==================== design 1
Fig. 1: design 1, congestion heat map
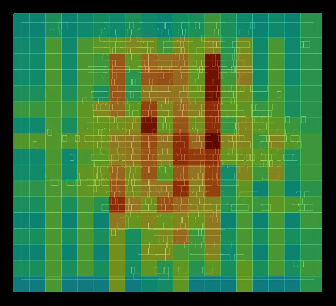

===== src/rtl/udp_panel_stream_writer.sv =====
// udp_panel_stream_writer
// Parses a byte stream of UDP payloads (panel index, row, start column,
// then packed pixels) and issues one registered pixel write per complete pixel.
// Optional feature: define UDP_PANEL_STATS_EN to add good/drop packet counters.
//
// Ports:
//   clock, reset           sole clock, synchronous active-high reset
//   udp0_source_*          byte stream in (valid/last/data/error), ready out
//   ctrl_en                panel write strobe (one-hot or broadcast all-ones)
//   ctrl_wr                byte-lane strobe, 4'b0111 on a write
//   ctrl_addr              {y, x} pixel address, zero-extended to 16 bits
//   ctrl_wdat              RGB888 pixel (RGB565 input is expanded)
//   led_reg                toggles once per completed good packet
//   good_pkt_count         (UDP_PANEL_STATS_EN) good packets, wraps
//   drop_pkt_count         (UDP_PANEL_STATS_EN) packets sent to DRAIN, wraps
module udp_panel_stream_writer #(
    parameter int unsigned NUM_PANELS      = 8,
    parameter int unsigned X_BITS          = 6,
    parameter int unsigned Y_BITS          = 6,
    parameter int unsigned BYTES_PER_PIXEL = 3
) (
    input  logic                  clock,
    input  logic                  reset,
    input  logic                  udp0_source_valid,
    input  logic                  udp0_source_last,
    input  logic [7:0]            udp0_source_data,
    input  logic                  udp0_source_error,
    output logic                  udp0_source_ready,
    output logic [NUM_PANELS-1:0] ctrl_en,
    output logic [3:0]            ctrl_wr,
    output logic [15:0]           ctrl_addr,
    output logic [23:0]           ctrl_wdat,
    output logic                  led_reg
`ifdef UDP_PANEL_STATS_EN
    ,
    output logic [15:0]           good_pkt_count,
    output logic [15:0]           drop_pkt_count
`endif
);

    localparam logic [1:0] LAST_BYTE = 2'(BYTES_PER_PIXEL - 1);

    typedef enum logic [2:0] {IDLE, HDR_Y, HDR_X, DATA, DRAIN} state_e;

    state_e                state_q, state_d;
    logic                  rdy_q, rdy_d;
    logic [NUM_PANELS-1:0] en_q, en_d;
    logic [NUM_PANELS-1:0] mask_q, mask_d;
    logic [3:0]            wr_q, wr_d;
    logic [15:0]           addr_q, addr_d;
    logic [23:0]           wdat_q, wdat_d;
    logic                  led_q, led_d;
    logic [X_BITS-1:0]     x_q, x_d;
    logic [Y_BITS-1:0]     y_q, y_d;
    logic [1:0]            cnt_q, cnt_d;
    logic [15:0]           pix_q, pix_d;
    logic                  good_inc, drop_inc;

    logic                  accept;
    logic [23:0]           pix_full;
    logic [23:0]           pix_rgb;

    assign accept   = udp0_source_valid && rdy_q;
    assign pix_full = {pix_q, udp0_source_data};
    // RGB565 is widened by replicating each channel's MSBs into the new LSBs
    assign pix_rgb  = (BYTES_PER_PIXEL == 2)
                    ? {pix_full[15:11], pix_full[15:13],
                       pix_full[10:5],  pix_full[10:9],
                       pix_full[4:0],   pix_full[4:2]}
                    : pix_full;

    // State and datapath registers
    always_ff @(posedge clock) begin
        if (reset) begin
            state_q <= IDLE;
            rdy_q   <= 1'b0;
            en_q    <= '0;
            mask_q  <= '0;
            wr_q    <= '0;
            addr_q  <= '0;
            wdat_q  <= '0;
            led_q   <= 1'b0;
            x_q     <= '0;
            y_q     <= '0;
            cnt_q   <= '0;
            pix_q   <= '0;
        end else begin
            state_q <= state_d;
            rdy_q   <= rdy_d;
            en_q    <= en_d;
            mask_q  <= mask_d;
            wr_q    <= wr_d;
            addr_q  <= addr_d;
            wdat_q  <= wdat_d;
            led_q   <= led_d;
            x_q     <= x_d;
            y_q     <= y_d;
            cnt_q   <= cnt_d;
            pix_q   <= pix_d;
        end
    end

    // Packet parser: next state, pixel assembly and write strobes
    always_comb begin
        state_d  = state_q;
        rdy_d    = 1'b1;
        en_d     = '0;
        wr_d     = '0;
        mask_d   = mask_q;
        addr_d   = addr_q;
        wdat_d   = wdat_q;
        led_d    = led_q;
        x_d      = x_q;
        y_d      = y_q;
        cnt_d    = cnt_q;
        pix_d    = pix_q;
        good_inc = 1'b0;
        drop_inc = 1'b0;

        if (accept) begin
            if (udp0_source_error) begin
                // Bad byte and any partial pixel are dropped; error+last ends the packet here
                cnt_d    = '0;
                state_d  = udp0_source_last ? IDLE : DRAIN;
                drop_inc = !udp0_source_last && (state_q != DRAIN);
            end else begin
                unique case (state_q)
                    IDLE: begin
                        if (udp0_source_last) begin
                            state_d = IDLE;
                        end else if (udp0_source_data == 8'hFF) begin
                            mask_d  = '1;
                            state_d = HDR_Y;
                        end else if (32'(udp0_source_data) < NUM_PANELS) begin
                            mask_d  = NUM_PANELS'(1) << udp0_source_data;
                            state_d = HDR_Y;
                        end else begin
                            state_d  = DRAIN;
                            drop_inc = 1'b1;
                        end
                    end
                    HDR_Y: begin
                        y_d     = Y_BITS'(udp0_source_data);
                        state_d = udp0_source_last ? IDLE : HDR_X;
                    end
                    HDR_X: begin
                        x_d     = X_BITS'(udp0_source_data);
                        cnt_d   = '0;
                        state_d = udp0_source_last ? IDLE : DATA;
                    end
                    DATA: begin
                        if (cnt_q == LAST_BYTE) begin
                            en_d   = mask_q;
                            wr_d   = 4'b0111;
                            addr_d = 16'({y_q, x_q});
                            wdat_d = pix_rgb;
                            x_d    = x_q + X_BITS'(1);
                            cnt_d  = '0;
                        end else begin
                            pix_d = {pix_q[7:0], udp0_source_data};
                            cnt_d = cnt_q + 2'd1;
                        end
                        if (udp0_source_last) begin
                            // Trailing partial pixel is simply forgotten
                            state_d  = IDLE;
                            cnt_d    = '0;
                            led_d    = !led_q;
                            good_inc = 1'b1;
                        end
                    end
                    DRAIN: begin
                        if (udp0_source_last) begin
                            state_d = IDLE;
                        end
                    end
                    default: state_d = IDLE;
                endcase
            end
        end
    end

    assign udp0_source_ready = rdy_q;
    assign ctrl_en           = en_q;
    assign ctrl_wr           = wr_q;
    assign ctrl_addr         = addr_q;
    assign ctrl_wdat         = wdat_q;
    assign led_reg           = led_q;

`ifdef UDP_PANEL_STATS_EN
    logic [15:0] good_q;
    logic [15:0] drop_q;

    // Packet statistics, wrapping naturally at 16 bits
    always_ff @(posedge clock) begin
        if (reset) begin
            good_q <= '0;
            drop_q <= '0;
        end else begin
            if (good_inc) good_q <= good_q + 16'd1;
            if (drop_inc) drop_q <= drop_q + 16'd1;
        end
    end

    assign good_pkt_count = good_q;
    assign drop_pkt_count = drop_q;
`else
    logic unused_stats;
    assign unused_stats = good_inc ^ drop_inc;
`endif

endmodule


===== config.mk =====
export PLATFORM = sky130hd
export DESIGN_NAME = udp_panel_stream_writer
export DESIGN_NICKNAME = d
export VERILOG_FILES = /design/src/rtl/udp_panel_stream_writer.sv
export SDC_FILE = /design/constraint.sdc
export NUM_CORES = 1
export LEC_CHECK = 0
export CAP_MARGIN = 0
export CORE_ASPECT_RATIO = 0.9
export CORE_MARGIN = 3
export CORE_UTILIZATION = 24
export CTS_CLUSTER_DIAMETER = 100
export DETAILED_ROUTE_END_ITERATION = 7
export GPL_ROUTABILITY_DRIVEN = 0
export GPL_TIMING_DRIVEN = 0
export SETUP_SLACK_MARGIN = 0.3
export SYNTH_ARGS = -nofsm -noshare
export SYNTH_HDL_FRONTEND = slang
export SYNTH_SLANG_ARGS = --single-unit

===== constraint.sdc =====
create_clock -name clock -period 1.82 [get_ports clock]
set_input_delay 0.273 -clock clock [delete_from_list [all_inputs] [get_ports clock]]
set_output_delay 0.273 -clock clock [all_outputs]
set_load 0.1 [all_outputs]

==================== design 2
===== config.mk =====
export PLATFORM = sky130hd
export DESIGN_NAME = vga_timing_gen_flat
export DESIGN_NICKNAME = d
export VERILOG_FILES = /design/src/rtl/vga_timing_gen_if.sv /design/src/rtl/vga_timing_gen.sv /design/src/flat_wrapper.sv
export SDC_FILE = /design/constraint.sdc
export NUM_CORES = 1
export LEC_CHECK = 0
export ABC_AREA = 1
export CAP_MARGIN = 20
export CELL_PAD_IN_SITES_DETAIL_PLACEMENT = 0
export CELL_PAD_IN_SITES_GLOBAL_PLACEMENT = 1
export CORE_ASPECT_RATIO = 0.7
export CORE_MARGIN = 2
export CORE_UTILIZATION = 45
export DETAILED_ROUTE_END_ITERATION = 10
export GPL_ROUTABILITY_DRIVEN = 1
export PLACE_DENSITY_LB_ADDON = 0.1
export SETUP_SLACK_MARGIN = 0.05
export SYNTH_ARGS = -nofsm -noshare
export SYNTH_HDL_FRONTEND = slang
export SYNTH_SLANG_ARGS = --single-unit

===== constraint.sdc =====
create_clock -name clk -period 3.6 [get_ports clk]
set_input_delay 0.72 -clock clk [delete_from_list [all_inputs] [get_ports clk]]
set_output_delay 0.72 -clock clk [all_outputs]
set_load 0.01 [all_outputs]

===== src/rtl/vga_timing_gen_if.sv =====
// Raster timing bundle between the VGA timing generator and the pixel-drawing logic.
// Latency: n/a (signal bundle only).
// Backpressure: none; the pixel strobe is free-running and outputs are held between pixels.
// Ports: pix_clk_in (strobe into the generator); pixel_tick, hsync, vsync, video_on,
//        x, y, line_start, frame_start (raster state out of the generator).
interface vga_timing_gen_if #(
  parameter int CW = 10
);
  logic          pix_clk_in;
  logic          pixel_tick;
  logic          hsync;
  logic          vsync;
  logic          video_on;
  logic [CW-1:0] x;
  logic [CW-1:0] y;
  logic          line_start;
  logic          frame_start;

  // master = the timing generator, slave = the consumer that draws pixels
  modport master (
    input  pix_clk_in,
    output pixel_tick, hsync, vsync, video_on, x, y, line_start, frame_start
  );
  modport slave (
    output pix_clk_in,
    input  pixel_tick, hsync, vsync, video_on, x, y, line_start, frame_start
  );
endinterface


===== src/rtl/vga_timing_gen.sv =====
// VGA raster timing: advances one pixel per rising edge of the pix_clk_in strobe.
// Latency: pix_clk_in rising at edge N -> pixel_tick and new x/y/syncs at edge N+1.
// Backpressure: none; with pix_clk_in constant nothing advances and outputs hold.
// Ports: clk system clock; rst async active-low; vga.master carries pix_clk_in in and
//        pixel_tick/hsync/vsync/video_on/x/y/line_start/frame_start out (all registered).
module vga_timing_gen #(
  parameter int H_ACTIVE = 640,
  parameter int H_FP     = 16,
  parameter int H_SYNC   = 96,
  parameter int H_BP     = 48,
  parameter int V_ACTIVE = 480,
  parameter int V_FP     = 10,
  parameter int V_SYNC   = 2,
  parameter int V_BP     = 33,
  parameter bit SYNC_POL = 1'b0,
  parameter int CW       = 10
) (
  input  logic             clk,
  input  logic             rst,
  vga_timing_gen_if.master vga
);

  localparam int H_TOTAL = H_ACTIVE + H_FP + H_SYNC + H_BP;
  localparam int V_TOTAL = V_ACTIVE + V_FP + V_SYNC + V_BP;

  // Segment boundaries: first coordinate of FP, SYNC and BP respectively.
  localparam logic [CW-1:0] H_T1   = CW'(H_ACTIVE);
  localparam logic [CW-1:0] H_T2   = CW'(H_ACTIVE + H_FP);
  localparam logic [CW-1:0] H_T3   = CW'(H_ACTIVE + H_FP + H_SYNC);
  localparam logic [CW-1:0] H_LAST = CW'(H_TOTAL - 1);
  localparam logic [CW-1:0] V_T1   = CW'(V_ACTIVE);
  localparam logic [CW-1:0] V_T2   = CW'(V_ACTIVE + V_FP);
  localparam logic [CW-1:0] V_T3   = CW'(V_ACTIVE + V_FP + V_SYNC);
  localparam logic [CW-1:0] V_LAST = CW'(V_TOTAL - 1);

  typedef enum logic [1:0] {S_ACT = 2'd0, S_FP = 2'd1, S_SYNC = 2'd2, S_BP = 2'd3} seg_e;

  // On a boundary crossing, land in the segment that actually contains the new
  // coordinate; this is what skips zero-length porch/sync segments.
  function automatic seg_e h_seg(input logic [CW-1:0] c);
    if (c < H_T1)      return S_ACT;
    else if (c < H_T2) return S_FP;
    else if (c < H_T3) return S_SYNC;
    else               return S_BP;
  endfunction

  function automatic seg_e v_seg(input logic [CW-1:0] c);
    if (c < V_T1)      return S_ACT;
    else if (c < V_T2) return S_FP;
    else if (c < V_T3) return S_SYNC;
    else               return S_BP;
  endfunction

  logic          pix_q;
  logic          tick;
  logic          armed, armed_nxt;
  logic [CW-1:0] h, h_nxt;
  logic [CW-1:0] v, v_nxt;
  logic          h_adv, h_wrap;
  seg_e          h_st, h_st_nxt;
  seg_e          v_st, v_st_nxt;
  logic          vid_d, hs_d, vs_d, ls_d, fs_d;

  assign tick = vga.pix_clk_in & ~pix_q;

  // State and output registers.
  always_ff @(posedge clk or negedge rst) begin
    if (!rst) begin
      pix_q           <= 1'b0;
      armed           <= 1'b0;
      h               <= '0;
      v               <= '0;
      h_st            <= S_ACT;
      v_st            <= S_ACT;
      vga.pixel_tick  <= 1'b0;
      vga.hsync       <= ~SYNC_POL;
      vga.vsync       <= ~SYNC_POL;
      vga.video_on    <= 1'b0;
      vga.x           <= '0;
      vga.y           <= '0;
      vga.line_start  <= 1'b0;
      vga.frame_start <= 1'b0;
    end else begin
      pix_q          <= vga.pix_clk_in;
      armed          <= armed_nxt;
      h              <= h_nxt;
      v              <= v_nxt;
      h_st           <= h_st_nxt;
      v_st           <= v_st_nxt;
      vga.pixel_tick <= tick;
      if (tick) begin
        vga.hsync       <= hs_d;
        vga.vsync       <= vs_d;
        vga.video_on    <= vid_d;
        vga.x           <= h_nxt;
        vga.y           <= v_nxt;
        vga.line_start  <= ls_d;
        vga.frame_start <= fs_d;
      end
    end
  end

  // Next-state logic for counters and the H/V segment FSMs.
  always_comb begin
    armed_nxt = armed;
    h_nxt     = h;
    v_nxt     = v;
    h_adv     = 1'b0;
    h_wrap    = 1'b0;
    h_st_nxt  = h_st;
    v_st_nxt  = v_st;
    if (tick) begin
      armed_nxt = 1'b1;
      // The first tick after reset only presents (0,0); counting starts after it.
      if (armed) begin
        h_adv = 1'b1;
        if (h == H_LAST) begin
          h_nxt  = '0;
          h_wrap = 1'b1;
          v_nxt  = (v == V_LAST) ? '0 : v + CW'(1);
        end else begin
          h_nxt = h + CW'(1);
        end
      end
    end
    if (h_adv && (h_nxt == H_T1 || h_nxt == H_T2 || h_nxt == H_T3 || h_nxt == '0))
      h_st_nxt = h_seg(h_nxt);
    if (h_wrap && (v_nxt == V_T1 || v_nxt == V_T2 || v_nxt == V_T3 || v_nxt == '0))
      v_st_nxt = v_seg(v_nxt);
  end

  // Output decode from the state the registers are about to take.
  always_comb begin
    vid_d = (h_st_nxt == S_ACT) && (v_st_nxt == S_ACT);
    hs_d  = (h_st_nxt == S_SYNC) ? SYNC_POL : ~SYNC_POL;
    vs_d  = (v_st_nxt == S_SYNC) ? SYNC_POL : ~SYNC_POL;
    ls_d  = (h_nxt == '0);
    fs_d  = (h_nxt == '0) && (v_nxt == '0);
  end

endmodule


===== src/flat_wrapper.sv =====
// flat-port wrapper written by rule: the top's interface ports become plain ports
module vga_timing_gen_flat 
#(
  parameter int H_ACTIVE = 640,
  parameter int H_FP     = 16,
  parameter int H_SYNC   = 96,
  parameter int H_BP     = 48,
  parameter int V_ACTIVE = 480,
  parameter int V_FP     = 10,
  parameter int V_SYNC   = 2,
  parameter int V_BP     = 33,
  parameter bit SYNC_POL = 1'b0,
  parameter int CW       = 10
)
  (clk, rst, vga_pix_clk_in, vga_pixel_tick, vga_hsync, vga_vsync, vga_video_on, vga_x, vga_y, vga_line_start, vga_frame_start);
  vga_timing_gen_if #(.CW(CW)) vga_i ();
  input  logic clk;
  input  logic rst;
  input wire logic [$bits(vga_i.pix_clk_in)-1:0] vga_pix_clk_in;
  output wire logic [$bits(vga_i.pixel_tick)-1:0] vga_pixel_tick;
  output wire logic [$bits(vga_i.hsync)-1:0] vga_hsync;
  output wire logic [$bits(vga_i.vsync)-1:0] vga_vsync;
  output wire logic [$bits(vga_i.video_on)-1:0] vga_video_on;
  output wire logic [$bits(vga_i.x)-1:0] vga_x;
  output wire logic [$bits(vga_i.y)-1:0] vga_y;
  output wire logic [$bits(vga_i.line_start)-1:0] vga_line_start;
  output wire logic [$bits(vga_i.frame_start)-1:0] vga_frame_start;
  assign vga_i.pix_clk_in = vga_pix_clk_in;
  assign vga_pixel_tick = vga_i.pixel_tick;
  assign vga_hsync = vga_i.hsync;
  assign vga_vsync = vga_i.vsync;
  assign vga_video_on = vga_i.video_on;
  assign vga_x = vga_i.x;
  assign vga_y = vga_i.y;
  assign vga_line_start = vga_i.line_start;
  assign vga_frame_start = vga_i.frame_start;
  vga_timing_gen #(.H_ACTIVE(H_ACTIVE), .H_FP(H_FP), .H_SYNC(H_SYNC), .H_BP(H_BP), .V_ACTIVE(V_ACTIVE), .V_FP(V_FP), .V_SYNC(V_SYNC), .V_BP(V_BP), .SYNC_POL(SYNC_POL), .CW(CW)) u_core (.clk(clk), .rst(rst), .vga(vga_i));
endmodule

==================== design 3
<file path="src/rtl/cpu_pkg.sv">
// Shared definitions for the pipelined RV32 core.
// Contents:
//   - opcode constants for the supported instruction classes
//   - ALUOp encodings produced by the main control decoder
//   - ctrl_t, the control bundle carried down the pipe, and CTRL_BUBBLE
//   - decode_ctrl(), the main control decoder truth table
package cpu_pkg;

   localparam logic [6:0] OP_R      = 7'b0110011;
   localparam logic [6:0] OP_IMM    = 7'b0010011;
   localparam logic [6:0] OP_LOAD   = 7'b0000011;
   localparam logic [6:0] OP_STORE  = 7'b0100011;
   localparam logic [6:0] OP_BRANCH = 7'b1100011;

   localparam logic [1:0] ALUOP_MEM = 2'b00;
   localparam logic [1:0] ALUOP_BEQ = 2'b01;
   localparam logic [1:0] ALUOP_R   = 2'b10;
   localparam logic [1:0] ALUOP_IMM = 2'b11;

   typedef struct packed {
      logic [1:0] alu_op;
      logic       alu_src;
      logic       reg_write;
      logic       mem_write;
      logic       mem_read;
      logic       mem2reg;
      logic       branch;
   } ctrl_t;

   localparam ctrl_t CTRL_BUBBLE = '0;

   // Main control decoder. Unknown opcodes decode to a bubble so they can
   // never write the register file or memory.
   function automatic ctrl_t decode_ctrl(input logic [6:0] opcode);
      ctrl_t c;
      c = CTRL_BUBBLE;
      case (opcode)
         OP_R: begin
            c.alu_op    = ALUOP_R;
            c.reg_write = 1'b1;
         end
         OP_IMM: begin
            c.alu_op    = ALUOP_IMM;
            c.alu_src   = 1'b1;
            c.reg_write = 1'b1;
         end
         OP_LOAD: begin
            c.alu_op    = ALUOP_MEM;
            c.alu_src   = 1'b1;
            c.reg_write = 1'b1;
            c.mem_read  = 1'b1;
            c.mem2reg   = 1'b1;
         end
         OP_STORE: begin
            c.alu_op    = ALUOP_MEM;
            c.alu_src   = 1'b1;
            c.mem_write = 1'b1;
         end
         OP_BRANCH: begin
            c.alu_op    = ALUOP_BEQ;
            c.branch    = 1'b1;
         end
         default: c = CTRL_BUBBLE;
      endcase
      return c;
   endfunction

endpackage

</file>
<file path="src/rtl/hazard_detect.sv">
// Load-use hazard detector (purely combinational).
// Flags a hazard when the instruction in ID reads the destination of a load
// that is currently sitting in EX.
// Ports:
//   id_valid            ID holds a real instruction
//   alu_src, mem_write  ID control bits, used to decide whether rs2 is read
//   rs1, rs2            ID source register addresses
//   ex_valid            EX holds a real instruction
//   ex_mem_read         EX instruction is a load
//   ex_rd               EX destination register
//   hazard              load-use hazard present
module hazard_detect (
   input  logic       id_valid,
   input  logic       alu_src,
   input  logic       mem_write,
   input  logic [4:0] rs1,
   input  logic [4:0] rs2,
   input  logic       ex_valid,
   input  logic       ex_mem_read,
   input  logic [4:0] ex_rd,
   output logic       hazard
);

   logic use_rs2;
   logic rs1_match;
   logic rs2_match;

   // rs2 is a real source for R-type and beq (register operand) and for
   // stores (store data). I-arith and loads put immediate bits in that field.
   assign use_rs2   = ~alu_src | mem_write;
   assign rs1_match = (ex_rd == rs1);
   assign rs2_match = use_rs2 & (ex_rd == rs2);

   // x0 is hard-wired to zero, so a load into it never produces a value
   // anyone has to wait for.
   assign hazard = id_valid & ex_valid & ex_mem_read & (ex_rd != 5'd0)
                 & (rs1_match | rs2_match);

endmodule

</file>
<file path="src/rtl/id_ex_pipe.sv">
// ID/EX pipeline register with load-use stall generation.
// Registers the decoder control bundle, operands, immediate, funct bits and
// register addresses for the EX stage, inserts bubbles on reset, flush and
// load-use hazards, and counts hazard bubbles.
// Ports:
//   clk_i, rst_i         clock, synchronous active-high reset
//   id_valid_i           ID holds a real instruction
//   alu_op_i .. branch_i control bundle from the main decoder
//   rs1_data_i .. pc_i   operand data, immediate, PC
//   funct_i              {funct7, funct3}, passed through untouched
//   rs1_i, rs2_i, rd_i   register addresses
//   flush_i              branch taken in EX, squash the ID instruction
//   hold_i               global freeze
//   stall_o              freeze PC and IF/ID (combinational)
//   ex_*_o               registered copies for the EX stage
//   bubble_cnt_o         saturating count of load-use bubbles
module id_ex_pipe
   import cpu_pkg::*;
#(
   parameter int XLEN  = 32,
   parameter int CNT_W = 16
) (
   input  logic             clk_i,
   input  logic             rst_i,
   input  logic             id_valid_i,
   input  logic [1:0]       alu_op_i,
   input  logic             alu_src_i,
   input  logic             reg_write_i,
   input  logic             mem_write_i,
   input  logic             mem_read_i,
   input  logic             mem2reg_i,
   input  logic             branch_i,
   input  logic [XLEN-1:0]  rs1_data_i,
   input  logic [XLEN-1:0]  rs2_data_i,
   input  logic [XLEN-1:0]  imm_i,
   input  logic [XLEN-1:0]  pc_i,
   input  logic [9:0]       funct_i,
   input  logic [4:0]       rs1_i,
   input  logic [4:0]       rs2_i,
   input  logic [4:0]       rd_i,
   input  logic             flush_i,
   input  logic             hold_i,
   output logic             stall_o,
   output logic             ex_valid_o,
   output logic [1:0]       ex_alu_op_o,
   output logic             ex_alu_src_o,
   output logic             ex_reg_write_o,
   output logic             ex_mem_write_o,
   output logic             ex_mem_read_o,
   output logic             ex_mem2reg_o,
   output logic             ex_branch_o,
   output logic [XLEN-1:0]  ex_rs1_data_o,
   output logic [XLEN-1:0]  ex_rs2_data_o,
   output logic [XLEN-1:0]  ex_imm_o,
   output logic [XLEN-1:0]  ex_pc_o,
   output logic [9:0]       ex_funct_o,
   output logic [4:0]       ex_rs1_o,
   output logic [4:0]       ex_rs2_o,
   output logic [4:0]       ex_rd_o,
   output logic [CNT_W-1:0] bubble_cnt_o
);

   localparam logic [CNT_W-1:0] CNT_ONE = {{(CNT_W-1){1'b0}}, 1'b1};
   localparam logic [CNT_W-1:0] CNT_MAX = {CNT_W{1'b1}};

   ctrl_t ctrl_in;
   ctrl_t ctrl_cap;
   ctrl_t ex_ctrl;
   logic  hazard;
   logic  bubble;

   always_comb begin
      ctrl_in.alu_op    = alu_op_i;
      ctrl_in.alu_src   = alu_src_i;
      ctrl_in.reg_write = reg_write_i;
      ctrl_in.mem_write = mem_write_i;
      ctrl_in.mem_read  = mem_read_i;
      ctrl_in.mem2reg   = mem2reg_i;
      ctrl_in.branch    = branch_i;
   end

   // An invalid ID slot still carries its data fields through, but its
   // control is zeroed so nothing downstream can write on its behalf.
   assign ctrl_cap = id_valid_i ? ctrl_in : CTRL_BUBBLE;

   hazard_detect u_hazard (
      .id_valid    (id_valid_i),
      .alu_src     (alu_src_i),
      .mem_write   (mem_write_i),
      .rs1         (rs1_i),
      .rs2         (rs2_i),
      .ex_valid    (ex_valid_o),
      .ex_mem_read (ex_mem_read_o),
      .ex_rd       (ex_rd_o),
      .hazard      (hazard)
   );

   // A taken branch squashes the consumer anyway, so stalling for it would
   // only waste a cycle. hold_i deliberately plays no part here.
   assign stall_o = hazard & ~flush_i;
   assign bubble  = flush_i | hazard;

   always_ff @(posedge clk_i) begin
      if (rst_i) begin
         ex_valid_o    <= 1'b0;
         ex_ctrl       <= CTRL_BUBBLE;
         ex_rs1_data_o <= '0;
         ex_rs2_data_o <= '0;
         ex_imm_o      <= '0;
         ex_pc_o       <= '0;
         ex_funct_o    <= '0;
         ex_rs1_o      <= '0;
         ex_rs2_o      <= '0;
         ex_rd_o       <= '0;
         bubble_cnt_o  <= '0;
      end else if (!hold_i) begin
         if (bubble) begin
            ex_valid_o    <= 1'b0;
            ex_ctrl       <= CTRL_BUBBLE;
            ex_rs1_data_o <= '0;
            ex_rs2_data_o <= '0;
            ex_imm_o      <= '0;
            ex_pc_o       <= '0;
            ex_funct_o    <= '0;
            ex_rs1_o      <= '0;
            ex_rs2_o      <= '0;
            ex_rd_o       <= '0;
            // Only hazard bubbles count; a flush takes precedence.
            if (!flush_i && bubble_cnt_o != CNT_MAX)
               bubble_cnt_o <= bubble_cnt_o + CNT_ONE;
         end else begin
            ex_valid_o    <= id_valid_i;
            ex_ctrl       <= ctrl_cap;
            ex_rs1_data_o <= rs1_data_i;
            ex_rs2_data_o <= rs2_data_i;
            ex_imm_o      <= imm_i;
            ex_pc_o       <= pc_i;
            ex_funct_o    <= funct_i;
            ex_rs1_o      <= rs1_i;
            ex_rs2_o      <= rs2_i;
            ex_rd_o       <= rd_i;
         end
      end
   end

   assign ex_alu_op_o    = ex_ctrl.alu_op;
   assign ex_alu_src_o   = ex_ctrl.alu_src;
   assign ex_reg_write_o = ex_ctrl.reg_write;
   assign ex_mem_write_o = ex_ctrl.mem_write;
   assign ex_mem_read_o  = ex_ctrl.mem_read;
   assign ex_mem2reg_o   = ex_ctrl.mem2reg;
   assign ex_branch_o    = ex_ctrl.branch;

endmodule
</file>
<file path="config.mk">
export PLATFORM = sky130hd
export DESIGN_NAME = id_ex_pipe
export DESIGN_NICKNAME = d
export VERILOG_FILES = /design/src/rtl/cpu_pkg.sv /design/src/rtl/hazard_detect.sv /design/src/rtl/id_ex_pipe.sv
export SDC_FILE = /design/constraint.sdc
export NUM_CORES = 1
export LEC_CHECK = 0
export ABC_AREA = 1
export CAP_MARGIN = 20
export CORE_AREA = 2 2 133 135
export CTS_BUF_LIST = sky130_fd_sc_hd__clkbuf_4
export DETAILED_ROUTE_END_ITERATION = 16
export DIE_AREA = 0 0 135 137
export PLACE_DENSITY = 0.8
export SYNTH_ARGS = -nofsm -noshare
export SYNTH_HDL_FRONTEND = slang
export SYNTH_SLANG_ARGS = --single-unit
</file>
<file path="constraint.sdc">
create_clock -name clk_i -period 2.4 [get_ports clk_i]
set_clock_uncertainty 0.1 [all_clocks]
set_input_delay 0.72 -clock clk_i [delete_from_list [all_inputs] [get_ports clk_i]]
set_output_delay 0.72 -clock clk_i [all_outputs]
set_load 0.03 [all_outputs]
</file>
==================== design 4
===== src/rtl/tpu_pkg.sv =====
// Shared TPU definitions: partial-sum geometry, the result-readout FSM
// encoding and the signed partial-sum element type.
package tpu_pkg;

  localparam int PARTIAL_SUM_BW = 24;
  localparam int MATRIX_SIZE    = 16;

  typedef enum logic [2:0] {
    IDLE,
    READ,
    LATCH,
    STREAM,
    FIN
  } readout_state_t;

  typedef logic signed [PARTIAL_SUM_BW-1:0] ps_t;

endpackage


===== src/rtl/result_row_serializer.sv =====
// Serializes one latched result row into MATRIX_SIZE partial-sum words on a
// valid/ready stream. Build option RESULT_RELU_EN clamps negative words to 0.
module result_row_serializer #(
  parameter int PARTIAL_SUM_BW = 24,
  parameter int MATRIX_SIZE    = 16,
  parameter int ELEM_W         = $clog2(MATRIX_SIZE) + 1
) (
  input  logic                                  clk,
  input  logic                                  rstn,
  input  logic                                  load,
  input  logic [PARTIAL_SUM_BW*MATRIX_SIZE-1:0] row_data,
  input  logic                                  is_last_row,
  input  logic                                  m_ready,
  output logic                                  m_valid,
  output logic [PARTIAL_SUM_BW-1:0]             m_data,
  output logic                                  m_last,
  output logic                                  row_done
);

  localparam int                ROW_W     = PARTIAL_SUM_BW * MATRIX_SIZE;
  localparam logic [ELEM_W-1:0] LAST_ELEM = ELEM_W'(MATRIX_SIZE - 1);

  logic [ROW_W-1:0]          r_shift;
  logic [ELEM_W-1:0]         r_elem;
  logic                      r_valid;
  logic                      w_handshake;
  logic                      w_elem_last;
  logic [PARTIAL_SUM_BW-1:0] w_elem;

  assign w_handshake = r_valid & m_ready;
  assign w_elem_last = (r_elem == LAST_ELEM);
  assign row_done    = w_handshake & w_elem_last;
  assign w_elem      = r_shift[PARTIAL_SUM_BW-1:0];

  // NOTE: the row register is reset even though it is a data store, because
  // m_data is taken straight from its low element and must read 0 after reset.
  always_ff @(posedge clk or negedge rstn) begin
    if (!rstn) begin
      r_shift <= '0;
      r_elem  <= '0;
      r_valid <= 1'b0;
    end else if (load) begin
      r_shift <= row_data;
      r_elem  <= '0;
      r_valid <= 1'b1;
    end else if (w_handshake) begin
      r_shift <= r_shift >> PARTIAL_SUM_BW;
      if (w_elem_last) begin
        r_elem  <= '0;
        r_valid <= 1'b0;
      end else begin
        r_elem <= r_elem + ELEM_W'(1);
      end
    end
  end

  assign m_valid = r_valid;
  assign m_last  = r_valid & is_last_row & w_elem_last;

  always_comb begin
`ifdef RESULT_RELU_EN
    m_data = w_elem[PARTIAL_SUM_BW-1] ? '0 : w_elem;
`else
    m_data = w_elem;
`endif
  end

endmodule


===== src/rtl/result_readout_ctrl.sv =====
// Drains NUM_ROWS result rows from the result SRAM starting at BASE_ADDR and
// streams them word by word. Optional build macro: RESULT_RELU_EN.
module result_readout_ctrl #(
  parameter int                     ADDRESSSIZE    = 10,
  parameter int                     PARTIAL_SUM_BW = tpu_pkg::PARTIAL_SUM_BW,
  parameter int                     MATRIX_SIZE    = tpu_pkg::MATRIX_SIZE,
  parameter int                     NUM_ROWS       = 16,
  parameter logic [ADDRESSSIZE-1:0] BASE_ADDR      = '0
) (
  input  logic                                  clk,
  input  logic                                  rstn,
  input  logic                                  start,
  output logic [ADDRESSSIZE-1:0]                sram_address,
  input  logic [PARTIAL_SUM_BW*MATRIX_SIZE-1:0] sram_data_in,
  output logic                                  m_valid,
  input  logic                                  m_ready,
  output logic [PARTIAL_SUM_BW-1:0]             m_data,
  output logic                                  m_last,
  output logic                                  busy,
  output logic                                  done
);

  import tpu_pkg::*;

  localparam int            ROW_W    = $clog2(NUM_ROWS) + 1;
  localparam logic [ROW_W-1:0] LAST_ROW = ROW_W'(NUM_ROWS - 1);

  readout_state_t   r_state;
  readout_state_t   w_next_state;
  logic [ROW_W-1:0] r_row;
  logic             w_last_row;
  logic             w_row_done;
  logic             w_load;

  assign w_last_row = (r_row == LAST_ROW);
  assign w_load     = (r_state == LATCH);

  // Address wraps naturally at ADDRESSSIZE bits.
  assign sram_address = BASE_ADDR + ADDRESSSIZE'(r_row);

  // NOTE: state and counters use non-blocking assignments so every register
  // samples pre-edge values; blocking here would create order-dependent races.
  always_ff @(posedge clk or negedge rstn) begin
    if (!rstn) begin
      r_state <= IDLE;
      r_row   <= '0;
    end else begin
      r_state <= w_next_state;
      if (r_state == FIN) begin
        r_row <= '0;
      end else if (w_row_done && !w_last_row) begin
        r_row <= r_row + ROW_W'(1);
      end
    end
  end

  // NOTE: every output of this block gets a default first, so no path
  // through the case statement can leave one unassigned and infer a latch.
  always_comb begin
    w_next_state = r_state;
    busy         = 1'b1;
    done         = 1'b0;
    case (r_state)
      IDLE: begin
        busy = 1'b0;
        if (start) w_next_state = READ;
      end
      READ:  w_next_state = LATCH;
      LATCH: w_next_state = STREAM;
      STREAM: begin
        if (w_row_done) w_next_state = w_last_row ? FIN : READ;
      end
      FIN: begin
        done         = 1'b1;
        w_next_state = IDLE;
      end
      default: w_next_state = IDLE;
    endcase
  end

  result_row_serializer #(
    .PARTIAL_SUM_BW(PARTIAL_SUM_BW),
    .MATRIX_SIZE   (MATRIX_SIZE)
  ) u_serializer (
    .clk        (clk),
    .rstn       (rstn),
    .load       (w_load),
    .row_data   (sram_data_in),
    .is_last_row(w_last_row),
    .m_ready    (m_ready),
    .m_valid    (m_valid),
    .m_data     (m_data),
    .m_last     (m_last),
    .row_done   (w_row_done)
  );

endmodule


===== config.mk =====
export PLATFORM = sky130hd
export DESIGN_NAME = result_readout_ctrl
export DESIGN_NICKNAME = d
export VERILOG_FILES = /design/src/rtl/tpu_pkg.sv /design/src/rtl/result_row_serializer.sv /design/src/rtl/result_readout_ctrl.sv
export SDC_FILE = /design/constraint.sdc
export NUM_CORES = 1
export LEC_CHECK = 0
export ABC_AREA = 1
export CORE_MARGIN = 5
export CORE_UTILIZATION = 37
export DETAILED_ROUTE_END_ITERATION = 7
export MAX_ROUTING_LAYER = met4
export PLACE_DENSITY = 0.74
export SETUP_SLACK_MARGIN = 0.02
export SLEW_MARGIN = 25
export SYNTH_ARGS = -nofsm -noshare
export SYNTH_HDL_FRONTEND = slang
export SYNTH_SLANG_ARGS = --single-unit

===== constraint.sdc =====
create_clock -name clk -period 2.25 [get_ports clk]
set_input_delay 0.225 -clock clk [delete_from_list [all_inputs] [get_ports clk]]
set_output_delay 0.225 -clock clk [all_outputs]
set_load 0.02 [all_outputs]

Fig. 2: design 2, close-up of the layout
Region (36, 7) to (66, 37) um. Cells in gray, sequential cells in the stronger gray; small squares are vias.
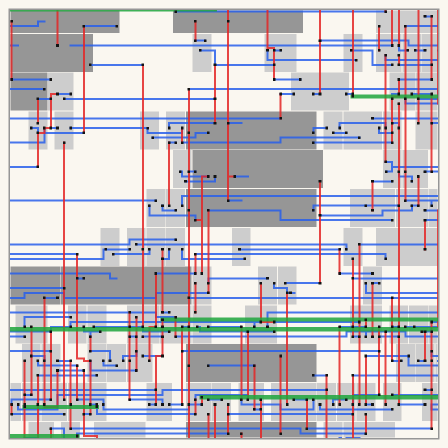
legend:
  green:
    layer: met3
  red:
    layer: met2
  blue:
    layer: met1
sequential cells in the window: 8
netlist names of flops here include: u_core.h (6), u_core.vga.x (2)
most frequent: nand2_1 (15), nor2_1 (14), inv_1 (11)
cells with their middle in the window: 74

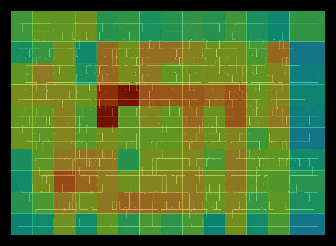
Fig. 3. Congestion heat map (design 2).
DR WL/cell: 14.0 um
Util after Layout: 0.542

==> results.cfg, design 2 <==
; yosys + openroad results
[final_layout]
comb_share = 0.414
area.share.sequential = 0.382
nNonClkBuffers = 31
inverters_excl_clock = 55
largestClassByArea = logic gates
lay_top_count = nand2_1
num-multi-input-gates = 273
diodes = 0
syn2layout_area_growth_pct = 15.1

[sta]
slew_headroom = 0.499
tightest_slew_ps = 752
fin_crit_sh = 0.785
setup_violations = 0
rsz0062_at_grt = false

[clock_tree]
cts_resized = 0
post_cts_buffers = 0
clock_path_buffers = 2
cts_tree = built
root_buffer = clkbuf_8
clock_latency_ps = 310

[grt]
grt_util_met3 = 0.0328
grt_use_total = 0.205
gr-total-overflow = 0
global_route.usage.met2 = 0.266

[setup_path]
path_cells = clkdlybuf4s50_1 -> nand3_4 -> inv_1 -> nand2_4 -> nor2_4 -> nand3_2 -> nand2_2 -> nand2_2 -> nor2_2 -> nand3b_1 -> nand2_2 -> nand3_1 -> nand2_2 -> inv_1 -> nor2_1 -> nor2_1
r2r.worst_path.cells = 16
start_kind = primary input
crit_start = vga_pix_clk_in
rr_endpoint = u_core.vga.vsync$_DFFE_PN1P_
cp-endpoint = u_core.vga.vsync$_DFFE_PN1P_

[placement]
placed_area_mm2 = 0.00333
place_ws_ps = 432
placed_cells = 489
io_buffer_count = 28

[yosys]
topCellsByArea = dfrtp_1, nand2_1, inv_1
avgSynthCellArea_um2 = 7.65
yosysUniqueCellTypes = 34
yosysTopAreaCell = dfrtp_1
synth_seq_share = 0.439
ys_sh_adder = 0.0126

[route]
vias_per_cell = 4.97
drt_wl_total_mm = 6.97
drc = 0
routed-wl-met3_um = 422

[floorplan]
floorplan.core_util = 0.471
io_pins = 29

[flow_run]
warning_count = 27

[run_status]
outcome = finished clean

[power_and_ir_drop]
comb-power_mw = 0.405
pwr-share-comb = 0.275
power_leader = sequential cells
cellLeakagePower_nw = 1.73
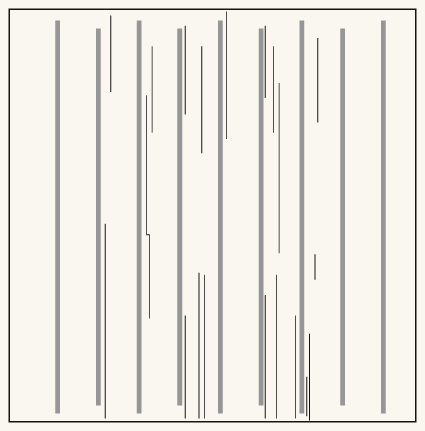
Fig. 4. The metal 4 layer (design 3).
Drawn at 3 px/um. Supply wires on this layer in gray.
nets with wire on the layer: 18
main direction: vertical
longest straight run: 64.6 um
wire length on this layer: 739 um
share of all routed wire: 3.2%

==> results.cfg, design 3 <==
; yosys + openroad results
[floorplan]
num_tap_cells = 225
die_x_um = 135

[final_layout]
ff_count = 178
syn2layout_area_growth_pct = 55.8
comb_share = 0.279
nClkBuffers = 18
diodes = 2
inverters_excl_clock = 27
final_area_mm2 = 0.0110
bufAreaShareNonClock = 0.337
regArea_mm2 = 0.00358

[flow_run]
warning_count = 28

[yosys]
ys_async_sr_fraction = 0
avgSynthCellArea_um2 = 7.72
ys_chip_area_mm2 = 0.00708
syn_inst = 916
most_common_cell = nand2_1
topCellsByArea = dfxtp_1, a21oi_1, nand3_1
ys_cells = 916
synthSimpleGateAreaFrac = 0.271
yosysUniqueCellTypes = 25
ys_sh_aoi = 0.141

[setup_path]
required_ps = 1580
crit_fanout = 3
cp_slowest_cell = dlygate4sd2_1
r2r.worst_path.cells = 14
cpMostUsedCell = nand2_2
slowest_delay_ps = 250

[clock_tree]
h-tree-depth = 4
numCtsBuffers = 17
cts_tree = built
clk_pin_slew_worst_paths_ps = 130

[worst_hold_path]
hp-start = ex_pc_o[18]$_SDFFE_PP0N_

[run_status]
failed_checks = setup timing
outcome = finished, violations left

[power_and_ir_drop]
power_density_mw_per_mm2 = 521
comb-power_mw = 0.991
p_clk_mw = 1.65
pg_seq_mw = 3.10
power_leader = sequential cells
switchingPower_mw = 1.61

[grt]
grt_util_met3 = 0.0752
grt_pass1_vias = 7018
gr-usage-met1 = 0.275
antenna_found_initial = 2
grt_use_total = 0.243
gr-total-overflow = 0

[placement]
hpwl_mm = 16.9
io_buffer_count = 344

[route]
top_layer = met4
ant_nets = 0
wl_met2_mm = 11.7
drt_wl_total_mm = 23.3

[sta]
drv_slew = 0
fin_setup_tns_ps = -116
setup_ws_ps = -116
rsz0062_at_grt = true
setup_violations = 1
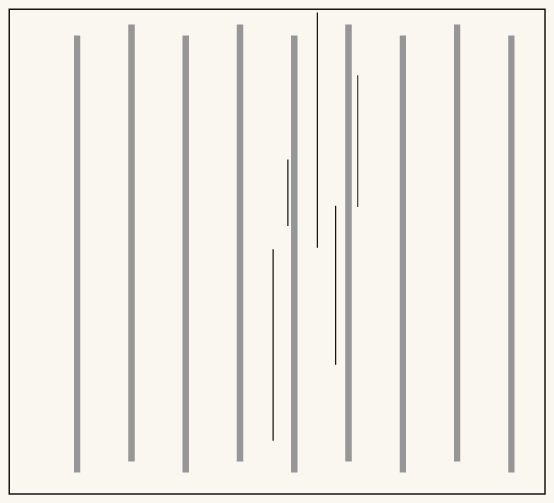
Fig. 5. The metal 4 layer (design 1).
Drawn at 4 px/um. Supply wires on this layer in gray.
longest straight run: 58.5 um
main direction: vertical
share of all routed wire: 2.0%
nets with wire on the layer: 4
wire length on this layer: 195 um

## Picture notes: Fig. 1
DR WL/cell: 14.2 um
Util after Layout: 0.346
GRT met1 Usage: 0.153
met2 GRT Util: 0.191
busiest grt layer: met2

==> results.cfg, design 1 <==
; yosys + openroad results
[run_status]
outcome = finished clean

[yosys]
ys_cells = 401
yosysUniqueCellTypes = 49
ys_chip_area_mm2 = 0.00352
most_common_cell = dfxtp_1
top_area_frac = 0.501
synth_xor_xnor_area_share = 0.00249
syn_area_mm2 = 0.00352

[setup_path]
required_ps = 1550
path_cells = clkdlybuf4s15_2
slowest_delay_ps = 560
r2r_setup_slack_ps = 340

[placement]
place_ws_ps = -432

[floorplan]
rows = 41
floorplan.core_util = 0.248
io_pins = 67

[clock_tree]
post_cts_buffers = 6
clock_latency_ps = 340
root_buffer = clkbuf_16
numCtsBuffers = 9

[power_and_ir_drop]
ir_drop_uv = 349
pwr-share-comb = 0.054
comb-power_mw = 0.219

[sta]
slew_headroom = 0.526
tightest_slew_ps = 711

[final_layout]
regArea_mm2 = 0.00177
lay_top_count = dfxtp_1
comb_share = 0.345
largestClassByArea = registers

[route]
dr.pass1.iters = 5
ant_nets = 0

[worst_hold_path]
hp-class = in2reg

[flow_run]
warning_count = 29
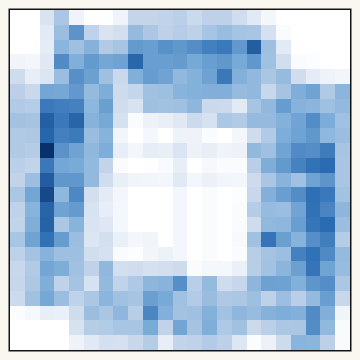
Fig. 6. Wiring heat map (design 4).
Drawn at 1.5 px/um. The die is cut into 23 by 23 equal tiles; white is low, dark blue is high, scaled to the fullest tile. Values are wire area over tile area, all layers added.
nearly empty tiles: 12%
fullest tile: 0.57
emptiest ninth of the die: center
mean over tiles: 0.18
tiles over half the peak: 21%

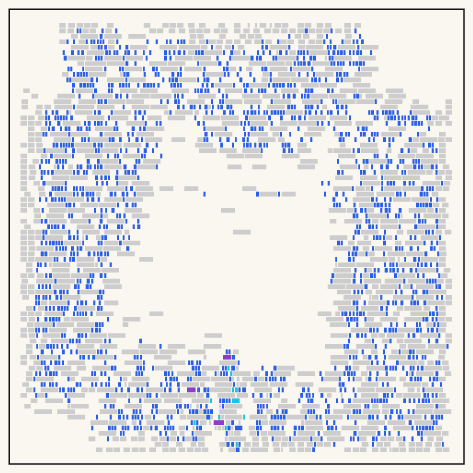
Fig. 7. Logic cells by family (design 4).
Drawn at 2 px/um.
legend:
  cyan:
    family: NOR gates
    cells: 11
    most_used: nor2_1
    where: bottom center
  purple:
    family: adder and majority cells
    cells: 3
    most_used: ha_1
  blue:
    family: NAND gates
    cells: 1559
    most_used: nand2_1
    where: widely spread

==> results.cfg, design 4 <==
; yosys + openroad results
[yosys]
ys_warn_count = 0
yosysUniqueCellTypes = 24
synth_xor_xnor_area_share = 0.000504
top_area_frac = 0.573

[floorplan]
floorplan.core_util = 0.374
num_tap_cells = 607

[run_status]
outcome = finished clean

[grt]
gr-total-overflow = 0
grt_use_total = 0.219

[final_layout]
nClkBuffers = 64

[setup_path]
r2r_setup_slack_ps = 450

[power_and_ir_drop]
pwr-share-clk = 0.294
power.internal_mw = 16.6
fin_total_pwr_mw = 24.7
power_leader = sequential cells
swShare = 0.329

[clock_tree]
numCtsBuffers = 44
cts.sinks = 398

[route]
drt-met1-wl_mm = 23.1
drc = 0

==================== design 5
Fig. 8: design 5, close-up of the layout
Region (32, 19) to (62, 49) um. Cells in gray, sequential cells in the stronger gray; small squares are vias.
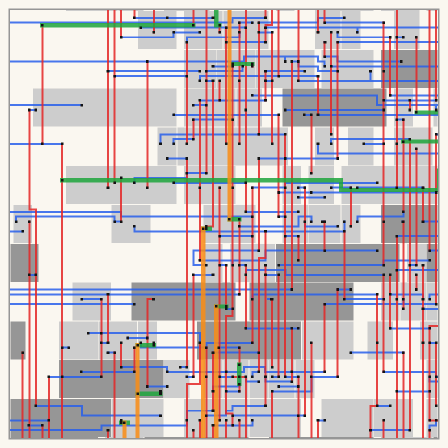

### src/rtl/mem_lsu.sv
// ---------------------------------------------------------------------------
// mem_lsu : load/store unit sitting between the execute stage and writeback.
//
// Accepts one instruction at a time from upstream. Non-memory instructions
// and misaligned memory instructions complete one cycle after acceptance.
// Aligned loads and stores issue a single request to the data memory, wait
// for its acknowledge, and complete one cycle after the acknowledge.
//
// Ports
//   clk, rst        : clock and synchronous active-high reset
//   in_valid        : upstream has an instruction
//   in_ready        : unit is idle and can take an instruction
//   rd, regwe       : destination register index and write enable
//   wbdata          : ALU result or effective address
//   mem_re, mem_we  : load / store request (both set is a store)
//   mem_size        : 00 byte, 01 half, 10 word, 11 dword
//   mem_unsigned    : zero-extend load data instead of sign-extending
//   store_data      : store data, low bytes significant
//   dmem_*          : data-memory request (word-aligned address, byte lanes)
//   out_valid       : one-cycle completion pulse
//   rd_o, regwe_o   : destination register index and write enable
//   wbdata_o        : writeback value (ALU result, load data or address)
//   misalign_o      : completed instruction was a misaligned memory access
// ---------------------------------------------------------------------------
module mem_lsu #(
  parameter int XLEN       = 32,
  parameter int REG_ADDR_W = 5
) (
  input  logic                  clk,
  input  logic                  rst,
  input  logic                  in_valid,
  output logic                  in_ready,
  input  logic [REG_ADDR_W-1:0] rd,
  input  logic                  regwe,
  input  logic [XLEN-1:0]       wbdata,
  input  logic                  mem_re,
  input  logic                  mem_we,
  input  logic [1:0]            mem_size,
  input  logic                  mem_unsigned,
  input  logic [XLEN-1:0]       store_data,
  output logic                  dmem_req,
  output logic                  dmem_we,
  output logic [XLEN-1:0]       dmem_addr,
  output logic [XLEN-1:0]       dmem_wdata,
  output logic [XLEN/8-1:0]     dmem_be,
  input  logic                  dmem_ack,
  input  logic [XLEN-1:0]       dmem_rdata,
  output logic                  out_valid,
  output logic [REG_ADDR_W-1:0] rd_o,
  output logic                  regwe_o,
  output logic [XLEN-1:0]       wbdata_o,
  output logic                  misalign_o
);

  localparam int BE_W  = XLEN / 8;
  localparam int OFF_W = $clog2(BE_W);

  localparam logic [XLEN-1:0] MASK_B = XLEN'(64'h0000_0000_0000_00FF);
  localparam logic [XLEN-1:0] MASK_H = XLEN'(64'h0000_0000_0000_FFFF);
  localparam logic [XLEN-1:0] MASK_W = XLEN'(64'h0000_0000_FFFF_FFFF);

  typedef enum logic {
    IDLE = 1'b0,
    BUSY = 1'b1
  } state_t;

  state_t r_state;
  state_t w_nextState;

  logic                  w_accept;
  logic                  w_isMem;
  logic                  w_isStore;
  logic                  w_misalign;
  logic [OFF_W-1:0]      w_offset;
  logic [7:0]            w_beByte;
  logic [BE_W-1:0]       w_be;
  logic [XLEN-1:0]       w_wdata;
  logic [XLEN-1:0]       w_lineAddr;

  logic [XLEN-1:0]       w_loadShift;
  logic [XLEN-1:0]       w_loadMask;
  logic                  w_loadSign;
  logic [XLEN-1:0]       w_loadData;

  logic [REG_ADDR_W-1:0] r_rd;
  logic                  r_regwe;
  logic [1:0]            r_size;
  logic                  r_unsigned;
  logic [OFF_W-1:0]      r_offset;
  logic [XLEN-1:0]       r_addr;
  logic                  r_isStore;

  assign in_ready  = (r_state == IDLE);
  assign w_accept  = in_valid && (r_state == IDLE);
  assign w_isMem   = mem_re || mem_we;
  assign w_isStore = mem_we;
  assign w_offset  = wbdata[OFF_W-1:0];
  assign w_lineAddr = {wbdata[XLEN-1:OFF_W], {OFF_W{1'b0}}};

  // Alignment check on the incoming address. A dword access cannot be
  // served on a 32-bit bus, so it is always reported as misaligned there.
  always_comb begin
    w_misalign = 1'b0;
    case (mem_size)
      2'b00:   w_misalign = 1'b0;
      2'b01:   w_misalign = wbdata[0];
      2'b10:   w_misalign = |wbdata[1:0];
      default: w_misalign = (XLEN == 32) ? 1'b1 : |wbdata[2:0];
    endcase
  end

  // Byte enables start as a contiguous run at lane 0 and are moved up to
  // the lane offset. Store data is replicated across the bus so that the
  // low bytes land in whichever lanes end up enabled, which avoids a
  // separate data shifter.
  always_comb begin
    w_beByte = 8'h01;
    w_wdata  = store_data;
    case (mem_size)
      2'b00: begin
        w_beByte = 8'h01;
        w_wdata  = {(XLEN/8){store_data[7:0]}};
      end
      2'b01: begin
        w_beByte = 8'h03;
        w_wdata  = {(XLEN/16){store_data[15:0]}};
      end
      2'b10: begin
        w_beByte = 8'h0F;
        w_wdata  = {(XLEN/32){store_data[31:0]}};
      end
      default: begin
        w_beByte = 8'hFF;
        w_wdata  = store_data;
      end
    endcase
    w_be = w_beByte[BE_W-1:0] << w_offset;
  end

  // Load data path: bring the addressed lanes down to bit 0, keep the
  // access width, then fill the upper bits with either the sign bit of the
  // access or zeros. Everything here uses the values captured at acceptance.
  always_comb begin
    w_loadShift = dmem_rdata >> {r_offset, 3'b000};
    w_loadMask  = {XLEN{1'b1}};
    w_loadSign  = 1'b0;
    case (r_size)
      2'b00: begin
        w_loadMask = MASK_B;
        w_loadSign = w_loadShift[7];
      end
      2'b01: begin
        w_loadMask = MASK_H;
        w_loadSign = w_loadShift[15];
      end
      2'b10: begin
        w_loadMask = MASK_W;
        w_loadSign = w_loadShift[31];
      end
      default: begin
        w_loadMask = {XLEN{1'b1}};
        w_loadSign = 1'b0;
      end
    endcase
    w_loadData = (w_loadShift & w_loadMask)
               | ((w_loadSign && !r_unsigned) ? ~w_loadMask : {XLEN{1'b0}});
  end

  // State register. Reset drops any outstanding request, so an acknowledge
  // that arrives afterwards lands in IDLE and is ignored.
  always_ff @(posedge clk) begin
    if (rst) begin
      r_state <= IDLE;
    end else begin
      r_state <= w_nextState;
    end
  end

  // Next-state logic: only an aligned memory instruction leaves IDLE, and
  // the acknowledge is the only way back.
  always_comb begin
    w_nextState = r_state;
    case (r_state)
      IDLE: begin
        if (w_accept && w_isMem && !w_misalign) begin
          w_nextState = BUSY;
        end
      end
      BUSY: begin
        if (dmem_ack) begin
          w_nextState = IDLE;
        end
      end
      default: w_nextState = IDLE;
    endcase
  end

  // Registered outputs and the per-instruction capture. out_valid defaults
  // low every cycle so it can only ever be a single-cycle pulse; the other
  // writeback outputs hold until the next completion. The request fields
  // are written only at acceptance, so they stay stable while dmem_req is up.
  always_ff @(posedge clk) begin
    if (rst) begin
      out_valid  <= 1'b0;
      rd_o       <= '0;
      regwe_o    <= 1'b0;
      wbdata_o   <= '0;
      misalign_o <= 1'b0;
      dmem_req   <= 1'b0;
      dmem_we    <= 1'b0;
      dmem_addr  <= '0;
      dmem_wdata <= '0;
      dmem_be    <= '0;
      r_rd       <= '0;
      r_regwe    <= 1'b0;
      r_size     <= 2'b00;
      r_unsigned <= 1'b0;
      r_offset   <= '0;
      r_addr     <= '0;
      r_isStore  <= 1'b0;
    end else begin
      out_valid <= 1'b0;
      case (r_state)
        IDLE: begin
          if (w_accept) begin
            if (!w_isMem) begin
              out_valid  <= 1'b1;
              rd_o       <= rd;
              regwe_o    <= regwe;
              wbdata_o   <= wbdata;
              misalign_o <= 1'b0;
            end else if (w_misalign) begin
              out_valid  <= 1'b1;
              rd_o       <= rd;
              regwe_o    <= 1'b0;
              wbdata_o   <= wbdata;
              misalign_o <= 1'b1;
            end else begin
              dmem_req   <= 1'b1;
              dmem_we    <= w_isStore;
              dmem_addr  <= w_lineAddr;
              dmem_wdata <= w_wdata;
              dmem_be    <= w_be;
              r_rd       <= rd;
              r_regwe    <= regwe;
              r_size     <= mem_size;
              r_unsigned <= mem_unsigned;
              r_offset   <= w_offset;
              r_addr     <= wbdata;
              r_isStore  <= w_isStore;
            end
          end
        end
        BUSY: begin
          if (dmem_ack) begin
            dmem_req   <= 1'b0;
            out_valid  <= 1'b1;
            rd_o       <= r_rd;
            misalign_o <= 1'b0;
            if (r_isStore) begin
              regwe_o  <= 1'b0;
              wbdata_o <= r_addr;
            end else begin
              regwe_o  <= r_regwe;
              wbdata_o <= w_loadData;
            end
          end
        end
        default: begin
          dmem_req <= 1'b0;
        end
      endcase
    end
  end

endmodule

### config.mk
export PLATFORM = sky130hd
export DESIGN_NAME = mem_lsu
export DESIGN_NICKNAME = d
export VERILOG_FILES = /design/src/rtl/mem_lsu.sv
export SDC_FILE = /design/constraint.sdc
export NUM_CORES = 1
export LEC_CHECK = 0
export CAP_MARGIN = 20
export CORE_AREA = 2 2 92 112
export CTS_BUF_LIST = sky130_fd_sc_hd__clkbuf_4
export CTS_CLUSTER_SIZE = 24
export DETAILED_ROUTE_END_ITERATION = 8
export DIE_AREA = 0 0 94 114
export DONT_BUFFER_PORTS = 1
export GPL_TIMING_DRIVEN = 1
export PLACE_DENSITY = 0.8
export RECOVER_POWER = 100
export SLEW_MARGIN = 20
export SYNTH_ARGS = -nofsm -noshare
export SYNTH_HDL_FRONTEND = slang
export SYNTH_SLANG_ARGS = --single-unit
export TNS_END_PERCENT = 20
### constraint.sdc
create_clock -name clk -period 2.7 [get_ports clk]
set_clock_uncertainty 0.15 [all_clocks]
set_input_delay 0.27 -clock clk [delete_from_list [all_inputs] [get_ports clk]]
set_output_delay 0.27 -clock clk [all_outputs]
set_load 0.02 [all_outputs]
==================== design 6
`config.mk`:
```
export PLATFORM = sky130hd
export DESIGN_NAME = thumb_fetch_hw_buffer_flat
export DESIGN_NICKNAME = d
export VERILOG_FILES = /design/src/rtl/thumb_fetch_hw_buffer_pkg.sv /design/src/rtl/thumb_fetch_hw_buffer_if.sv /design/src/rtl/thumb_fetch_hw_buffer_fifo.sv /design/src/rtl/thumb_fetch_hw_buffer.sv /design/src/flat_wrapper.sv
export SDC_FILE = /design/constraint.sdc
export NUM_CORES = 1
export LEC_CHECK = 0
export CAP_MARGIN = 25
export CELL_PAD_IN_SITES_DETAIL_PLACEMENT = 0
export CELL_PAD_IN_SITES_GLOBAL_PLACEMENT = 1
export CORE_ASPECT_RATIO = 1.1
export CORE_MARGIN = 3
export CORE_UTILIZATION = 50
export DETAILED_ROUTE_END_ITERATION = 10
export PLACE_DENSITY = 0.77
export SLEW_MARGIN = 20
export SYNTH_ARGS = -nofsm -noshare
export SYNTH_HDL_FRONTEND = slang
export SYNTH_HIERARCHICAL = 1
export SYNTH_SLANG_ARGS = --single-unit
```
`constraint.sdc`:
```
create_clock -name clk -period 4.55 [get_ports clk]
set_input_delay 0.91 -clock clk [delete_from_list [all_inputs] [get_ports clk]]
set_output_delay 0.91 -clock clk [all_outputs]
set_load 0.05 [all_outputs]
```
`src/rtl/thumb_fetch_hw_buffer_pkg.sv`:
```
// Shared types and constants for the Thumb fetch halfword buffer.
// The THUMB_FETCH_BUS_ERR_EN macro gives each halfword entry a live error bit.
package thumb_fetch_pkg;

  localparam int HW_W   = 16;
  localparam int WORD_W = 32;
  localparam int PC_W   = 32;

  typedef enum logic [0:0] {
    IDLE = 1'b0,
    RUN  = 1'b1
  } state_t;

  typedef struct packed {
    logic [HW_W-1:0] data;
    logic [PC_W-1:0] pc;
    logic            err;
  } hw_entry_t;

  function automatic logic [PC_W-1:0] word_align(input logic [PC_W-1:0] pc);
    return {pc[PC_W-1:2], 2'b00};
  endfunction

endpackage

```
`src/rtl/thumb_fetch_hw_buffer_if.sv`:
```
// Redirect, fetch bus, response and halfword output signals of the fetch buffer.
// THUMB_FETCH_BUS_ERR_EN adds rerr (with rdata_valid) and hw_err (with hw_data).
interface thumb_fetch_hw_buffer_if;
  import thumb_fetch_pkg::*;

  logic              flush;
  logic [PC_W-1:0]   flush_pc;
  logic              fetch_req;
  logic [PC_W-1:0]   fetch_addr;
  logic              fetch_gnt;
  logic              rdata_valid;
  logic [WORD_W-1:0] rdata;
  logic              hw_valid;
  logic [HW_W-1:0]   hw_data;
  logic [PC_W-1:0]   hw_pc;
  logic              hw_ready;
`ifdef THUMB_FETCH_BUS_ERR_EN
  logic              rerr;
  logic              hw_err;
`endif

  modport master (
    input  flush, flush_pc, fetch_gnt, rdata_valid, rdata, hw_ready,
`ifdef THUMB_FETCH_BUS_ERR_EN
    input  rerr,
    output hw_err,
`endif
    output fetch_req, fetch_addr, hw_valid, hw_data, hw_pc
  );

  modport slave (
    output flush, flush_pc, fetch_gnt, rdata_valid, rdata, hw_ready,
`ifdef THUMB_FETCH_BUS_ERR_EN
    output rerr,
    input  hw_err,
`endif
    input  fetch_req, fetch_addr, hw_valid, hw_data, hw_pc
  );

endinterface

```
`src/rtl/thumb_fetch_hw_buffer_fifo.sv`:
```
// Halfword queue: up to two writes and one read per cycle, head read straight from storage.
// Error bits are stored only when THUMB_FETCH_BUS_ERR_EN is defined.
module thumb_hw_fifo
  import thumb_fetch_pkg::*;
#(
  parameter int DEPTH = 8
) (
  input  logic                     clk,
  input  logic                     rst,
  input  logic                     clr_i,
  input  logic                     wr_en_i,
  input  logic                     wr_two_i,
  input  hw_entry_t                wr0_i,
  input  hw_entry_t                wr1_i,
  input  logic                     rd_en_i,
  output hw_entry_t                head_o,
  output logic [$clog2(DEPTH):0]   count_o,
  output logic [$clog2(DEPTH):0]   free_o
);

  localparam int AW = $clog2(DEPTH);
  localparam logic [AW:0] PTR_ONE = (AW+1)'(1);
  localparam logic [AW:0] PTR_TWO = (AW+1)'(2);

  logic [AW:0]      wr_ptr_q, rd_ptr_q;
  logic [HW_W-1:0]  data_q [DEPTH];
  logic [PC_W-1:0]  pc_q   [DEPTH];
  logic [AW-1:0]    wr_idx0_s, wr_idx1_s, rd_idx_s;

  assign wr_idx0_s = wr_ptr_q[AW-1:0];
  assign wr_idx1_s = wr_idx0_s + AW'(1);
  assign rd_idx_s  = rd_ptr_q[AW-1:0];

  // Extra pointer bit distinguishes full from empty.
  assign count_o = wr_ptr_q - rd_ptr_q;
  assign free_o  = (AW+1)'(DEPTH) - count_o;

`ifdef THUMB_FETCH_BUS_ERR_EN
  logic err_q [DEPTH];
  assign head_o = '{data: data_q[rd_idx_s], pc: pc_q[rd_idx_s], err: err_q[rd_idx_s]};

  always_ff @(posedge clk) begin
    if (rst) begin
      for (int i = 0; i < DEPTH; i++) err_q[i] <= 1'b0;
    end else if (wr_en_i && !clr_i) begin
      err_q[wr_idx0_s] <= wr0_i.err;
      if (wr_two_i) err_q[wr_idx1_s] <= wr1_i.err;
    end
  end
`else
  logic unused_err_s;
  assign unused_err_s = wr0_i.err ^ wr1_i.err;
  assign head_o = '{data: data_q[rd_idx_s], pc: pc_q[rd_idx_s], err: 1'b0};
`endif

  always_ff @(posedge clk) begin
    if (rst) begin
      wr_ptr_q <= '0;
      rd_ptr_q <= '0;
      for (int i = 0; i < DEPTH; i++) begin
        data_q[i] <= '0;
        pc_q[i]   <= '0;
      end
    end else if (clr_i) begin
      wr_ptr_q <= '0;
      rd_ptr_q <= '0;
    end else begin
      if (wr_en_i) begin
        data_q[wr_idx0_s] <= wr0_i.data;
        pc_q[wr_idx0_s]   <= wr0_i.pc;
        if (wr_two_i) begin
          data_q[wr_idx1_s] <= wr1_i.data;
          pc_q[wr_idx1_s]   <= wr1_i.pc;
        end
        wr_ptr_q <= wr_ptr_q + (wr_two_i ? PTR_TWO : PTR_ONE);
      end
      if (rd_en_i) rd_ptr_q <= rd_ptr_q + PTR_ONE;
    end
  end

endmodule

```
`src/rtl/thumb_fetch_hw_buffer.sv`:
```
// Word fetcher feeding Thumb decode: splits responses into PC-tagged halfwords, handles redirects.
// Optional THUMB_FETCH_BUS_ERR_EN carries the bus error of each word onto its halfwords.
module thumb_fetch_hw_buffer
  import thumb_fetch_pkg::*;
#(
  parameter int DEPTH_HW = 8,
  parameter int MAX_OUT  = 2
) (
  input  logic                      clk,
  input  logic                      rst,
  thumb_fetch_hw_buffer_if.master   bus
);

  localparam int         CW        = $clog2(DEPTH_HW) + 1;
  localparam logic [2:0] MAX_OUT_C = 3'(MAX_OUT);

  state_t          state_q, state_d;
  logic [1:0]      out_q, out_d, disc_q, disc_d;
  logic [PC_W-1:0] addr_q, addr_d, resp_q, resp_d;
  logic            skip_q, skip_d;

  logic [CW-1:0]   fifo_count_s, fifo_free_s;
  hw_entry_t       head_s, wr0_s, wr1_s;
  logic            wr_en_s, wr_two_s, rd_en_s;
  logic            hw_valid_s, req_s, gnt_s, acc_s, drop_s, rerr_s, credit_s;
  logic [2:0]      inflight_s;
  logic [1:0]      pend_sum_s;

`ifdef THUMB_FETCH_BUS_ERR_EN
  assign rerr_s     = bus.rerr;
  assign bus.hw_err = head_s.err;
`else
  logic unused_head_err_s;
  assign rerr_s            = 1'b0;
  assign unused_head_err_s = head_s.err;
`endif

  // A request is only issued when its whole response is guaranteed queue space.
  assign inflight_s = {1'b0, out_q} + {1'b0, disc_q};
  assign credit_s   = int'(fifo_free_s) >= 2 * (int'(out_q) + 1);
  assign req_s      = (state_q == RUN) && !bus.flush && (inflight_s < MAX_OUT_C) && credit_s;
  assign gnt_s      = req_s && bus.fetch_gnt;
  assign drop_s     = bus.rdata_valid && !bus.flush && (disc_q != 2'd0);
  assign acc_s      = bus.rdata_valid && !bus.flush && (disc_q == 2'd0) && (out_q != 2'd0);
  assign pend_sum_s = out_q + disc_q;

  assign hw_valid_s = (fifo_count_s != '0) && !bus.flush;
  assign rd_en_s    = hw_valid_s && bus.hw_ready;

  assign bus.fetch_req  = req_s;
  assign bus.fetch_addr = addr_q;
  assign bus.hw_valid   = hw_valid_s;
  assign bus.hw_data    = head_s.data;
  assign bus.hw_pc      = head_s.pc;

  thumb_hw_fifo #(.DEPTH(DEPTH_HW)) u_fifo (
    .clk      (clk),
    .rst      (rst),
    .clr_i    (bus.flush),
    .wr_en_i  (wr_en_s),
    .wr_two_i (wr_two_s),
    .wr0_i    (wr0_s),
    .wr1_i    (wr1_s),
    .rd_en_i  (rd_en_s),
    .head_o   (head_s),
    .count_o  (fifo_count_s),
    .free_o   (fifo_free_s)
  );

  // Next state: the boot PC arrives as the first redirect.
  always_comb begin
    state_d = state_q;
    case (state_q)
      IDLE:    if (bus.flush) state_d = RUN; else state_d = IDLE;
      RUN:     state_d = RUN;
      default: state_d = IDLE;
    endcase
  end

  // Counters, address generation and queue write formation.
  always_comb begin
    addr_d   = addr_q;
    resp_d   = resp_q;
    skip_d   = skip_q;
    out_d    = out_q;
    disc_d   = disc_q;
    wr_en_s  = 1'b0;
    wr_two_s = 1'b0;
    wr0_s    = '0;
    wr1_s    = '0;
    if (bus.flush) begin
      // Everything in flight becomes stale; a response this cycle is already one of them.
      addr_d = word_align(bus.flush_pc);
      resp_d = word_align(bus.flush_pc);
      skip_d = bus.flush_pc[1];
      out_d  = 2'd0;
      disc_d = pend_sum_s - ((bus.rdata_valid && (pend_sum_s != 2'd0)) ? 2'd1 : 2'd0);
    end else begin
      if (gnt_s) addr_d = addr_q + 32'd4; else addr_d = addr_q;
      out_d = out_q + {1'b0, gnt_s} - {1'b0, acc_s};
      if (drop_s) disc_d = disc_q - 2'd1; else disc_d = disc_q;
      if (acc_s) begin
        wr_en_s = 1'b1;
        resp_d  = resp_q + 32'd4;
        skip_d  = 1'b0;
        if (skip_q) begin
          wr_two_s = 1'b0;
          wr0_s    = '{data: bus.rdata[31:16], pc: resp_q + 32'd2, err: rerr_s};
        end else begin
          wr_two_s = 1'b1;
          wr0_s    = '{data: bus.rdata[15:0],  pc: resp_q,          err: rerr_s};
          wr1_s    = '{data: bus.rdata[31:16], pc: resp_q + 32'd2, err: rerr_s};
        end
      end else begin
        wr_en_s = 1'b0;
      end
    end
  end

  // State and counter registers.
  always_ff @(posedge clk) begin
    if (rst) begin
      state_q <= IDLE;
      out_q   <= 2'd0;
      disc_q  <= 2'd0;
      addr_q  <= '0;
      resp_q  <= '0;
      skip_q  <= 1'b0;
    end else begin
      state_q <= state_d;
      out_q   <= out_d;
      disc_q  <= disc_d;
      addr_q  <= addr_d;
      resp_q  <= resp_d;
      skip_q  <= skip_d;
    end
  end

endmodule

```
`src/flat_wrapper.sv`:
```
// flat-port wrapper written by rule: the top's interface ports become plain ports
module thumb_fetch_hw_buffer_flat import thumb_fetch_pkg::*;
#(
  parameter int DEPTH_HW = 8,
  parameter int MAX_OUT  = 2
)
  (clk, rst, bus_flush, bus_flush_pc, bus_fetch_gnt, bus_rdata_valid, bus_rdata, bus_hw_ready, bus_fetch_req, bus_fetch_addr, bus_hw_valid, bus_hw_data, bus_hw_pc);
  thumb_fetch_hw_buffer_if bus_i ();
  input  logic clk;
  input  logic rst;
  input wire logic [$bits(bus_i.flush)-1:0] bus_flush;
  input wire logic [$bits(bus_i.flush_pc)-1:0] bus_flush_pc;
  input wire logic [$bits(bus_i.fetch_gnt)-1:0] bus_fetch_gnt;
  input wire logic [$bits(bus_i.rdata_valid)-1:0] bus_rdata_valid;
  input wire logic [$bits(bus_i.rdata)-1:0] bus_rdata;
  input wire logic [$bits(bus_i.hw_ready)-1:0] bus_hw_ready;
  output wire logic [$bits(bus_i.fetch_req)-1:0] bus_fetch_req;
  output wire logic [$bits(bus_i.fetch_addr)-1:0] bus_fetch_addr;
  output wire logic [$bits(bus_i.hw_valid)-1:0] bus_hw_valid;
  output wire logic [$bits(bus_i.hw_data)-1:0] bus_hw_data;
  output wire logic [$bits(bus_i.hw_pc)-1:0] bus_hw_pc;
  assign bus_i.flush = bus_flush;
  assign bus_i.flush_pc = bus_flush_pc;
  assign bus_i.fetch_gnt = bus_fetch_gnt;
  assign bus_i.rdata_valid = bus_rdata_valid;
  assign bus_i.rdata = bus_rdata;
  assign bus_i.hw_ready = bus_hw_ready;
  assign bus_fetch_req = bus_i.fetch_req;
  assign bus_fetch_addr = bus_i.fetch_addr;
  assign bus_hw_valid = bus_i.hw_valid;
  assign bus_hw_data = bus_i.hw_data;
  assign bus_hw_pc = bus_i.hw_pc;
  thumb_fetch_hw_buffer #(.DEPTH_HW(DEPTH_HW), .MAX_OUT(MAX_OUT)) u_core (.clk(clk), .rst(rst), .bus(bus_i));
endmodule
```
==================== design 7
## src/rtl/color_fsm_ctrl.sv

```systemverilog
// Blue/Red/Green colour controller with min-dwell gating, Green timeout and saturating Red residency count.
// Define COLOR_FSM_STAT_EN to add the trans_cnt and timeout_o statistics ports.
module color_fsm_ctrl #(
  parameter int OUT_WIDTH = 2,
  parameter int OUT_BLUE  = 1,
  parameter int OUT_RED   = 2,
  parameter int OUT_GREEN = 3,
  parameter int CNT_WIDTH = 8,
  parameter int DWELL_MIN = 2,
  parameter int TIMEOUT   = 16
) (
  input  logic                 clk,
  input  logic                 rst,
  input  logic                 en,
  input  logic [1:0]           cmd,
  input  logic                 cnt_clr,
  output logic [OUT_WIDTH-1:0] out,
  output logic [1:0]           state_o,
  output logic [CNT_WIDTH-1:0] dwell_cnt,
  output logic [CNT_WIDTH-1:0] red_cnt
`ifdef COLOR_FSM_STAT_EN
  ,
  output logic [CNT_WIDTH-1:0] trans_cnt,
  output logic                 timeout_o
`endif
);

  typedef enum logic [1:0] {
    BLUE  = 2'd0,
    RED   = 2'd1,
    GREEN = 2'd2,
    BAD   = 2'd3
  } state_t;

  localparam logic [1:0] CMD_NEXT = 2'd1;
  localparam logic [1:0] CMD_BACK = 2'd2;
  localparam logic [1:0] CMD_HOME = 2'd3;

  localparam logic [CNT_WIDTH-1:0] CNT_MAX = '1;
  localparam logic [CNT_WIDTH-1:0] DMIN    = CNT_WIDTH'(DWELL_MIN);
  localparam logic [CNT_WIDTH-1:0] TO_LAST = CNT_WIDTH'(TIMEOUT - 1);
  localparam bit                   TO_EN   = (TIMEOUT != 0);

  localparam logic [OUT_WIDTH-1:0] CODE_BLUE  = OUT_WIDTH'(OUT_BLUE);
  localparam logic [OUT_WIDTH-1:0] CODE_RED   = OUT_WIDTH'(OUT_RED);
  localparam logic [OUT_WIDTH-1:0] CODE_GREEN = OUT_WIDTH'(OUT_GREEN);

  state_t state;
  state_t state_nxt;
  logic   chg;
  logic   to_hit;
  logic   dwell_ok;

  // Every non-hold branch lands in a different state, except HOME in Red, which still counts as a change.
  always_comb begin
    state_nxt = state;
    chg       = 1'b0;
    to_hit    = 1'b0;
    dwell_ok  = (DWELL_MIN == 0) || (dwell_cnt >= DMIN);
    if (cmd == CMD_HOME) begin
      state_nxt = RED;
      chg       = 1'b1;
    end else if (state == BAD) begin
      state_nxt = RED;
      chg       = 1'b1;
    end else if (TO_EN && state == GREEN && dwell_cnt == TO_LAST) begin
      state_nxt = RED;
      chg       = 1'b1;
      to_hit    = 1'b1;
    end else if (dwell_ok && cmd == CMD_NEXT) begin
      chg = 1'b1;
      case (state)
        BLUE:    state_nxt = RED;
        RED:     state_nxt = GREEN;
        default: state_nxt = BLUE;
      endcase
    end else if (dwell_ok && cmd == CMD_BACK) begin
      chg = 1'b1;
      case (state)
        BLUE:    state_nxt = GREEN;
        RED:     state_nxt = BLUE;
        default: state_nxt = RED;
      endcase
    end
  end

  always_ff @(posedge clk or negedge rst) begin
    if (!rst) begin
      state     <= RED;
      dwell_cnt <= '0;
      red_cnt   <= '0;
    end else if (en) begin
      state <= state_nxt;
      if (chg)
        dwell_cnt <= '0;
      else if (dwell_cnt != CNT_MAX)
        dwell_cnt <= dwell_cnt + 1'b1;
      if (cnt_clr)
        red_cnt <= '0;
      else if (state == RED && red_cnt != CNT_MAX)
        red_cnt <= red_cnt + 1'b1;
    end
  end

`ifdef COLOR_FSM_STAT_EN
  always_ff @(posedge clk or negedge rst) begin
    if (!rst) begin
      trans_cnt <= '0;
      timeout_o <= 1'b0;
    end else if (en) begin
      if (chg)
        trans_cnt <= trans_cnt + 1'b1;
      timeout_o <= to_hit;
    end
  end
`endif

  always_comb begin
    case (state)
      BLUE:    out = CODE_BLUE;
      GREEN:   out = CODE_GREEN;
      default: out = CODE_RED;
    endcase
  end

  assign state_o = state;

endmodule
```

## config.mk

```make
export PLATFORM = sky130hd
export DESIGN_NAME = color_fsm_ctrl
export DESIGN_NICKNAME = d
export VERILOG_FILES = /design/src/rtl/color_fsm_ctrl.sv
export SDC_FILE = /design/constraint.sdc
export NUM_CORES = 1
export LEC_CHECK = 0
export ABC_AREA = 1
export CAP_MARGIN = 40
export CORE_MARGIN = 2
export CORE_UTILIZATION = 30
export DETAILED_ROUTE_END_ITERATION = 8
export PLACE_DENSITY_LB_ADDON = 0.05
export SYNTH_ARGS = -nofsm -noshare
export SYNTH_HDL_FRONTEND = slang
export SYNTH_SLANG_ARGS = --single-unit
export TNS_END_PERCENT = 100
```

## constraint.sdc

```tcl
create_clock -name clk -period 2 [get_ports clk]
set_input_delay 0.3 -clock clk [delete_from_list [all_inputs] [get_ports clk]]
set_output_delay 0.3 -clock clk [all_outputs]
set_load 0.1 [all_outputs]
```

Fig. 9: design 6, congestion heat map
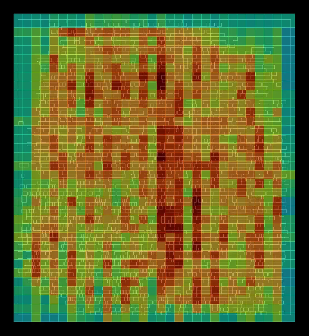
met2 GRT Util: 0.471
busiest grt layer: met2
DR WL/cell: 29.0 um
met3 Use GR: 0.0503

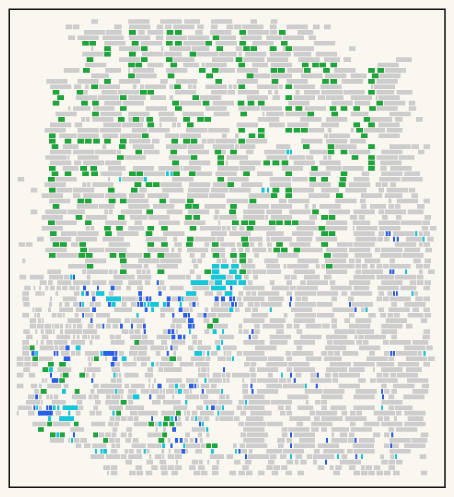
Fig. 10. Logic cells by family (design 6).
Drawn at 2 px/um.
legend:
  blue:
    family: NAND gates
    cells: 119
    most_used: nand2_1
  cyan:
    family: NOR gates
    cells: 101
    most_used: nor2_1
  green:
    family: AND-OR and OR-AND gates
    cells: 289
    most_used: a32o_1
post-route insts no fill: 2548
Commonest Layout Cell: edfxtp_1
multi-input gate share of the layout cell area: 0.365

==> results.cfg, design 6 <==
; yosys + openroad results
[power_and_ir_drop]
switchingPower_mw = 2.16
power.internal_mw = 7.35
comb-power_mw = 0.645
p_clk_mw = 4.05
pg_seq_mw = 4.81
swShare = 0.227

[sta]
period_minus_slack_ps = 4370
hold_viol_final = 0
drv_slew = 0
slew_headroom = 0.292
max_freq_ghz = 0.229
setup_ws_ps = 180
setup_violations = 0
rsz0062_at_grt = false

[floorplan]
num_tap_cells = 645

[final_layout]
fin_nets = 1957
inverters_excl_clock = 54
final_cell_mix = edfxtp_1, a32o_1, clkdlybuf4s50_1
ff_count = 461
final_area_mm2 = 0.0281
largestClassByArea = registers
final-clk-cell-share = 0.0576
syn2layout_area_growth_pct = 14.6

[route]
drt-initial-drc-count = 2053
drc = 0
top_layer = met5
drt-met1-wl_mm = 27.7
routed-wl-met3_mm = 7.07
drt_wl_total_mm = 73.8
vias_per_cell = 6.86

[clock_tree]
clk_pin_slew_worst_paths_ps = 60
clock_latency_ps = 600
clock_path_buffers = 3
post_cts_buffers = 0
cts_hold_buf = 0
numCtsBuffers = 48

[flow_run]
drv_cap = 0
warning_count = 28

[setup_path]
rr_startpoint = u_core/u_fifo/rd_ptr_q[0]$_SDFFE_PP0P_
crit_buf_inv = 3
crit_start = u_core/u_fifo/rd_ptr_q[0]$_SDFFE_PP0P_
required_ps = 3640
cp_num_cells = 12
cp_slowest_cell = dfxtp_1
path_cells = ha_1 -> inv_1 -> fa_1 -> xor2_1 -> nor3_1 -> xnor3_1 -> ha_1 -> nand2_1 -> a2111oi_4 -> buf_6 -> o21a_1 -> buf_12
crit_family = adder cells
cpMostUsedCell = ha_1
endpoint_kind = output pin
slowest_delay_ps = 400
cp-endpoint = bus_fetch_req

[yosys]
avgSynthCellArea_um2 = 13.2

[placement]
placed_area_mm2 = 0.0265

[grt]
gr-total-overflow = 0
grt_start_max_net_pins = 85
antenna_found_initial = 1

[run_status]
outcome = finished clean

[worst_hold_path]
hp-start = u_core/state_q$_SDFF_PP0_
hp-class = reg2reg
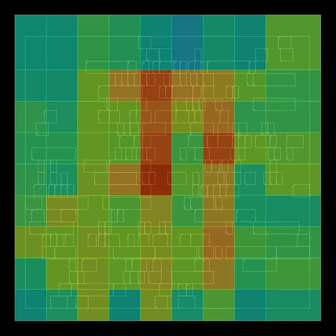
Fig. 11. Congestion heat map (design 7).
Tot GR Track Use: 0.148
DR WL/cell: 11.7 um
GRT met1 Usage: 0.202
Util after Layout: 0.420

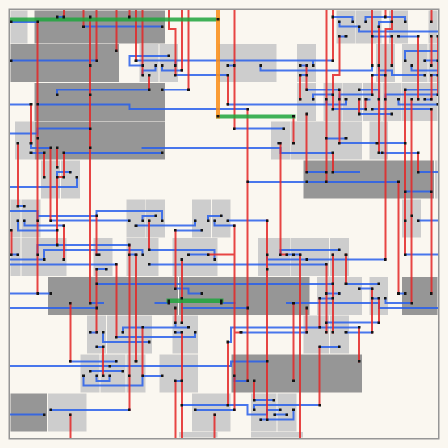
Fig. 12. Close-up of the layout (design 7).
Region (19, 5) to (49, 35) um. Cells in gray, sequential cells in the stronger gray; small squares are vias.
legend:
  red:
    layer: met2
  orange:
    layer: met4
  blue:
    layer: met1
  green:
    layer: met3
most frequent: nand2_1 (24), dfrtp_1 (8), nor2_1 (7)
cells with their middle in the window: 61
sequential cells in the window: 8
netlist names of flops here include: red_cnt (4), dwell_cnt (3)

==> results.cfg, design 7 <==
; yosys + openroad results
[flow_run]
warning_count = 28

[yosys]
syn_area_mm2 = 0.00120
flop_cell = dfrtp_1
yosysTopAreaCell = dfrtp_1
synth_seq_share = 0.376

[setup_path]
crit_family = simple AND/OR/NAND/NOR gates
cpMostUsedCell = nand2_1
cp_num_cells = 10
path_cells = ha_1 -> nand3_1 -> nor2_2 -> nand3_1 -> nand2_1 -> nand2_1 -> nand2_2 -> inv_1 -> nand2_1 -> nand2_1

[final_layout]
lay_top_count = nand2_1
area.share.sequential = 0.292
nNonClkBuffers = 27
ff_count = 18
fin_nets = 211
comb_share = 0.432

[sta]
setup_ws_ps = 311
setup_violations = 0
rsz0062_at_grt = false

[floorplan]
rows = 22

[power_and_ir_drop]
power_density_mw_per_mm2 = 1500
pg_seq_mw = 0.581

[route]
wl_met2_mm = 1.31
vias_per_cell = 4.74

[run_status]
outcome = finished clean

[clock_tree]
cts.sinks = 18
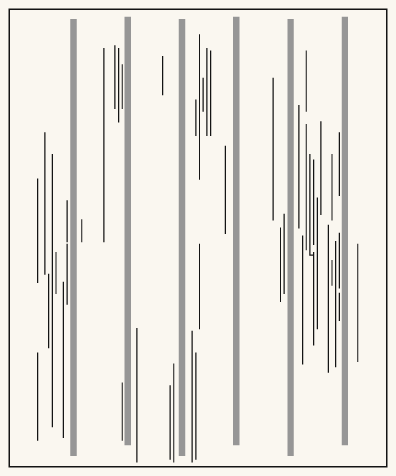
Fig. 13. The metal 4 layer (design 5).
Drawn at 4 px/um. Supply wires on this layer in gray.
nets with wire on the layer: 43
longest straight run: 68.0 um
main direction: vertical
routed wire length: 20.2 mm
vias post-DR: 6283

About Fig. 8:
legend:
  blue:
    layer: met1
  red:
    layer: met2
  green:
    layer: met3
  orange:
    layer: met4
cells with their middle in the window: 62
most frequent: nand2_1 (11), dfxtp_1 (8)
sequential cells in the window: 9

==> results.cfg, design 5 <==
; yosys + openroad results
[run_status]
outcome = finished clean

[sta]
period_minus_slack_ps = 2540
tightest_slew_ps = 903
rsz0062_at_grt = false

[final_layout]
drive_above_1_share = 0.0812
nClkBuffers = 20
syn2layout_area_growth_pct = 18.6
fillCellCount = 726
combGateArea_mm2 = 0.00319

[floorplan]
rows = 40
dieArea_mm2 = 0.0107
io_pins = 222
die_x_um = 94

[yosys]
syn_area_mm2 = 0.00611
top_area_frac = 0.393
ys_warn_count = 0
avgSynthCellArea_um2 = 7.77
synth_xor_xnor_area_share = 0
ys_sh_adder = 0
synthSimpleGateAreaFrac = 0.173
topCombFamilyByArea = AND-OR/OR-AND gates
syn_inst = 786
synth_flops = 120

[worst_hold_path]
hold_end = wbdata_o[20]$_SDFFE_PP0P_

[grt]
grt_util_met3 = 0.132
grt_start_max_net_pins = 114
grt.busiest_layer = met2

[route]
dr.pass1.iters = 6
detail_route.wl_per_cell_um = 20.7
top_layer = met4
vias_per_cell = 6.42

[power_and_ir_drop]
power_density_mw_per_mm2 = 538
cellLeakagePower_nw = 2.49
p_seq_frac = 0.542
pwr-share-clk = 0.267
ir_drop_uv = 393

[setup_path]
path_cells = o21ba_1 -> o21ai_2 -> nor2_4 -> buf_4 -> clkbuf_1 -> o211ai_1 -> a21oi_1
cp-endpoint = dmem_wdata[30]$_SDFFE_PP0P_
cp_slowest_cell = clkbuf_1
rr_endpoint = dmem_wdata[30]$_SDFFE_PP0P_
endpoint_kind = register

[clock_tree]
cts_hold_buf = 109
clk_pin_slew_worst_paths_ps = 110
root_buffer = clkbuf_4

==================== design 8
Fig. 14: design 8, close-up of the layout
Region (34, 14) to (64, 44) um. Cells in gray, sequential cells in the stronger gray; small squares are vias.
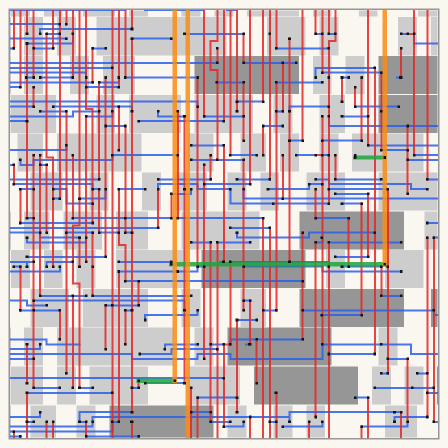

--- config.mk ---
export PLATFORM = sky130hd
export DESIGN_NAME = temp_sense_ctrl
export DESIGN_NICKNAME = d
export VERILOG_FILES = /design/src/rtl/temp_sense_pkg.sv /design/src/rtl/temp_avg_filter.sv /design/src/rtl/temp_sense_ctrl.sv
export SDC_FILE = /design/constraint.sdc
export NUM_CORES = 1
export LEC_CHECK = 0
export ABC_AREA = 1
export CAP_MARGIN = 30
export CELL_PAD_IN_SITES_DETAIL_PLACEMENT = 1
export CELL_PAD_IN_SITES_GLOBAL_PLACEMENT = 1
export CORE_MARGIN = 3
export CORE_UTILIZATION = 39
export DETAILED_ROUTE_END_ITERATION = 10
export GPL_ROUTABILITY_DRIVEN = 0
export PLACE_DENSITY = 0.84
export SLEW_MARGIN = 20
export SYNTH_ARGS = -nofsm -noshare
export SYNTH_HDL_FRONTEND = slang
export SYNTH_HIERARCHICAL = 1
export SYNTH_SLANG_ARGS = --single-unit
--- constraint.sdc ---
create_clock -name clk48 -period 2.8 [get_ports clk48]
set_input_delay 0.56 -clock clk48 [delete_from_list [all_inputs] [get_ports clk48]]
set_output_delay 0.56 -clock clk48 [all_outputs]
set_load 0.01 [all_outputs]
--- src/rtl/temp_sense_pkg.sv ---
// rtl/temp_sense_pkg.sv - shared types and helpers for the temperature sensor sequencer
// Contents: sequencer state enum, default sensor code width, accumulator width helper.
package temp_sense_pkg;

  localparam int DW_DEFAULT = 8;

  typedef enum logic [2:0] {
    ST_IDLE,
    ST_CLEAR,
    ST_CONVERT,
    ST_CAPTURE,
    ST_WAIT
  } ts_state_t;

  // Accumulator must hold 2^avg_log2 full-scale codes without overflow.
  function automatic int acc_width(input int dw, input int avg_log2);
    return dw + avg_log2;
  endfunction

endpackage

--- src/rtl/temp_avg_filter.sv ---
// rtl/temp_avg_filter.sv - box-car average of sensor samples with hysteretic over-temperature alarm
// Ports:
//   clk48, rst_n            clock, synchronous active-low reset
//   sample_stb, sample_data one-cycle sample strobe and its code
//   thr_hi, thr_lo          alarm set / clear thresholds (unsigned)
//   temp_avg, avg_vld       averaged code and its one-cycle update strobe
//   alarm                   over-temperature flag
module temp_avg_filter
  import temp_sense_pkg::*;
#(
  parameter int DW       = DW_DEFAULT,
  parameter int AVG_LOG2 = 2
) (
  input  logic          clk48,
  input  logic          rst_n,
  input  logic          sample_stb,
  input  logic [DW-1:0] sample_data,
  input  logic [DW-1:0] thr_hi,
  input  logic [DW-1:0] thr_lo,
  output logic [DW-1:0] temp_avg,
  output logic          avg_vld,
  output logic          alarm
);

  localparam int AW   = acc_width(DW, AVG_LOG2);
  // Keep the sample counter at least one bit wide; with AVG_LOG2=0 it stays
  // at zero and every sample closes a window.
  localparam int CNTW = (AVG_LOG2 > 0) ? AVG_LOG2 : 1;
  localparam logic [CNTW-1:0] CNT_LAST = CNTW'((1 << AVG_LOG2) - 1);

  logic [AW-1:0]   acc;
  logic [AW-1:0]   acc_sum;
  logic [CNTW-1:0] cnt;
  logic [DW-1:0]   avg_new;

  assign acc_sum = acc + AW'(sample_data);
  assign avg_new = DW'(acc_sum >> AVG_LOG2);

  always_ff @(posedge clk48) begin
    if (!rst_n) begin
      acc      <= '0;
      cnt      <= '0;
      temp_avg <= '0;
      avg_vld  <= 1'b0;
      alarm    <= 1'b0;
    end else begin
      avg_vld <= 1'b0;
      if (sample_stb) begin
        if (cnt == CNT_LAST) begin
          acc      <= '0;
          cnt      <= '0;
          temp_avg <= avg_new;
          avg_vld  <= 1'b1;
          // Set wins over clear when the thresholds overlap.
          if (avg_new >= thr_hi) begin
            alarm <= 1'b1;
          end else if (avg_new <= thr_lo) begin
            alarm <= 1'b0;
          end
        end else begin
          acc <= acc_sum;
          cnt <= cnt + CNTW'(1);
        end
      end
    end
  end

endmodule

--- src/rtl/temp_sense_ctrl.sv ---
// rtl/temp_sense_ctrl.sv - on-die temperature diode ADC sequencer (clear, convert, capture, average, alarm)
// Ports:
//   clk48, rst_n          sole clock, synchronous active-low reset
//   enable, start         free-run enable, one-cycle one-shot request
//   thr_hi, thr_lo        alarm set / clear thresholds
//   tsd_clr               clear/start pulse to the sensor
//   tsd_done, tsd_data    sensor conversion done (level) and code
//   temp_raw, sample_vld  last captured code and its one-cycle strobe
//   temp_avg, avg_vld     averaged code and its one-cycle strobe
//   alarm, timeout_err    over-temperature flag, sticky conversion-timeout flag
//   busy                  sequencer not idle
module temp_sense_ctrl
  import temp_sense_pkg::*;
#(
  parameter int DW          = DW_DEFAULT,
  parameter int CLR_CYCLES  = 4,
  parameter int TIMEOUT_CYC = 4096,
  parameter int INTERVAL    = 48000,
  parameter int AVG_LOG2    = 2
) (
  input  logic          clk48,
  input  logic          rst_n,
  input  logic          enable,
  input  logic          start,
  input  logic [DW-1:0] thr_hi,
  input  logic [DW-1:0] thr_lo,
  output logic          tsd_clr,
  input  logic          tsd_done,
  input  logic [DW-1:0] tsd_data,
  output logic [DW-1:0] temp_raw,
  output logic [DW-1:0] temp_avg,
  output logic          sample_vld,
  output logic          avg_vld,
  output logic          alarm,
  output logic          timeout_err,
  output logic          busy
);

  localparam int MAX_A   = (CLR_CYCLES > TIMEOUT_CYC) ? CLR_CYCLES : TIMEOUT_CYC;
  localparam int MAX_CNT = (MAX_A > INTERVAL) ? MAX_A : INTERVAL;
  localparam int CW      = $clog2(MAX_CNT + 1);

  localparam logic [CW-1:0] CLR_LAST  = CW'(CLR_CYCLES - 1);
  localparam logic [CW-1:0] TMO_LAST  = CW'(TIMEOUT_CYC - 1);
  // CAPTURE already supplies one idle cycle, so WAIT covers the other
  // INTERVAL-1; the counter reads k-1 on the k-th WAIT cycle.
  localparam logic [CW-1:0] WAIT_LAST = CW'((INTERVAL >= 2) ? INTERVAL - 2 : 0);

  ts_state_t     state;
  ts_state_t     state_nxt;
  logic [CW-1:0] cnt;
  logic          tmo_hit;
  logic          cap_stb;

  always_comb begin
    state_nxt = state;
    tmo_hit   = 1'b0;
    tsd_clr   = 1'b0;
    busy      = 1'b1;
    cap_stb   = 1'b0;
    case (state)
      ST_IDLE: begin
        busy = 1'b0;
        if (enable || start) begin
          state_nxt = ST_CLEAR;
        end
      end
      ST_CLEAR: begin
        tsd_clr = 1'b1;
        if (cnt == CLR_LAST) begin
          state_nxt = ST_CONVERT;
        end
      end
      ST_CONVERT: begin
        // A done on the last allowed cycle still counts as a good conversion.
        if (tsd_done) begin
          state_nxt = ST_CAPTURE;
        end else if (cnt == TMO_LAST) begin
          tmo_hit   = 1'b1;
          state_nxt = ST_CLEAR;
        end
      end
      ST_CAPTURE: begin
        cap_stb   = 1'b1;
        // enable is looked at only here, so a disable during CLEAR/CONVERT
        // lets the conversion in flight finish.
        state_nxt = enable ? ST_WAIT : ST_IDLE;
      end
      ST_WAIT: begin
        if (!enable) begin
          state_nxt = ST_IDLE;
        end else if (cnt == WAIT_LAST) begin
          state_nxt = ST_CLEAR;
        end
      end
      default: begin
        state_nxt = ST_IDLE;
      end
    endcase
  end

  always_ff @(posedge clk48) begin
    if (!rst_n) begin
      state       <= ST_IDLE;
      cnt         <= '0;
      temp_raw    <= '0;
      sample_vld  <= 1'b0;
      timeout_err <= 1'b0;
    end else begin
      state      <= state_nxt;
      sample_vld <= cap_stb;
      // One shared timer, restarted on every state change.
      if (state_nxt != state) begin
        cnt <= '0;
      end else if (state != ST_IDLE) begin
        cnt <= cnt + CW'(1);
      end
      if (cap_stb) begin
        temp_raw <= tsd_data;
      end
      if (tmo_hit) begin
        timeout_err <= 1'b1;
      end else if (cap_stb) begin
        timeout_err <= 1'b0;
      end
    end
  end

  temp_avg_filter #(
    .DW       (DW),
    .AVG_LOG2 (AVG_LOG2)
  ) u_filter (
    .clk48       (clk48),
    .rst_n       (rst_n),
    .sample_stb  (cap_stb),
    .sample_data (tsd_data),
    .thr_hi      (thr_hi),
    .thr_lo      (thr_lo),
    .temp_avg    (temp_avg),
    .avg_vld     (avg_vld),
    .alarm       (alarm)
  );

endmodule

==================== design 9
File: config.mk
export PLATFORM = sky130hd
export DESIGN_NAME = regfile_wr_arbiter
export DESIGN_NICKNAME = d
export VERILOG_FILES = /design/src/rtl/regfile_pkg.sv /design/src/rtl/regfile_wr_arbiter_rr.sv /design/src/rtl/regfile_wr_arbiter.sv
export SDC_FILE = /design/constraint.sdc
export NUM_CORES = 1
export LEC_CHECK = 0
export ABC_CLOCK_PERIOD_IN_PS = 4330
export CAP_MARGIN = 20
export CORE_MARGIN = 4
export CORE_UTILIZATION = 45
export DETAILED_ROUTE_END_ITERATION = 6
export MAX_ROUTING_LAYER = met4
export PLACE_DENSITY = 0.91
export SETUP_SLACK_MARGIN = 0.15
export SLEW_MARGIN = 40
export SYNTH_ARGS = -nofsm -noshare
export SYNTH_HDL_FRONTEND = slang
export SYNTH_SLANG_ARGS = --single-unit
File: constraint.sdc
create_clock -name clk -period 4.33 [get_ports clk]
set_input_delay 0.866 -clock clk [delete_from_list [all_inputs] [get_ports clk]]
set_output_delay 0.866 -clock clk [all_outputs]
set_load 0.01 [all_outputs]
File: src/rtl/regfile_pkg.sv
// Shared definitions for the register file and its write-port sequencer/arbiter.
package regfile_pkg;

    localparam int unsigned RF_DATA_WIDTH = 8;
    localparam int unsigned RF_DEPTH      = 3;
    localparam int unsigned RF_NREQ       = 4;

    typedef enum logic {
        INIT = 1'b0,
        RUN  = 1'b1
    } wr_state_e;

endpackage

File: src/rtl/regfile_wr_arbiter_rr.sv
// Round-robin arbiter: first set request at or after ptr, wrapping; one-hot grant.
module rr_arbiter #(
    parameter int unsigned NREQ = 4,
    parameter int unsigned PW   = (NREQ > 1) ? $clog2(NREQ) : 1
) (
    input  logic [NREQ-1:0] req,
    input  logic [PW-1:0]   ptr,
    output logic [NREQ-1:0] grant,
    output logic            grant_valid
);

    logic [NREQ-1:0] rot_req;
    logic [NREQ-1:0] rot_gnt;

    // Rotate so the pointer position sits at bit 0, pick the lowest set bit, rotate back.
    assign rot_req     = NREQ'({req, req} >> ptr);
    assign rot_gnt     = rot_req & (~rot_req + NREQ'(1));
    assign grant       = NREQ'({rot_gnt, rot_gnt} >> (NREQ - 32'(ptr)));
    assign grant_valid = |req;

endmodule

File: src/rtl/regfile_wr_arbiter.sv
// Register file write-port sequencer: zero-fills the file, then round-robin arbitrates writers.
module regfile_wr_arbiter
    import regfile_pkg::*;
#(
    parameter int unsigned DATA_WIDTH = RF_DATA_WIDTH,
    parameter int unsigned DEPTH      = RF_DEPTH,
    parameter int unsigned NREQ       = RF_NREQ
) (
    input  logic                       clk,
    input  logic                       rst,
    input  logic                       in_clr,
    input  logic [NREQ-1:0]            in_req_valid,
    input  logic [NREQ*DEPTH-1:0]      in_req_addr,
    input  logic [NREQ*DATA_WIDTH-1:0] in_req_data,
    output logic [NREQ-1:0]            out_req_ready,
    output logic                       out_we,
    output logic [DEPTH-1:0]           out_wr_addr,
    output logic [DATA_WIDTH-1:0]      out_wr_data,
    output logic                       out_init_done
);

    localparam int unsigned PW = (NREQ > 1) ? $clog2(NREQ) : 1;
    localparam logic [DEPTH-1:0] LAST_ADDR = '1;

    wr_state_e             state;
    wr_state_e             state_nxt;
    logic [DEPTH-1:0]      cnt;
    logic [PW-1:0]         ptr;
    logic [PW-1:0]         ptr_nxt;
    logic [PW-1:0]         grant_idx;
    logic [NREQ-1:0]       grant;
    logic                  grant_valid;
    logic                  accept;
    logic [DEPTH-1:0]      sel_addr;
    logic [DATA_WIDTH-1:0] sel_data;

    rr_arbiter #(
        .NREQ (NREQ),
        .PW   (PW)
    ) u_rr (
        .req         (in_req_valid),
        .ptr         (ptr),
        .grant       (grant),
        .grant_valid (grant_valid)
    );

    // Arbitration is live only once init_done is visible; a clear wins over any grant.
    assign accept        = (state == RUN) && out_init_done && !in_clr && grant_valid;
    assign out_req_ready = accept ? grant : '0;

    // Decode the one-hot grant into an index and the selected payload.
    always_comb begin
        grant_idx = '0;
        sel_addr  = '0;
        sel_data  = '0;
        for (int unsigned i = 0; i < NREQ; i++) begin
            if (grant[PW'(i)]) begin
                grant_idx = PW'(i);
                sel_addr  = DEPTH'(in_req_addr >> (i * DEPTH));
                sel_data  = DATA_WIDTH'(in_req_data >> (i * DATA_WIDTH));
            end
        end
    end

    assign ptr_nxt = (grant_idx == PW'(NREQ - 1)) ? '0 : grant_idx + PW'(1);

    always_ff @(posedge clk or posedge rst) begin
        if (rst) begin
            state <= INIT;
        end else begin
            state <= state_nxt;
        end
    end

    always_comb begin
        state_nxt = state;
        if (state == INIT) begin
            if (cnt == LAST_ADDR) begin
                state_nxt = RUN;
            end
        end else if (in_clr) begin
            state_nxt = INIT;
        end
    end

    // Init walk counter, RR pointer and the registered write port.
    always_ff @(posedge clk or posedge rst) begin
        if (rst) begin
            cnt           <= '0;
            ptr           <= '0;
            out_we        <= 1'b0;
            out_wr_addr   <= '0;
            out_wr_data   <= '0;
            out_init_done <= 1'b0;
        end else begin
            out_init_done <= (state == RUN) && !in_clr;
            if (state == INIT) begin
                out_we      <= 1'b1;
                out_wr_addr <= cnt;
                out_wr_data <= '0;
                cnt         <= (cnt == LAST_ADDR) ? '0 : cnt + DEPTH'(1);
            end else begin
                cnt <= '0;
                if (accept) begin
                    // Address 0 is hardwired to zero: accept the request but drop the write.
                    out_we      <= (sel_addr != '0);
                    out_wr_addr <= sel_addr;
                    out_wr_data <= sel_data;
                    ptr         <= ptr_nxt;
                end else begin
                    out_we <= 1'b0;
                end
            end
        end
    end

endmodule

==================== design 10
===== src/rtl/coin_pkg.sv =====
// ----------------------------------------------------------------------------
// coin_pkg
// Shared definitions for the coin input block: the coin identifiers, the
// arbitration priority order, the default debounce length and the priority
// pick helper used by the arbiter.
// ----------------------------------------------------------------------------
package coin_pkg;

    // Coin identifiers; the value doubles as the bit index of each channel
    // inside the per-channel vectors used by coin_input.
    typedef enum logic [1:0] {
        COIN1  = 2'd0,
        COIN5  = 2'd1,
        COIN10 = 2'd2
    } coin_t;

    localparam int NUM_COINS = 3;

    // 10 ms at 50 MHz.
    localparam int DEBOUNCE_CYCLES_DEFAULT = 500000;

    // Arbitration order, highest priority first.
    localparam coin_t PRIO_ORDER [NUM_COINS] = '{COIN1, COIN5, COIN10};

    // Returns a one-hot (or zero) grant for the highest-priority requester.
    function automatic logic [NUM_COINS-1:0] pick_coin(input logic [NUM_COINS-1:0] req);
        logic [NUM_COINS-1:0] grant;
        grant = '0;
        for (int i = 0; i < NUM_COINS; i++) begin
            if (req[PRIO_ORDER[i]] && (grant == '0)) begin
                grant[PRIO_ORDER[i]] = 1'b1;
            end
        end
        return grant;
    endfunction

endpackage


===== src/rtl/coin_debounce.sv =====
// ----------------------------------------------------------------------------
// coin_debounce
// One coin button channel: two-flop synchroniser, counter-based debouncer and
// press-event detector.
//
// Ports
//   clk      in   system clock, rising edge
//   reset_n  in   asynchronous active-low reset
//   key      in   raw, asynchronous, bouncing button level
//   press    out  registered one-cycle pulse on each accepted
//                 inactive-to-active debounced transition
//
// A new synchronised level must persist for DEBOUNCE_CYCLES consecutive
// cycles before it replaces the debounced level. Releases are debounced the
// same way but never produce a press pulse.
// ----------------------------------------------------------------------------
module coin_debounce
    import coin_pkg::*;
#(
    parameter int DEBOUNCE_CYCLES = DEBOUNCE_CYCLES_DEFAULT,
    parameter bit KEY_ACTIVE_LOW  = 1'b1
) (
    input  logic clk,
    input  logic reset_n,
    input  logic key,
    output logic press
);

    localparam int              CNT_W      = $clog2(DEBOUNCE_CYCLES + 1);
    localparam logic [CNT_W-1:0] CNT_LAST  = CNT_W'(DEBOUNCE_CYCLES - 1);
    localparam logic            IDLE_LEVEL = KEY_ACTIVE_LOW;

    logic             sync1;
    logic             sync2;
    logic             level;
    logic [CNT_W-1:0] cnt;
    logic             differ;
    logic             accept;

    assign differ = (sync2 != level);
    // The counter has already seen DEBOUNCE_CYCLES-1 differing cycles, so this
    // is the DEBOUNCE_CYCLES-th consecutive one.
    assign accept = differ && (cnt == CNT_LAST);

    always_ff @(posedge clk or negedge reset_n) begin
        if (!reset_n) begin
            sync1 <= IDLE_LEVEL;
            sync2 <= IDLE_LEVEL;
            level <= IDLE_LEVEL;
            cnt   <= '0;
            press <= 1'b0;
        end else begin
            sync1 <= key;
            sync2 <= sync1;
            press <= accept && (sync2 != IDLE_LEVEL);
            if (accept) begin
                level <= sync2;
            end
            if (!differ || accept) begin
                cnt <= '0;
            end else begin
                cnt <= cnt + CNT_W'(1);
            end
        end
    end

endmodule


===== src/rtl/coin_input.sv =====
// ----------------------------------------------------------------------------
// coin_input
// Coin button front end: debounces the 1, 5 and 10 yuan buttons and turns
// each accepted press into exactly one single-cycle coin strobe.
//
// Ports
//   clk       in   system clock, rising edge
//   reset_n   in   asynchronous active-low reset
//   key1_in   in   raw 1-yuan button
//   key5_in   in   raw 5-yuan button
//   key10_in  in   raw 10-yuan button
//   rmb1      out  registered 1-yuan strobe
//   rmb5      out  registered 5-yuan strobe
//   rmb10     out  registered 10-yuan strobe
//   busy      out  registered; high while any accepted press awaits its strobe
//
// Strobe interface: rmb1/rmb5/rmb10 are fire-and-forget pulses with no
// back-pressure; the accumulator must count every high cycle. At most one
// strobe is high in any cycle. Presses that collide are held in per-channel
// pending bits and issued on later cycles in priority order 1 > 5 > 10.
// A press on a channel whose pending bit is already set is absorbed.
// ----------------------------------------------------------------------------
module coin_input
    import coin_pkg::*;
#(
    parameter int DEBOUNCE_CYCLES = DEBOUNCE_CYCLES_DEFAULT,
    parameter bit KEY_ACTIVE_LOW  = 1'b1
) (
    input  logic clk,
    input  logic reset_n,
    input  logic key1_in,
    input  logic key5_in,
    input  logic key10_in,
    output logic rmb1,
    output logic rmb5,
    output logic rmb10,
    output logic busy
);

    logic [NUM_COINS-1:0] keys;
    logic [NUM_COINS-1:0] press;
    logic [NUM_COINS-1:0] pending;
    logic [NUM_COINS-1:0] cand;
    logic [NUM_COINS-1:0] grant;
    logic [NUM_COINS-1:0] remain;
    logic [NUM_COINS-1:0] strobe;
    logic                 busy_q;

    always_comb begin
        keys         = '0;
        keys[COIN1]  = key1_in;
        keys[COIN5]  = key5_in;
        keys[COIN10] = key10_in;
    end

    for (genvar i = 0; i < NUM_COINS; i++) begin : gen_ch
        coin_debounce #(
            .DEBOUNCE_CYCLES (DEBOUNCE_CYCLES),
            .KEY_ACTIVE_LOW  (KEY_ACTIVE_LOW)
        ) u_debounce (
            .clk     (clk),
            .reset_n (reset_n),
            .key     (keys[i]),
            .press   (press[i])
        );
    end

    // Same-cycle presses compete directly with pending bits, so an
    // uncontended press goes straight to its strobe without touching pending.
    // OR-ing a press into an already-set pending bit is the overrun discard.
    always_comb begin
        cand   = pending | press;
        grant  = pick_coin(cand);
        remain = cand & ~grant;
    end

    always_ff @(posedge clk or negedge reset_n) begin
        if (!reset_n) begin
            pending <= '0;
            strobe  <= '0;
            busy_q  <= 1'b0;
        end else begin
            pending <= remain;
            strobe  <= grant;
            busy_q  <= |remain;
        end
    end

    assign rmb1  = strobe[COIN1];
    assign rmb5  = strobe[COIN5];
    assign rmb10 = strobe[COIN10];
    assign busy  = busy_q;

endmodule


===== config.mk =====
export PLATFORM = sky130hd
export DESIGN_NAME = coin_input
export DESIGN_NICKNAME = d
export VERILOG_FILES = /design/src/rtl/coin_pkg.sv /design/src/rtl/coin_debounce.sv /design/src/rtl/coin_input.sv
export SDC_FILE = /design/constraint.sdc
export NUM_CORES = 1
export LEC_CHECK = 0
export CAP_MARGIN = 20
export CORE_MARGIN = 2
export CORE_UTILIZATION = 48
export CTS_CLUSTER_DIAMETER = 50
export DETAILED_ROUTE_END_ITERATION = 10
export HOLD_SLACK_MARGIN = 0.1
export PLACE_DENSITY_LB_ADDON = 0.25
export SYNTH_ARGS = -nofsm -noshare
export SYNTH_HDL_FRONTEND = slang
export SYNTH_HIERARCHICAL = 1
export SYNTH_SLANG_ARGS = --single-unit

===== constraint.sdc =====
create_clock -name clk -period 5 [get_ports clk]
set_clock_uncertainty 0.2 [all_clocks]
set_input_delay 1 -clock clk [delete_from_list [all_inputs] [get_ports clk]]
set_output_delay 1 -clock clk [all_outputs]
set_load 0.02 [all_outputs]


## Gallery

Logic cells by family.
picture 1
Drawn at 10 px/um.
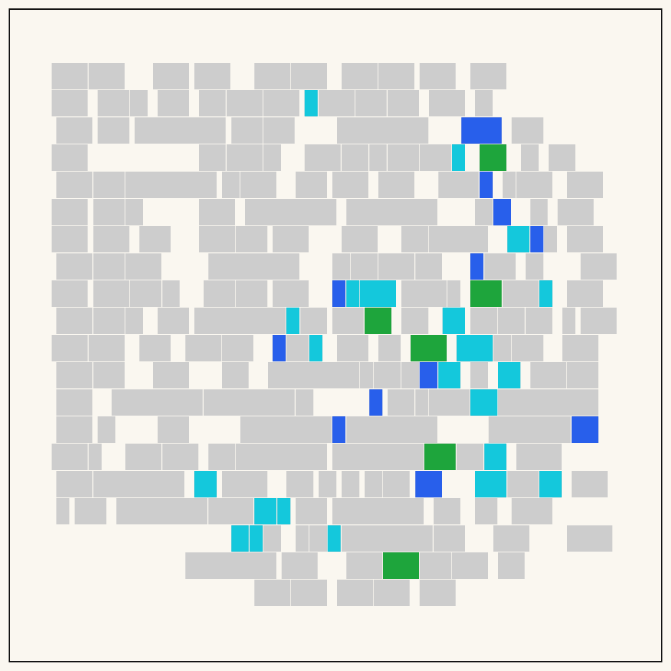
picture 2
Drawn at 6 px/um.
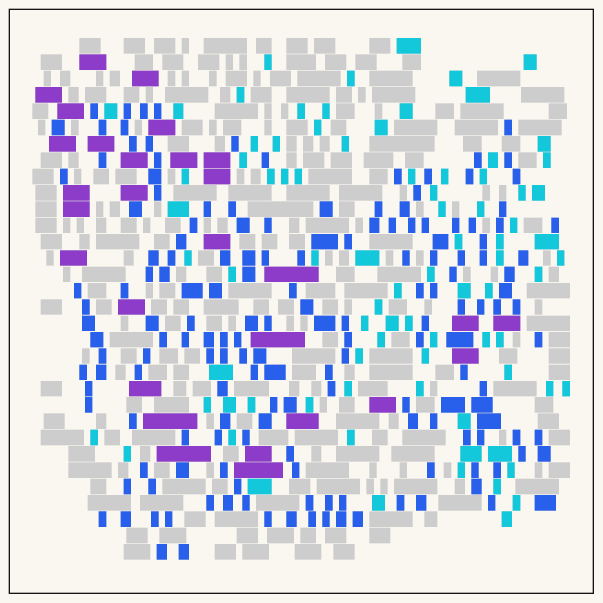
picture 3
Drawn at 6 px/um.
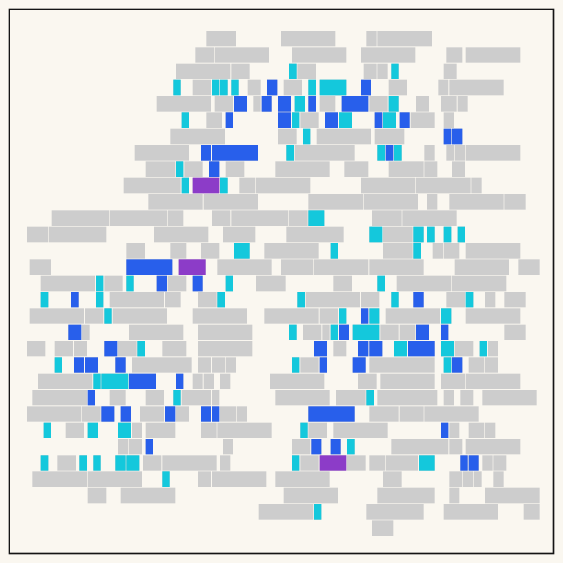
Picture 2 comes from design 8.
Picture 1 comes from design 9.
Picture 3 comes from design 10.

Key to picture 3:
legend:
  blue:
    family: NAND gates
    cells: 54
    most_used: nand3_1
  purple:
    family: adder and majority cells
    cells: 3
    most_used: ha_1
  cyan:
    family: NOR gates
    cells: 72
    most_used: nor2_1
    where: widely spread

Fig. 15: design 9, close-up of the layout
Region (18, 5) to (48, 35) um. Cells in gray, sequential cells in the stronger gray; small squares are vias.
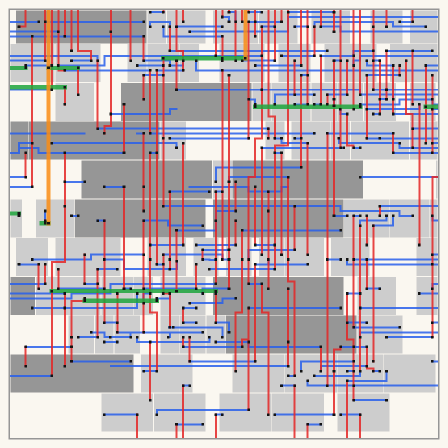
legend:
  red:
    layer: met2
  green:
    layer: met3
  orange:
    layer: met4
  blue:
    layer: met1
sequential cells in the window: 10
netlist names of flops here include: out_wr_addr (3), cnt (2), ptr (2)
cells with their middle in the window: 74
most frequent: dfrtp_1 (10), clkdlybuf4s50_1 (9), buf_4 (7)

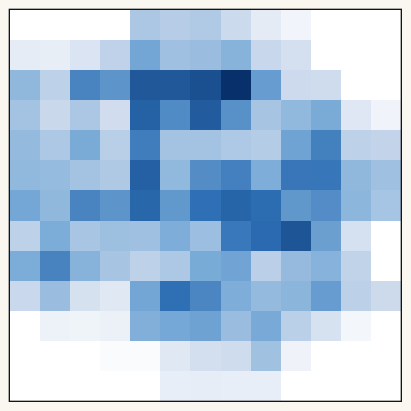
Fig. 16. Wiring heat map (design 9).
Drawn at 6 px/um. The die is cut into 13 by 13 equal tiles; white is low, dark blue is high, scaled to the fullest tile. Values are wire area over tile area, all layers added.
mean over tiles: 0.17
fullest tile: 0.51
nearly empty tiles: 18%
emptiest ninth of the die: lower left
tiles over half the peak: 25%

==> results.cfg, design 9 <==
; yosys + openroad results
[run_status]
outcome = finished clean

[sta]
drv_slew = 0
hold_viol_final = 0
rsz0062_at_grt = false

[clock_tree]
cts_resized = 0
cts_hold_buf = 0
clk_pin_slew_worst_paths_ps = 120
root_buffer = clkbuf_4
cts.sinks = 19
h-tree-depth = 1

[final_layout]
regMostFlops = out_wr_data
num-multi-input-gates = 120
final_area_mm2 = 0.00225
diodes = 0
nClkBuffers = 3
largest_register_ffs = 8

[grt]
grt.busiest_layer = met2
gr-total-overflow = 0
grt_pass1_wl_mm = 7.13
grt_util_met3 = 0.0347

[setup_path]
crit_buf_inv = 2
cpMostUsedCell = clkdlybuf4s50_1
start_kind = primary input
r2r_setup_slack_ps = 1350
crit_family = buffers and inverters

[yosys]
edf_count = 0
yosysUniqueCellTypes = 54
synth_xor_xnor_area_share = 0

[power_and_ir_drop]
switchingPower_mw = 0.609
power_leader = combinational logic
cellLeakagePower_nw = 0.856
pwr-share-comb = 0.695
p_clk_mw = 0.0942

[floorplan]
coreArea_mm2 = 0.00308
io_pins = 68
die_h_um = 65.1

[placement]
routabilityCongestion = 0.847

[route]
dr.pass1.iters = 4
top_layer = met4
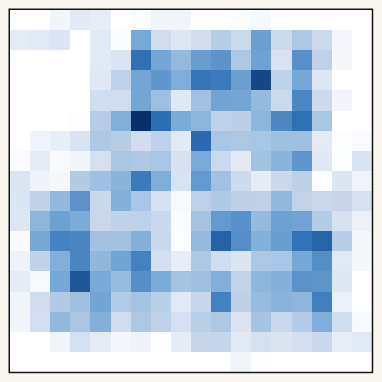
Fig. 17. Wiring heat map (design 10).
Drawn at 4 px/um. The die is cut into 18 by 18 equal tiles; white is low, dark blue is high, scaled to the fullest tile. Values are wire area over tile area, all layers added.
mean over tiles: 0.12
emptiest ninth of the die: upper left
tiles over half the peak: 17%
routed wire length: 6.18 mm
DR WL/cell: 13.8 um
Tot GR Track Use: 0.168
vias post-DR: 2455

==> results.cfg, design 10 <==
; yosys + openroad results
[setup_path]
required_ps = 3800
r2r.worst_path.cells = 4
cp-endpoint = busy
crit_family = buffers and inverters

[grt]
gr-total-overflow = 0
antenna_found_initial = 0
grt_start_max_net_pins = 76

[final_layout]
diodes = 0
regMostFlops = gen_ch.u_debounce/cnt
regArea_mm2 = 0.00189
drive_above_1_share = 0.164

[floorplan]
num_tap_cells = 99
rows = 31

[run_status]
outcome = finished clean

[yosys]
synth_flops = 75
top_area_frac = 0.460
edf_count = 0
flop_cell = dfrtp_1

[sta]
drv_slew = 0
rsz0062_at_grt = false
hold_ws_ps = 157

[placement]
io_buffer_count = 8

[flow_run]
warning_count = 26

[power_and_ir_drop]
pwr-share-clk = 0.426
ir_drop_uv = 116
cellLeakagePower_nw = 1.64
switchingPower_mw = 0.264
power_density_mw_per_mm2 = 290

[clock_tree]
cts.sinks = 75
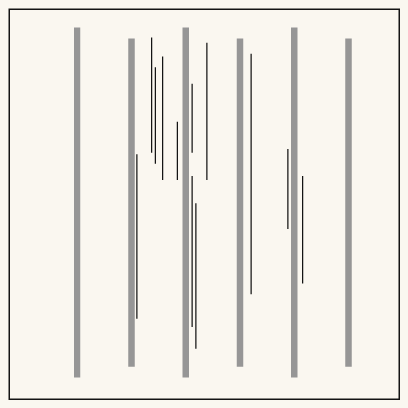
Fig. 18. The metal 4 layer (design 8).
Drawn at 4 px/um. Supply wires on this layer in gray.
share of all routed wire: 3.5%
wire length on this layer: 369 um
longest straight run: 59.8 um
nets with wire on the layer: 12
main direction: vertical

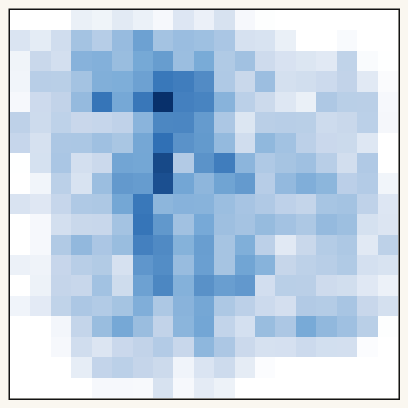
Fig. 19. Wiring heat map (design 8).
Drawn at 4 px/um. The die is cut into 19 by 19 equal tiles; white is low, dark blue is high, scaled to the fullest tile. Values are wire area over tile area, all layers added.
emptiest ninth of the die: upper right
nearly empty tiles: 14%
densest ninth of the die: center
fullest tile: 0.64
tiles over half the peak: 14%
mean over tiles: 0.18
routed wire length: 10.6 mm
Tot GR Track Use: 0.212
DR WL/cell: 16.3 um

Notes on Fig. 14 above:
legend:
  red:
    layer: met2
  blue:
    layer: met1
  orange:
    layer: met4
  green:
    layer: met3
netlist names of flops here include: temp_raw (3), u_filter/acc (3), u_filter/cnt (2)
sequential cells in the window: 9
most frequent: nand2_1 (20), dfxtp_1 (9), nor2_1 (7)
cells with their middle in the window: 72

==> results.cfg, design 8 <==
; yosys + openroad results
[setup_path]
slowest_delay_ps = 450
endpoint_kind = register
rr_startpoint = u_filter/acc[0]$_SDFFE_PN0P_
cp.arrival_ps = 2940
cpMostUsedCell = nand2_1
rr_endpoint = u_filter/alarm$_SDFFE_PN0P_
required_ps = 3030
start_kind = primary input
cp-endpoint = u_filter/alarm$_SDFFE_PN0P_

[worst_hold_path]
hold_depth = 2

[run_status]
outcome = finished clean

[clock_tree]
cts_hold_buf = 0
clock_latency_ps = 320
root_buffer = clkbuf_8

[final_layout]
top_regs = cnt: 16 flops, u_filter/acc: 10 flops
fin_nets = 606
drive_above_1_share = 0.195
instances_no_fill = 651
num-multi-input-gates = 342
combGateArea_mm2 = 0.00206
largestClassByArea = logic gates
regMostFlops = cnt

[grt]
grt_pass1_wl_mm = 16.4
gr-total-overflow = 0
grt_start_max_net_pins = 19

[yosys]
syn_area_mm2 = 0.00324
edf_count = 0
ys_sh_aoi = 0.0750
topCellsByArea = dfxtp_1, nand2_1, ha_1
ys_sh_mux = 0
ys_sh_adder = 0.114
fp_nets = 520
synth_xor_xnor_area_share = 0.0487
top_area_frac = 0.315

[sta]
period_minus_slack_ps = 2710
fin_setup_tns_ps = 0
fin_skew_ps = 9.05
fin_crit_sh = 0.969
hold_viol_final = 0
hold_ws_ps = 480
setup_ws_ps = 87.7
setup_violations = 0

[floorplan]
dieArea_mm2 = 0.00943

[power_and_ir_drop]
comb-power_mw = 0.230
p_clk_mw = 0.632
pwr-share-comb = 0.144
p_seq_frac = 0.460
fin_total_pwr_mw = 1.60
ir_drop_uv = 215

[placement]
hpwl_mm = 7.75

==================== design 11
<file path="config.mk">
export PLATFORM = sky130hd
export DESIGN_NAME = ex_mem_stage
export DESIGN_NICKNAME = d
export VERILOG_FILES = /design/src/rtl/ex_mem_pkg.sv /design/src/rtl/ex_mem_entry.sv /design/src/rtl/ex_mem_stage.sv
export SDC_FILE = /design/constraint.sdc
export NUM_CORES = 1
export LEC_CHECK = 0
export CAP_MARGIN = 20
export CORE_ASPECT_RATIO = 1.1
export CORE_UTILIZATION = 44
export CTS_CLUSTER_SIZE = 20
export DETAILED_ROUTE_END_ITERATION = 10
export GPL_ROUTABILITY_DRIVEN = 0
export PLACE_DENSITY = 0.74
export RECOVER_POWER = 50
export SLEW_MARGIN = 20
export SYNTH_ARGS = -nofsm -noshare
export SYNTH_HDL_FRONTEND = slang
export SYNTH_SLANG_ARGS = --single-unit
export TNS_END_PERCENT = 5
</file>
<file path="constraint.sdc">
create_clock -name Clk -period 3.82 [get_ports Clk]
set_input_delay 0.382 -clock Clk [delete_from_list [all_inputs] [get_ports Clk]]
set_output_delay 0.382 -clock Clk [all_outputs]
set_load 0.01 [all_outputs]
</file>
<file path="src/rtl/ex_mem_pkg.sv">
// Shared types and constants for the EX->MEM pipeline stage.
// The optional bne resolution is enabled by defining EX_MEM_BNE_EN.
package ex_mem_pkg;

    typedef enum logic [1:0] {
        StEmpty = 2'd0,
        StOne   = 2'd1,
        StTwo   = 2'd2
    } state_e;

    localparam int unsigned CTRL_REG_WRITE  = 3;
    localparam int unsigned CTRL_MEM_TO_REG = 2;
    localparam int unsigned CTRL_MEM_READ   = 1;
    localparam int unsigned CTRL_MEM_WRITE  = 0;

    localparam int unsigned CTRL_W = 4;

    // Packed entry layout: {alu_result, rt_data, dest_reg, ctrl}
    function automatic int unsigned entry_width(int unsigned data_w, int unsigned reg_w);
        return 2 * data_w + reg_w + CTRL_W;
    endfunction

endpackage

</file>
<file path="src/rtl/ex_mem_entry.sv">
// One packed pipeline entry: load-enable register with synchronous clear.
module ex_mem_entry
    import ex_mem_pkg::*;
#(
    parameter int unsigned Width = 73
) (
    input  logic             clk_i,
    input  logic             rst_i,
    input  logic             load_i,
    input  logic [Width-1:0] data_i,
    output logic [Width-1:0] data_o
);

    logic [Width-1:0] data_q;

    always_ff @(posedge clk_i) begin
        if (rst_i) begin
            data_q <= '0;
        end else if (load_i) begin
            data_q <= data_i;
        end
    end

    assign data_o = data_q;

endmodule

</file>
<file path="src/rtl/ex_mem_stage.sv">
// EX->MEM stage with a 2-entry skid buffer and branch resolution from zero_bit.
// Define EX_MEM_BNE_EN to add the branch_ne input and resolve bne as well as beq.
module ex_mem_stage
    import ex_mem_pkg::*;
#(
    parameter int unsigned DATA_W = 32,
    parameter int unsigned REG_W  = 5
) (
    input  logic              Clk,
    input  logic              Reset,
    input  logic              flush,
    input  logic              in_valid,
    output logic              in_ready,
    input  logic [DATA_W-1:0] alu_result,
    input  logic              zero_bit,
    input  logic [DATA_W-1:0] rt_data,
    input  logic [REG_W-1:0]  dest_reg,
    input  logic [3:0]        ctrl,
    input  logic              branch,
`ifdef EX_MEM_BNE_EN
    input  logic              branch_ne,
`endif
    input  logic [DATA_W-1:0] branch_target,
    output logic              out_valid,
    input  logic              out_ready,
    output logic [DATA_W-1:0] out_alu_result,
    output logic [DATA_W-1:0] out_wdata,
    output logic [REG_W-1:0]  out_dest_reg,
    output logic [3:0]        out_ctrl,
    output logic              pc_src,
    output logic [DATA_W-1:0] pc_target
);

    localparam int unsigned EntryW = entry_width(DATA_W, REG_W);

    state_e state_q, state_d;

    logic              accept;
    logic              pop;
    logic              taken_cond;
    logic              main_load;
    logic              skid_load;
    logic [EntryW-1:0] in_entry;
    logic [EntryW-1:0] main_d;
    logic [EntryW-1:0] main_q;
    logic [EntryW-1:0] skid_q;

    logic              pc_src_d, pc_src_q;
    logic [DATA_W-1:0] pc_target_d, pc_target_q;

    // in_ready depends only on registered state, never on out_ready
    assign in_ready  = (state_q != StTwo);
    assign out_valid = (state_q != StEmpty);

    assign accept   = in_valid & in_ready;
    assign pop      = out_valid & out_ready;
    assign in_entry = {alu_result, rt_data, dest_reg, ctrl};

`ifdef EX_MEM_BNE_EN
    // beq wins when both branch flags are set
    assign taken_cond = branch ? zero_bit : (branch_ne & ~zero_bit);
`else
    assign taken_cond = branch & zero_bit;
`endif

    always_comb begin
        state_d   = state_q;
        main_load = 1'b0;
        skid_load = 1'b0;
        main_d    = in_entry;

        if (flush) begin
            state_d = StEmpty;
        end else begin
            case (state_q)
                StEmpty: begin
                    if (accept) begin
                        main_load = 1'b1;
                        state_d   = StOne;
                    end
                end
                StOne: begin
                    if (accept && pop) begin
                        main_load = 1'b1;
                    end else if (accept) begin
                        skid_load = 1'b1;
                        state_d   = StTwo;
                    end else if (pop) begin
                        state_d = StEmpty;
                    end
                end
                StTwo: begin
                    if (pop) begin
                        main_load = 1'b1;
                        main_d    = skid_q;
                        state_d   = StOne;
                    end
                end
                default: begin
                    state_d = StEmpty;
                end
            endcase
        end
    end

    always_comb begin
        pc_src_d    = accept & taken_cond & ~flush;
        pc_target_d = pc_target_q;
        if (pc_src_d) begin
            pc_target_d = branch_target;
        end
    end

    always_ff @(posedge Clk) begin
        if (Reset) begin
            state_q     <= StEmpty;
            pc_src_q    <= 1'b0;
            pc_target_q <= '0;
        end else begin
            state_q     <= state_d;
            pc_src_q    <= pc_src_d;
            pc_target_q <= pc_target_d;
        end
    end

    ex_mem_entry #(
        .Width (EntryW)
    ) u_main (
        .clk_i  (Clk),
        .rst_i  (Reset),
        .load_i (main_load),
        .data_i (main_d),
        .data_o (main_q)
    );

    ex_mem_entry #(
        .Width (EntryW)
    ) u_skid (
        .clk_i  (Clk),
        .rst_i  (Reset),
        .load_i (skid_load),
        .data_i (in_entry),
        .data_o (skid_q)
    );

    assign {out_alu_result, out_wdata, out_dest_reg, out_ctrl} = main_q;

    assign pc_src    = pc_src_q;
    assign pc_target = pc_target_q;

endmodule
</file>
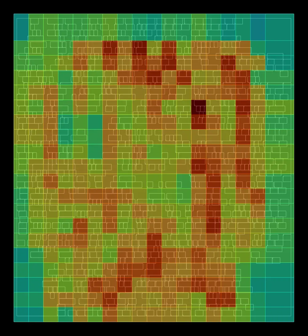
Fig. 20. Congestion heat map (design 11).
Util after Layout: 0.603
met3 Use GR: 0.0454

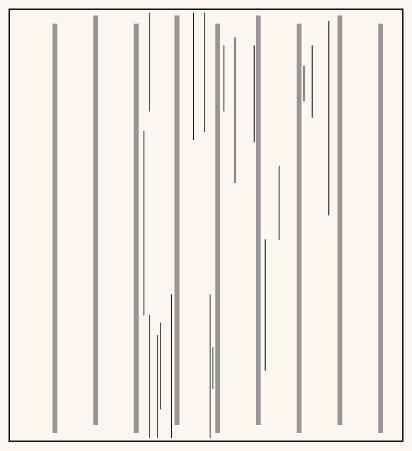
Fig. 21. The metal 4 layer (design 11).
Drawn at 3 px/um. Supply wires on this layer in gray.
share of all routed wire: 2.7%
longest straight run: 64.6 um
main direction: vertical
nets with wire on the layer: 16

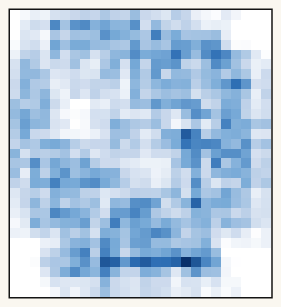
Fig. 22. Wiring heat map (design 11).
Drawn at 2 px/um. The die is cut into 26 by 29 equal tiles; white is low, dark blue is high, scaled to the fullest tile. Values are wire area over tile area, all layers added.
nearly empty tiles: 8.4%
mean over tiles: 0.21
fullest tile: 0.67
tiles over half the peak: 16%

==> results.cfg <==
; yosys + openroad results
[power_and_ir_drop]
ir_drop_uv = 320
switchingPower_mw = 1.03
comb-power_mw = 0.541
power.internal_mw = 3.28

[final_layout]
final_area_mm2 = 0.0107
largestClassByArea = logic gates
fillCellCount = 1573
ff_count = 181
num-multi-input-gates = 555
instances_no_fill = 1250
inverters_excl_clock = 3
regArea_mm2 = 0.00362
area.share.sequential = 0.339

[setup_path]
crit_type = reg2reg
cp.arrival_ps = 3390
cp-endpoint = u_main.data_o[49]$_SDFFE_PP0P_
slowest_delay_ps = 850
endpoint_kind = register
rr_endpoint = u_main.data_o[49]$_SDFFE_PP0P_
required_ps = 4150

[sta]
fin_setup_tns_ps = 0
fin_skew_ps = 8.81
drv_slew = 0
fin_crit_sh = 0.801
setup_violations = 0

[yosys]
fp_nets = 974
synth_xor_xnor_area_share = 0
synth_flops = 181
yosysUniqueCellTypes = 31
most_common_cell = dfxtp_1
ys_sh_adder = 0
top_area_frac = 0.452
avgSynthCellArea_um2 = 9.29
ys_sh_aoi = 0.295
syn_inst = 862
ys_async_sr_fraction = 0
syn_area_mm2 = 0.00801

[floorplan]
coreArea_mm2 = 0.0177
io_pins = 220
dieArea_mm2 = 0.0188
rows = 51
die_h_um = 144

[run_status]
outcome = finished clean

[placement]
place_ws_ps = 1060
placed_cells = 1217

[worst_hold_path]
hp-class = in2reg

[clock_tree]
h-tree-depth = 4
root_buffer = clkbuf_16
cts_resized = 0
clock_path_buffers = 2
clock_latency_ps = 420
cts.sinks = 181
cts_hold_buf = 0
cts_tree = built

[flow_run]
warning_count = 29
drv_cap = 0

[grt]
grt_pass1_vias = 7052
grt_use_total = 0.251

[route]
detail_route.wl_per_cell_um = 19.3
drt-met1-wl_mm = 10.2


==> notes/layouts.md <==
Pictures saved along the way, in no particular order.

Close-up of the layout.
(a)
Region (52, 26) to (82, 56) um. Cells in gray, sequential cells in the stronger gray; small squares are vias.
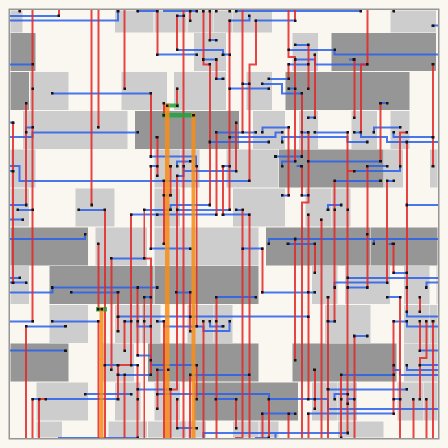
(b)
Region (94, 56) to (124, 86) um. Cells in gray, sequential cells in the stronger gray; small squares are vias.
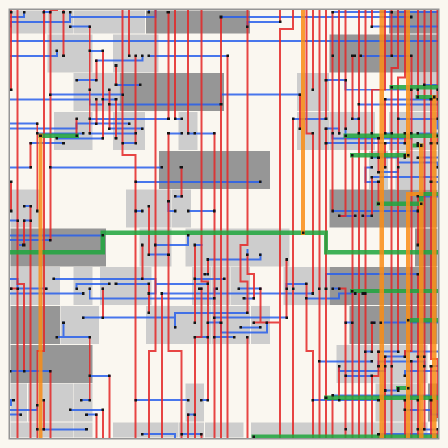
(c)
Region (98, 53) to (128, 83) um. Cells in gray, sequential cells in the stronger gray; small squares are vias.
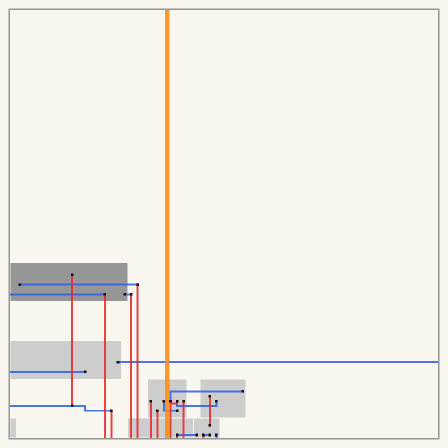
(d)
Region (30, 12) to (60, 42) um. Cells in gray, sequential cells in the stronger gray; small squares are vias.
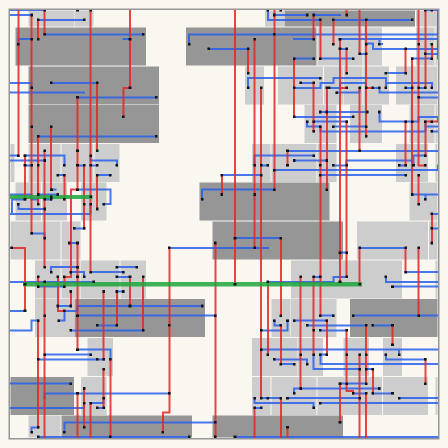
(e)
Region (52, 21) to (82, 51) um. Cells in gray, sequential cells in the stronger gray; small squares are vias.
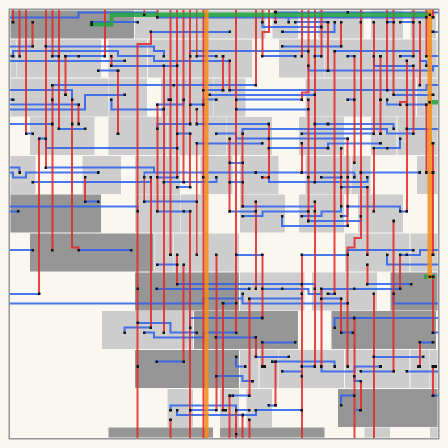
(f)
Region (50, 28) to (80, 58) um. Cells in gray, sequential cells in the stronger gray; small squares are vias.
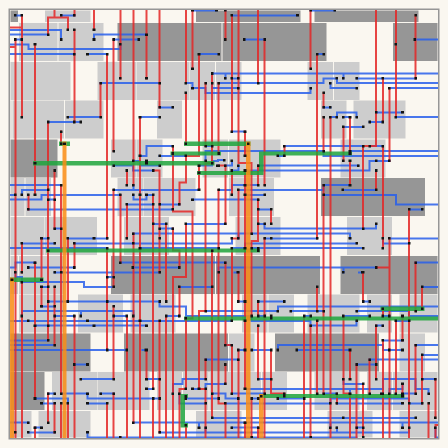
design 3 -> (a)
design 1 -> (e)
design 11 -> (f)
design 4 -> (c)
design 6 -> (b)
design 10 -> (d)

Key to (a):
legend:
  red:
    layer: met2
  blue:
    layer: met1
  orange:
    layer: met4
  green:
    layer: met3
cells with their middle in the window: 62
most frequent: a21oi_1 (11), dfxtp_1 (11), nand2_1 (10)
netlist names of flops here include: ex_rs2_o (4), bubble_cnt_o (2), ex_rd_o (2)
sequential cells in the window: 13


==> gallery <==
Congestion heat map.
panel A
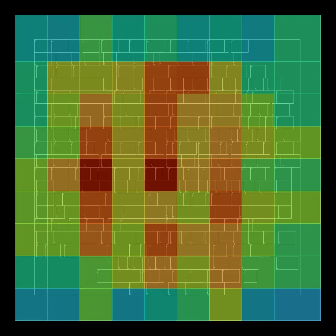
panel B
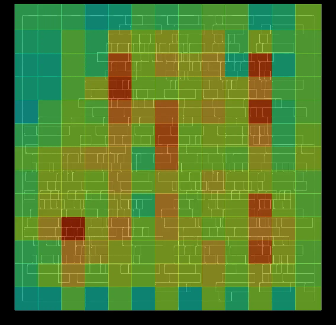
panel C
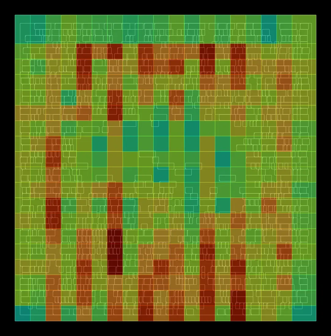
panel D
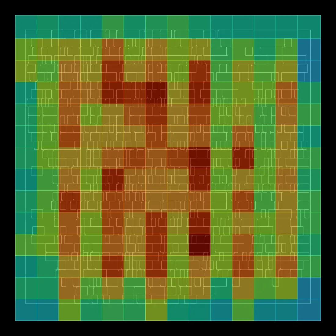
panel E
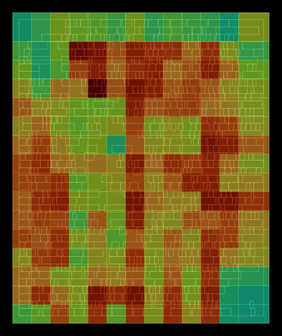
panel F
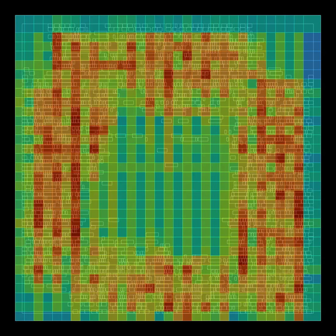
For design 5, see panel E.
For design 3, see panel C.
For design 10, see panel B.
For design 4, see panel F.
For design 9, see panel A.
For design 8, see panel D.
Of these, highest track usage: panel E

No activity file was given, so power comes from the tool's default toggle rates.
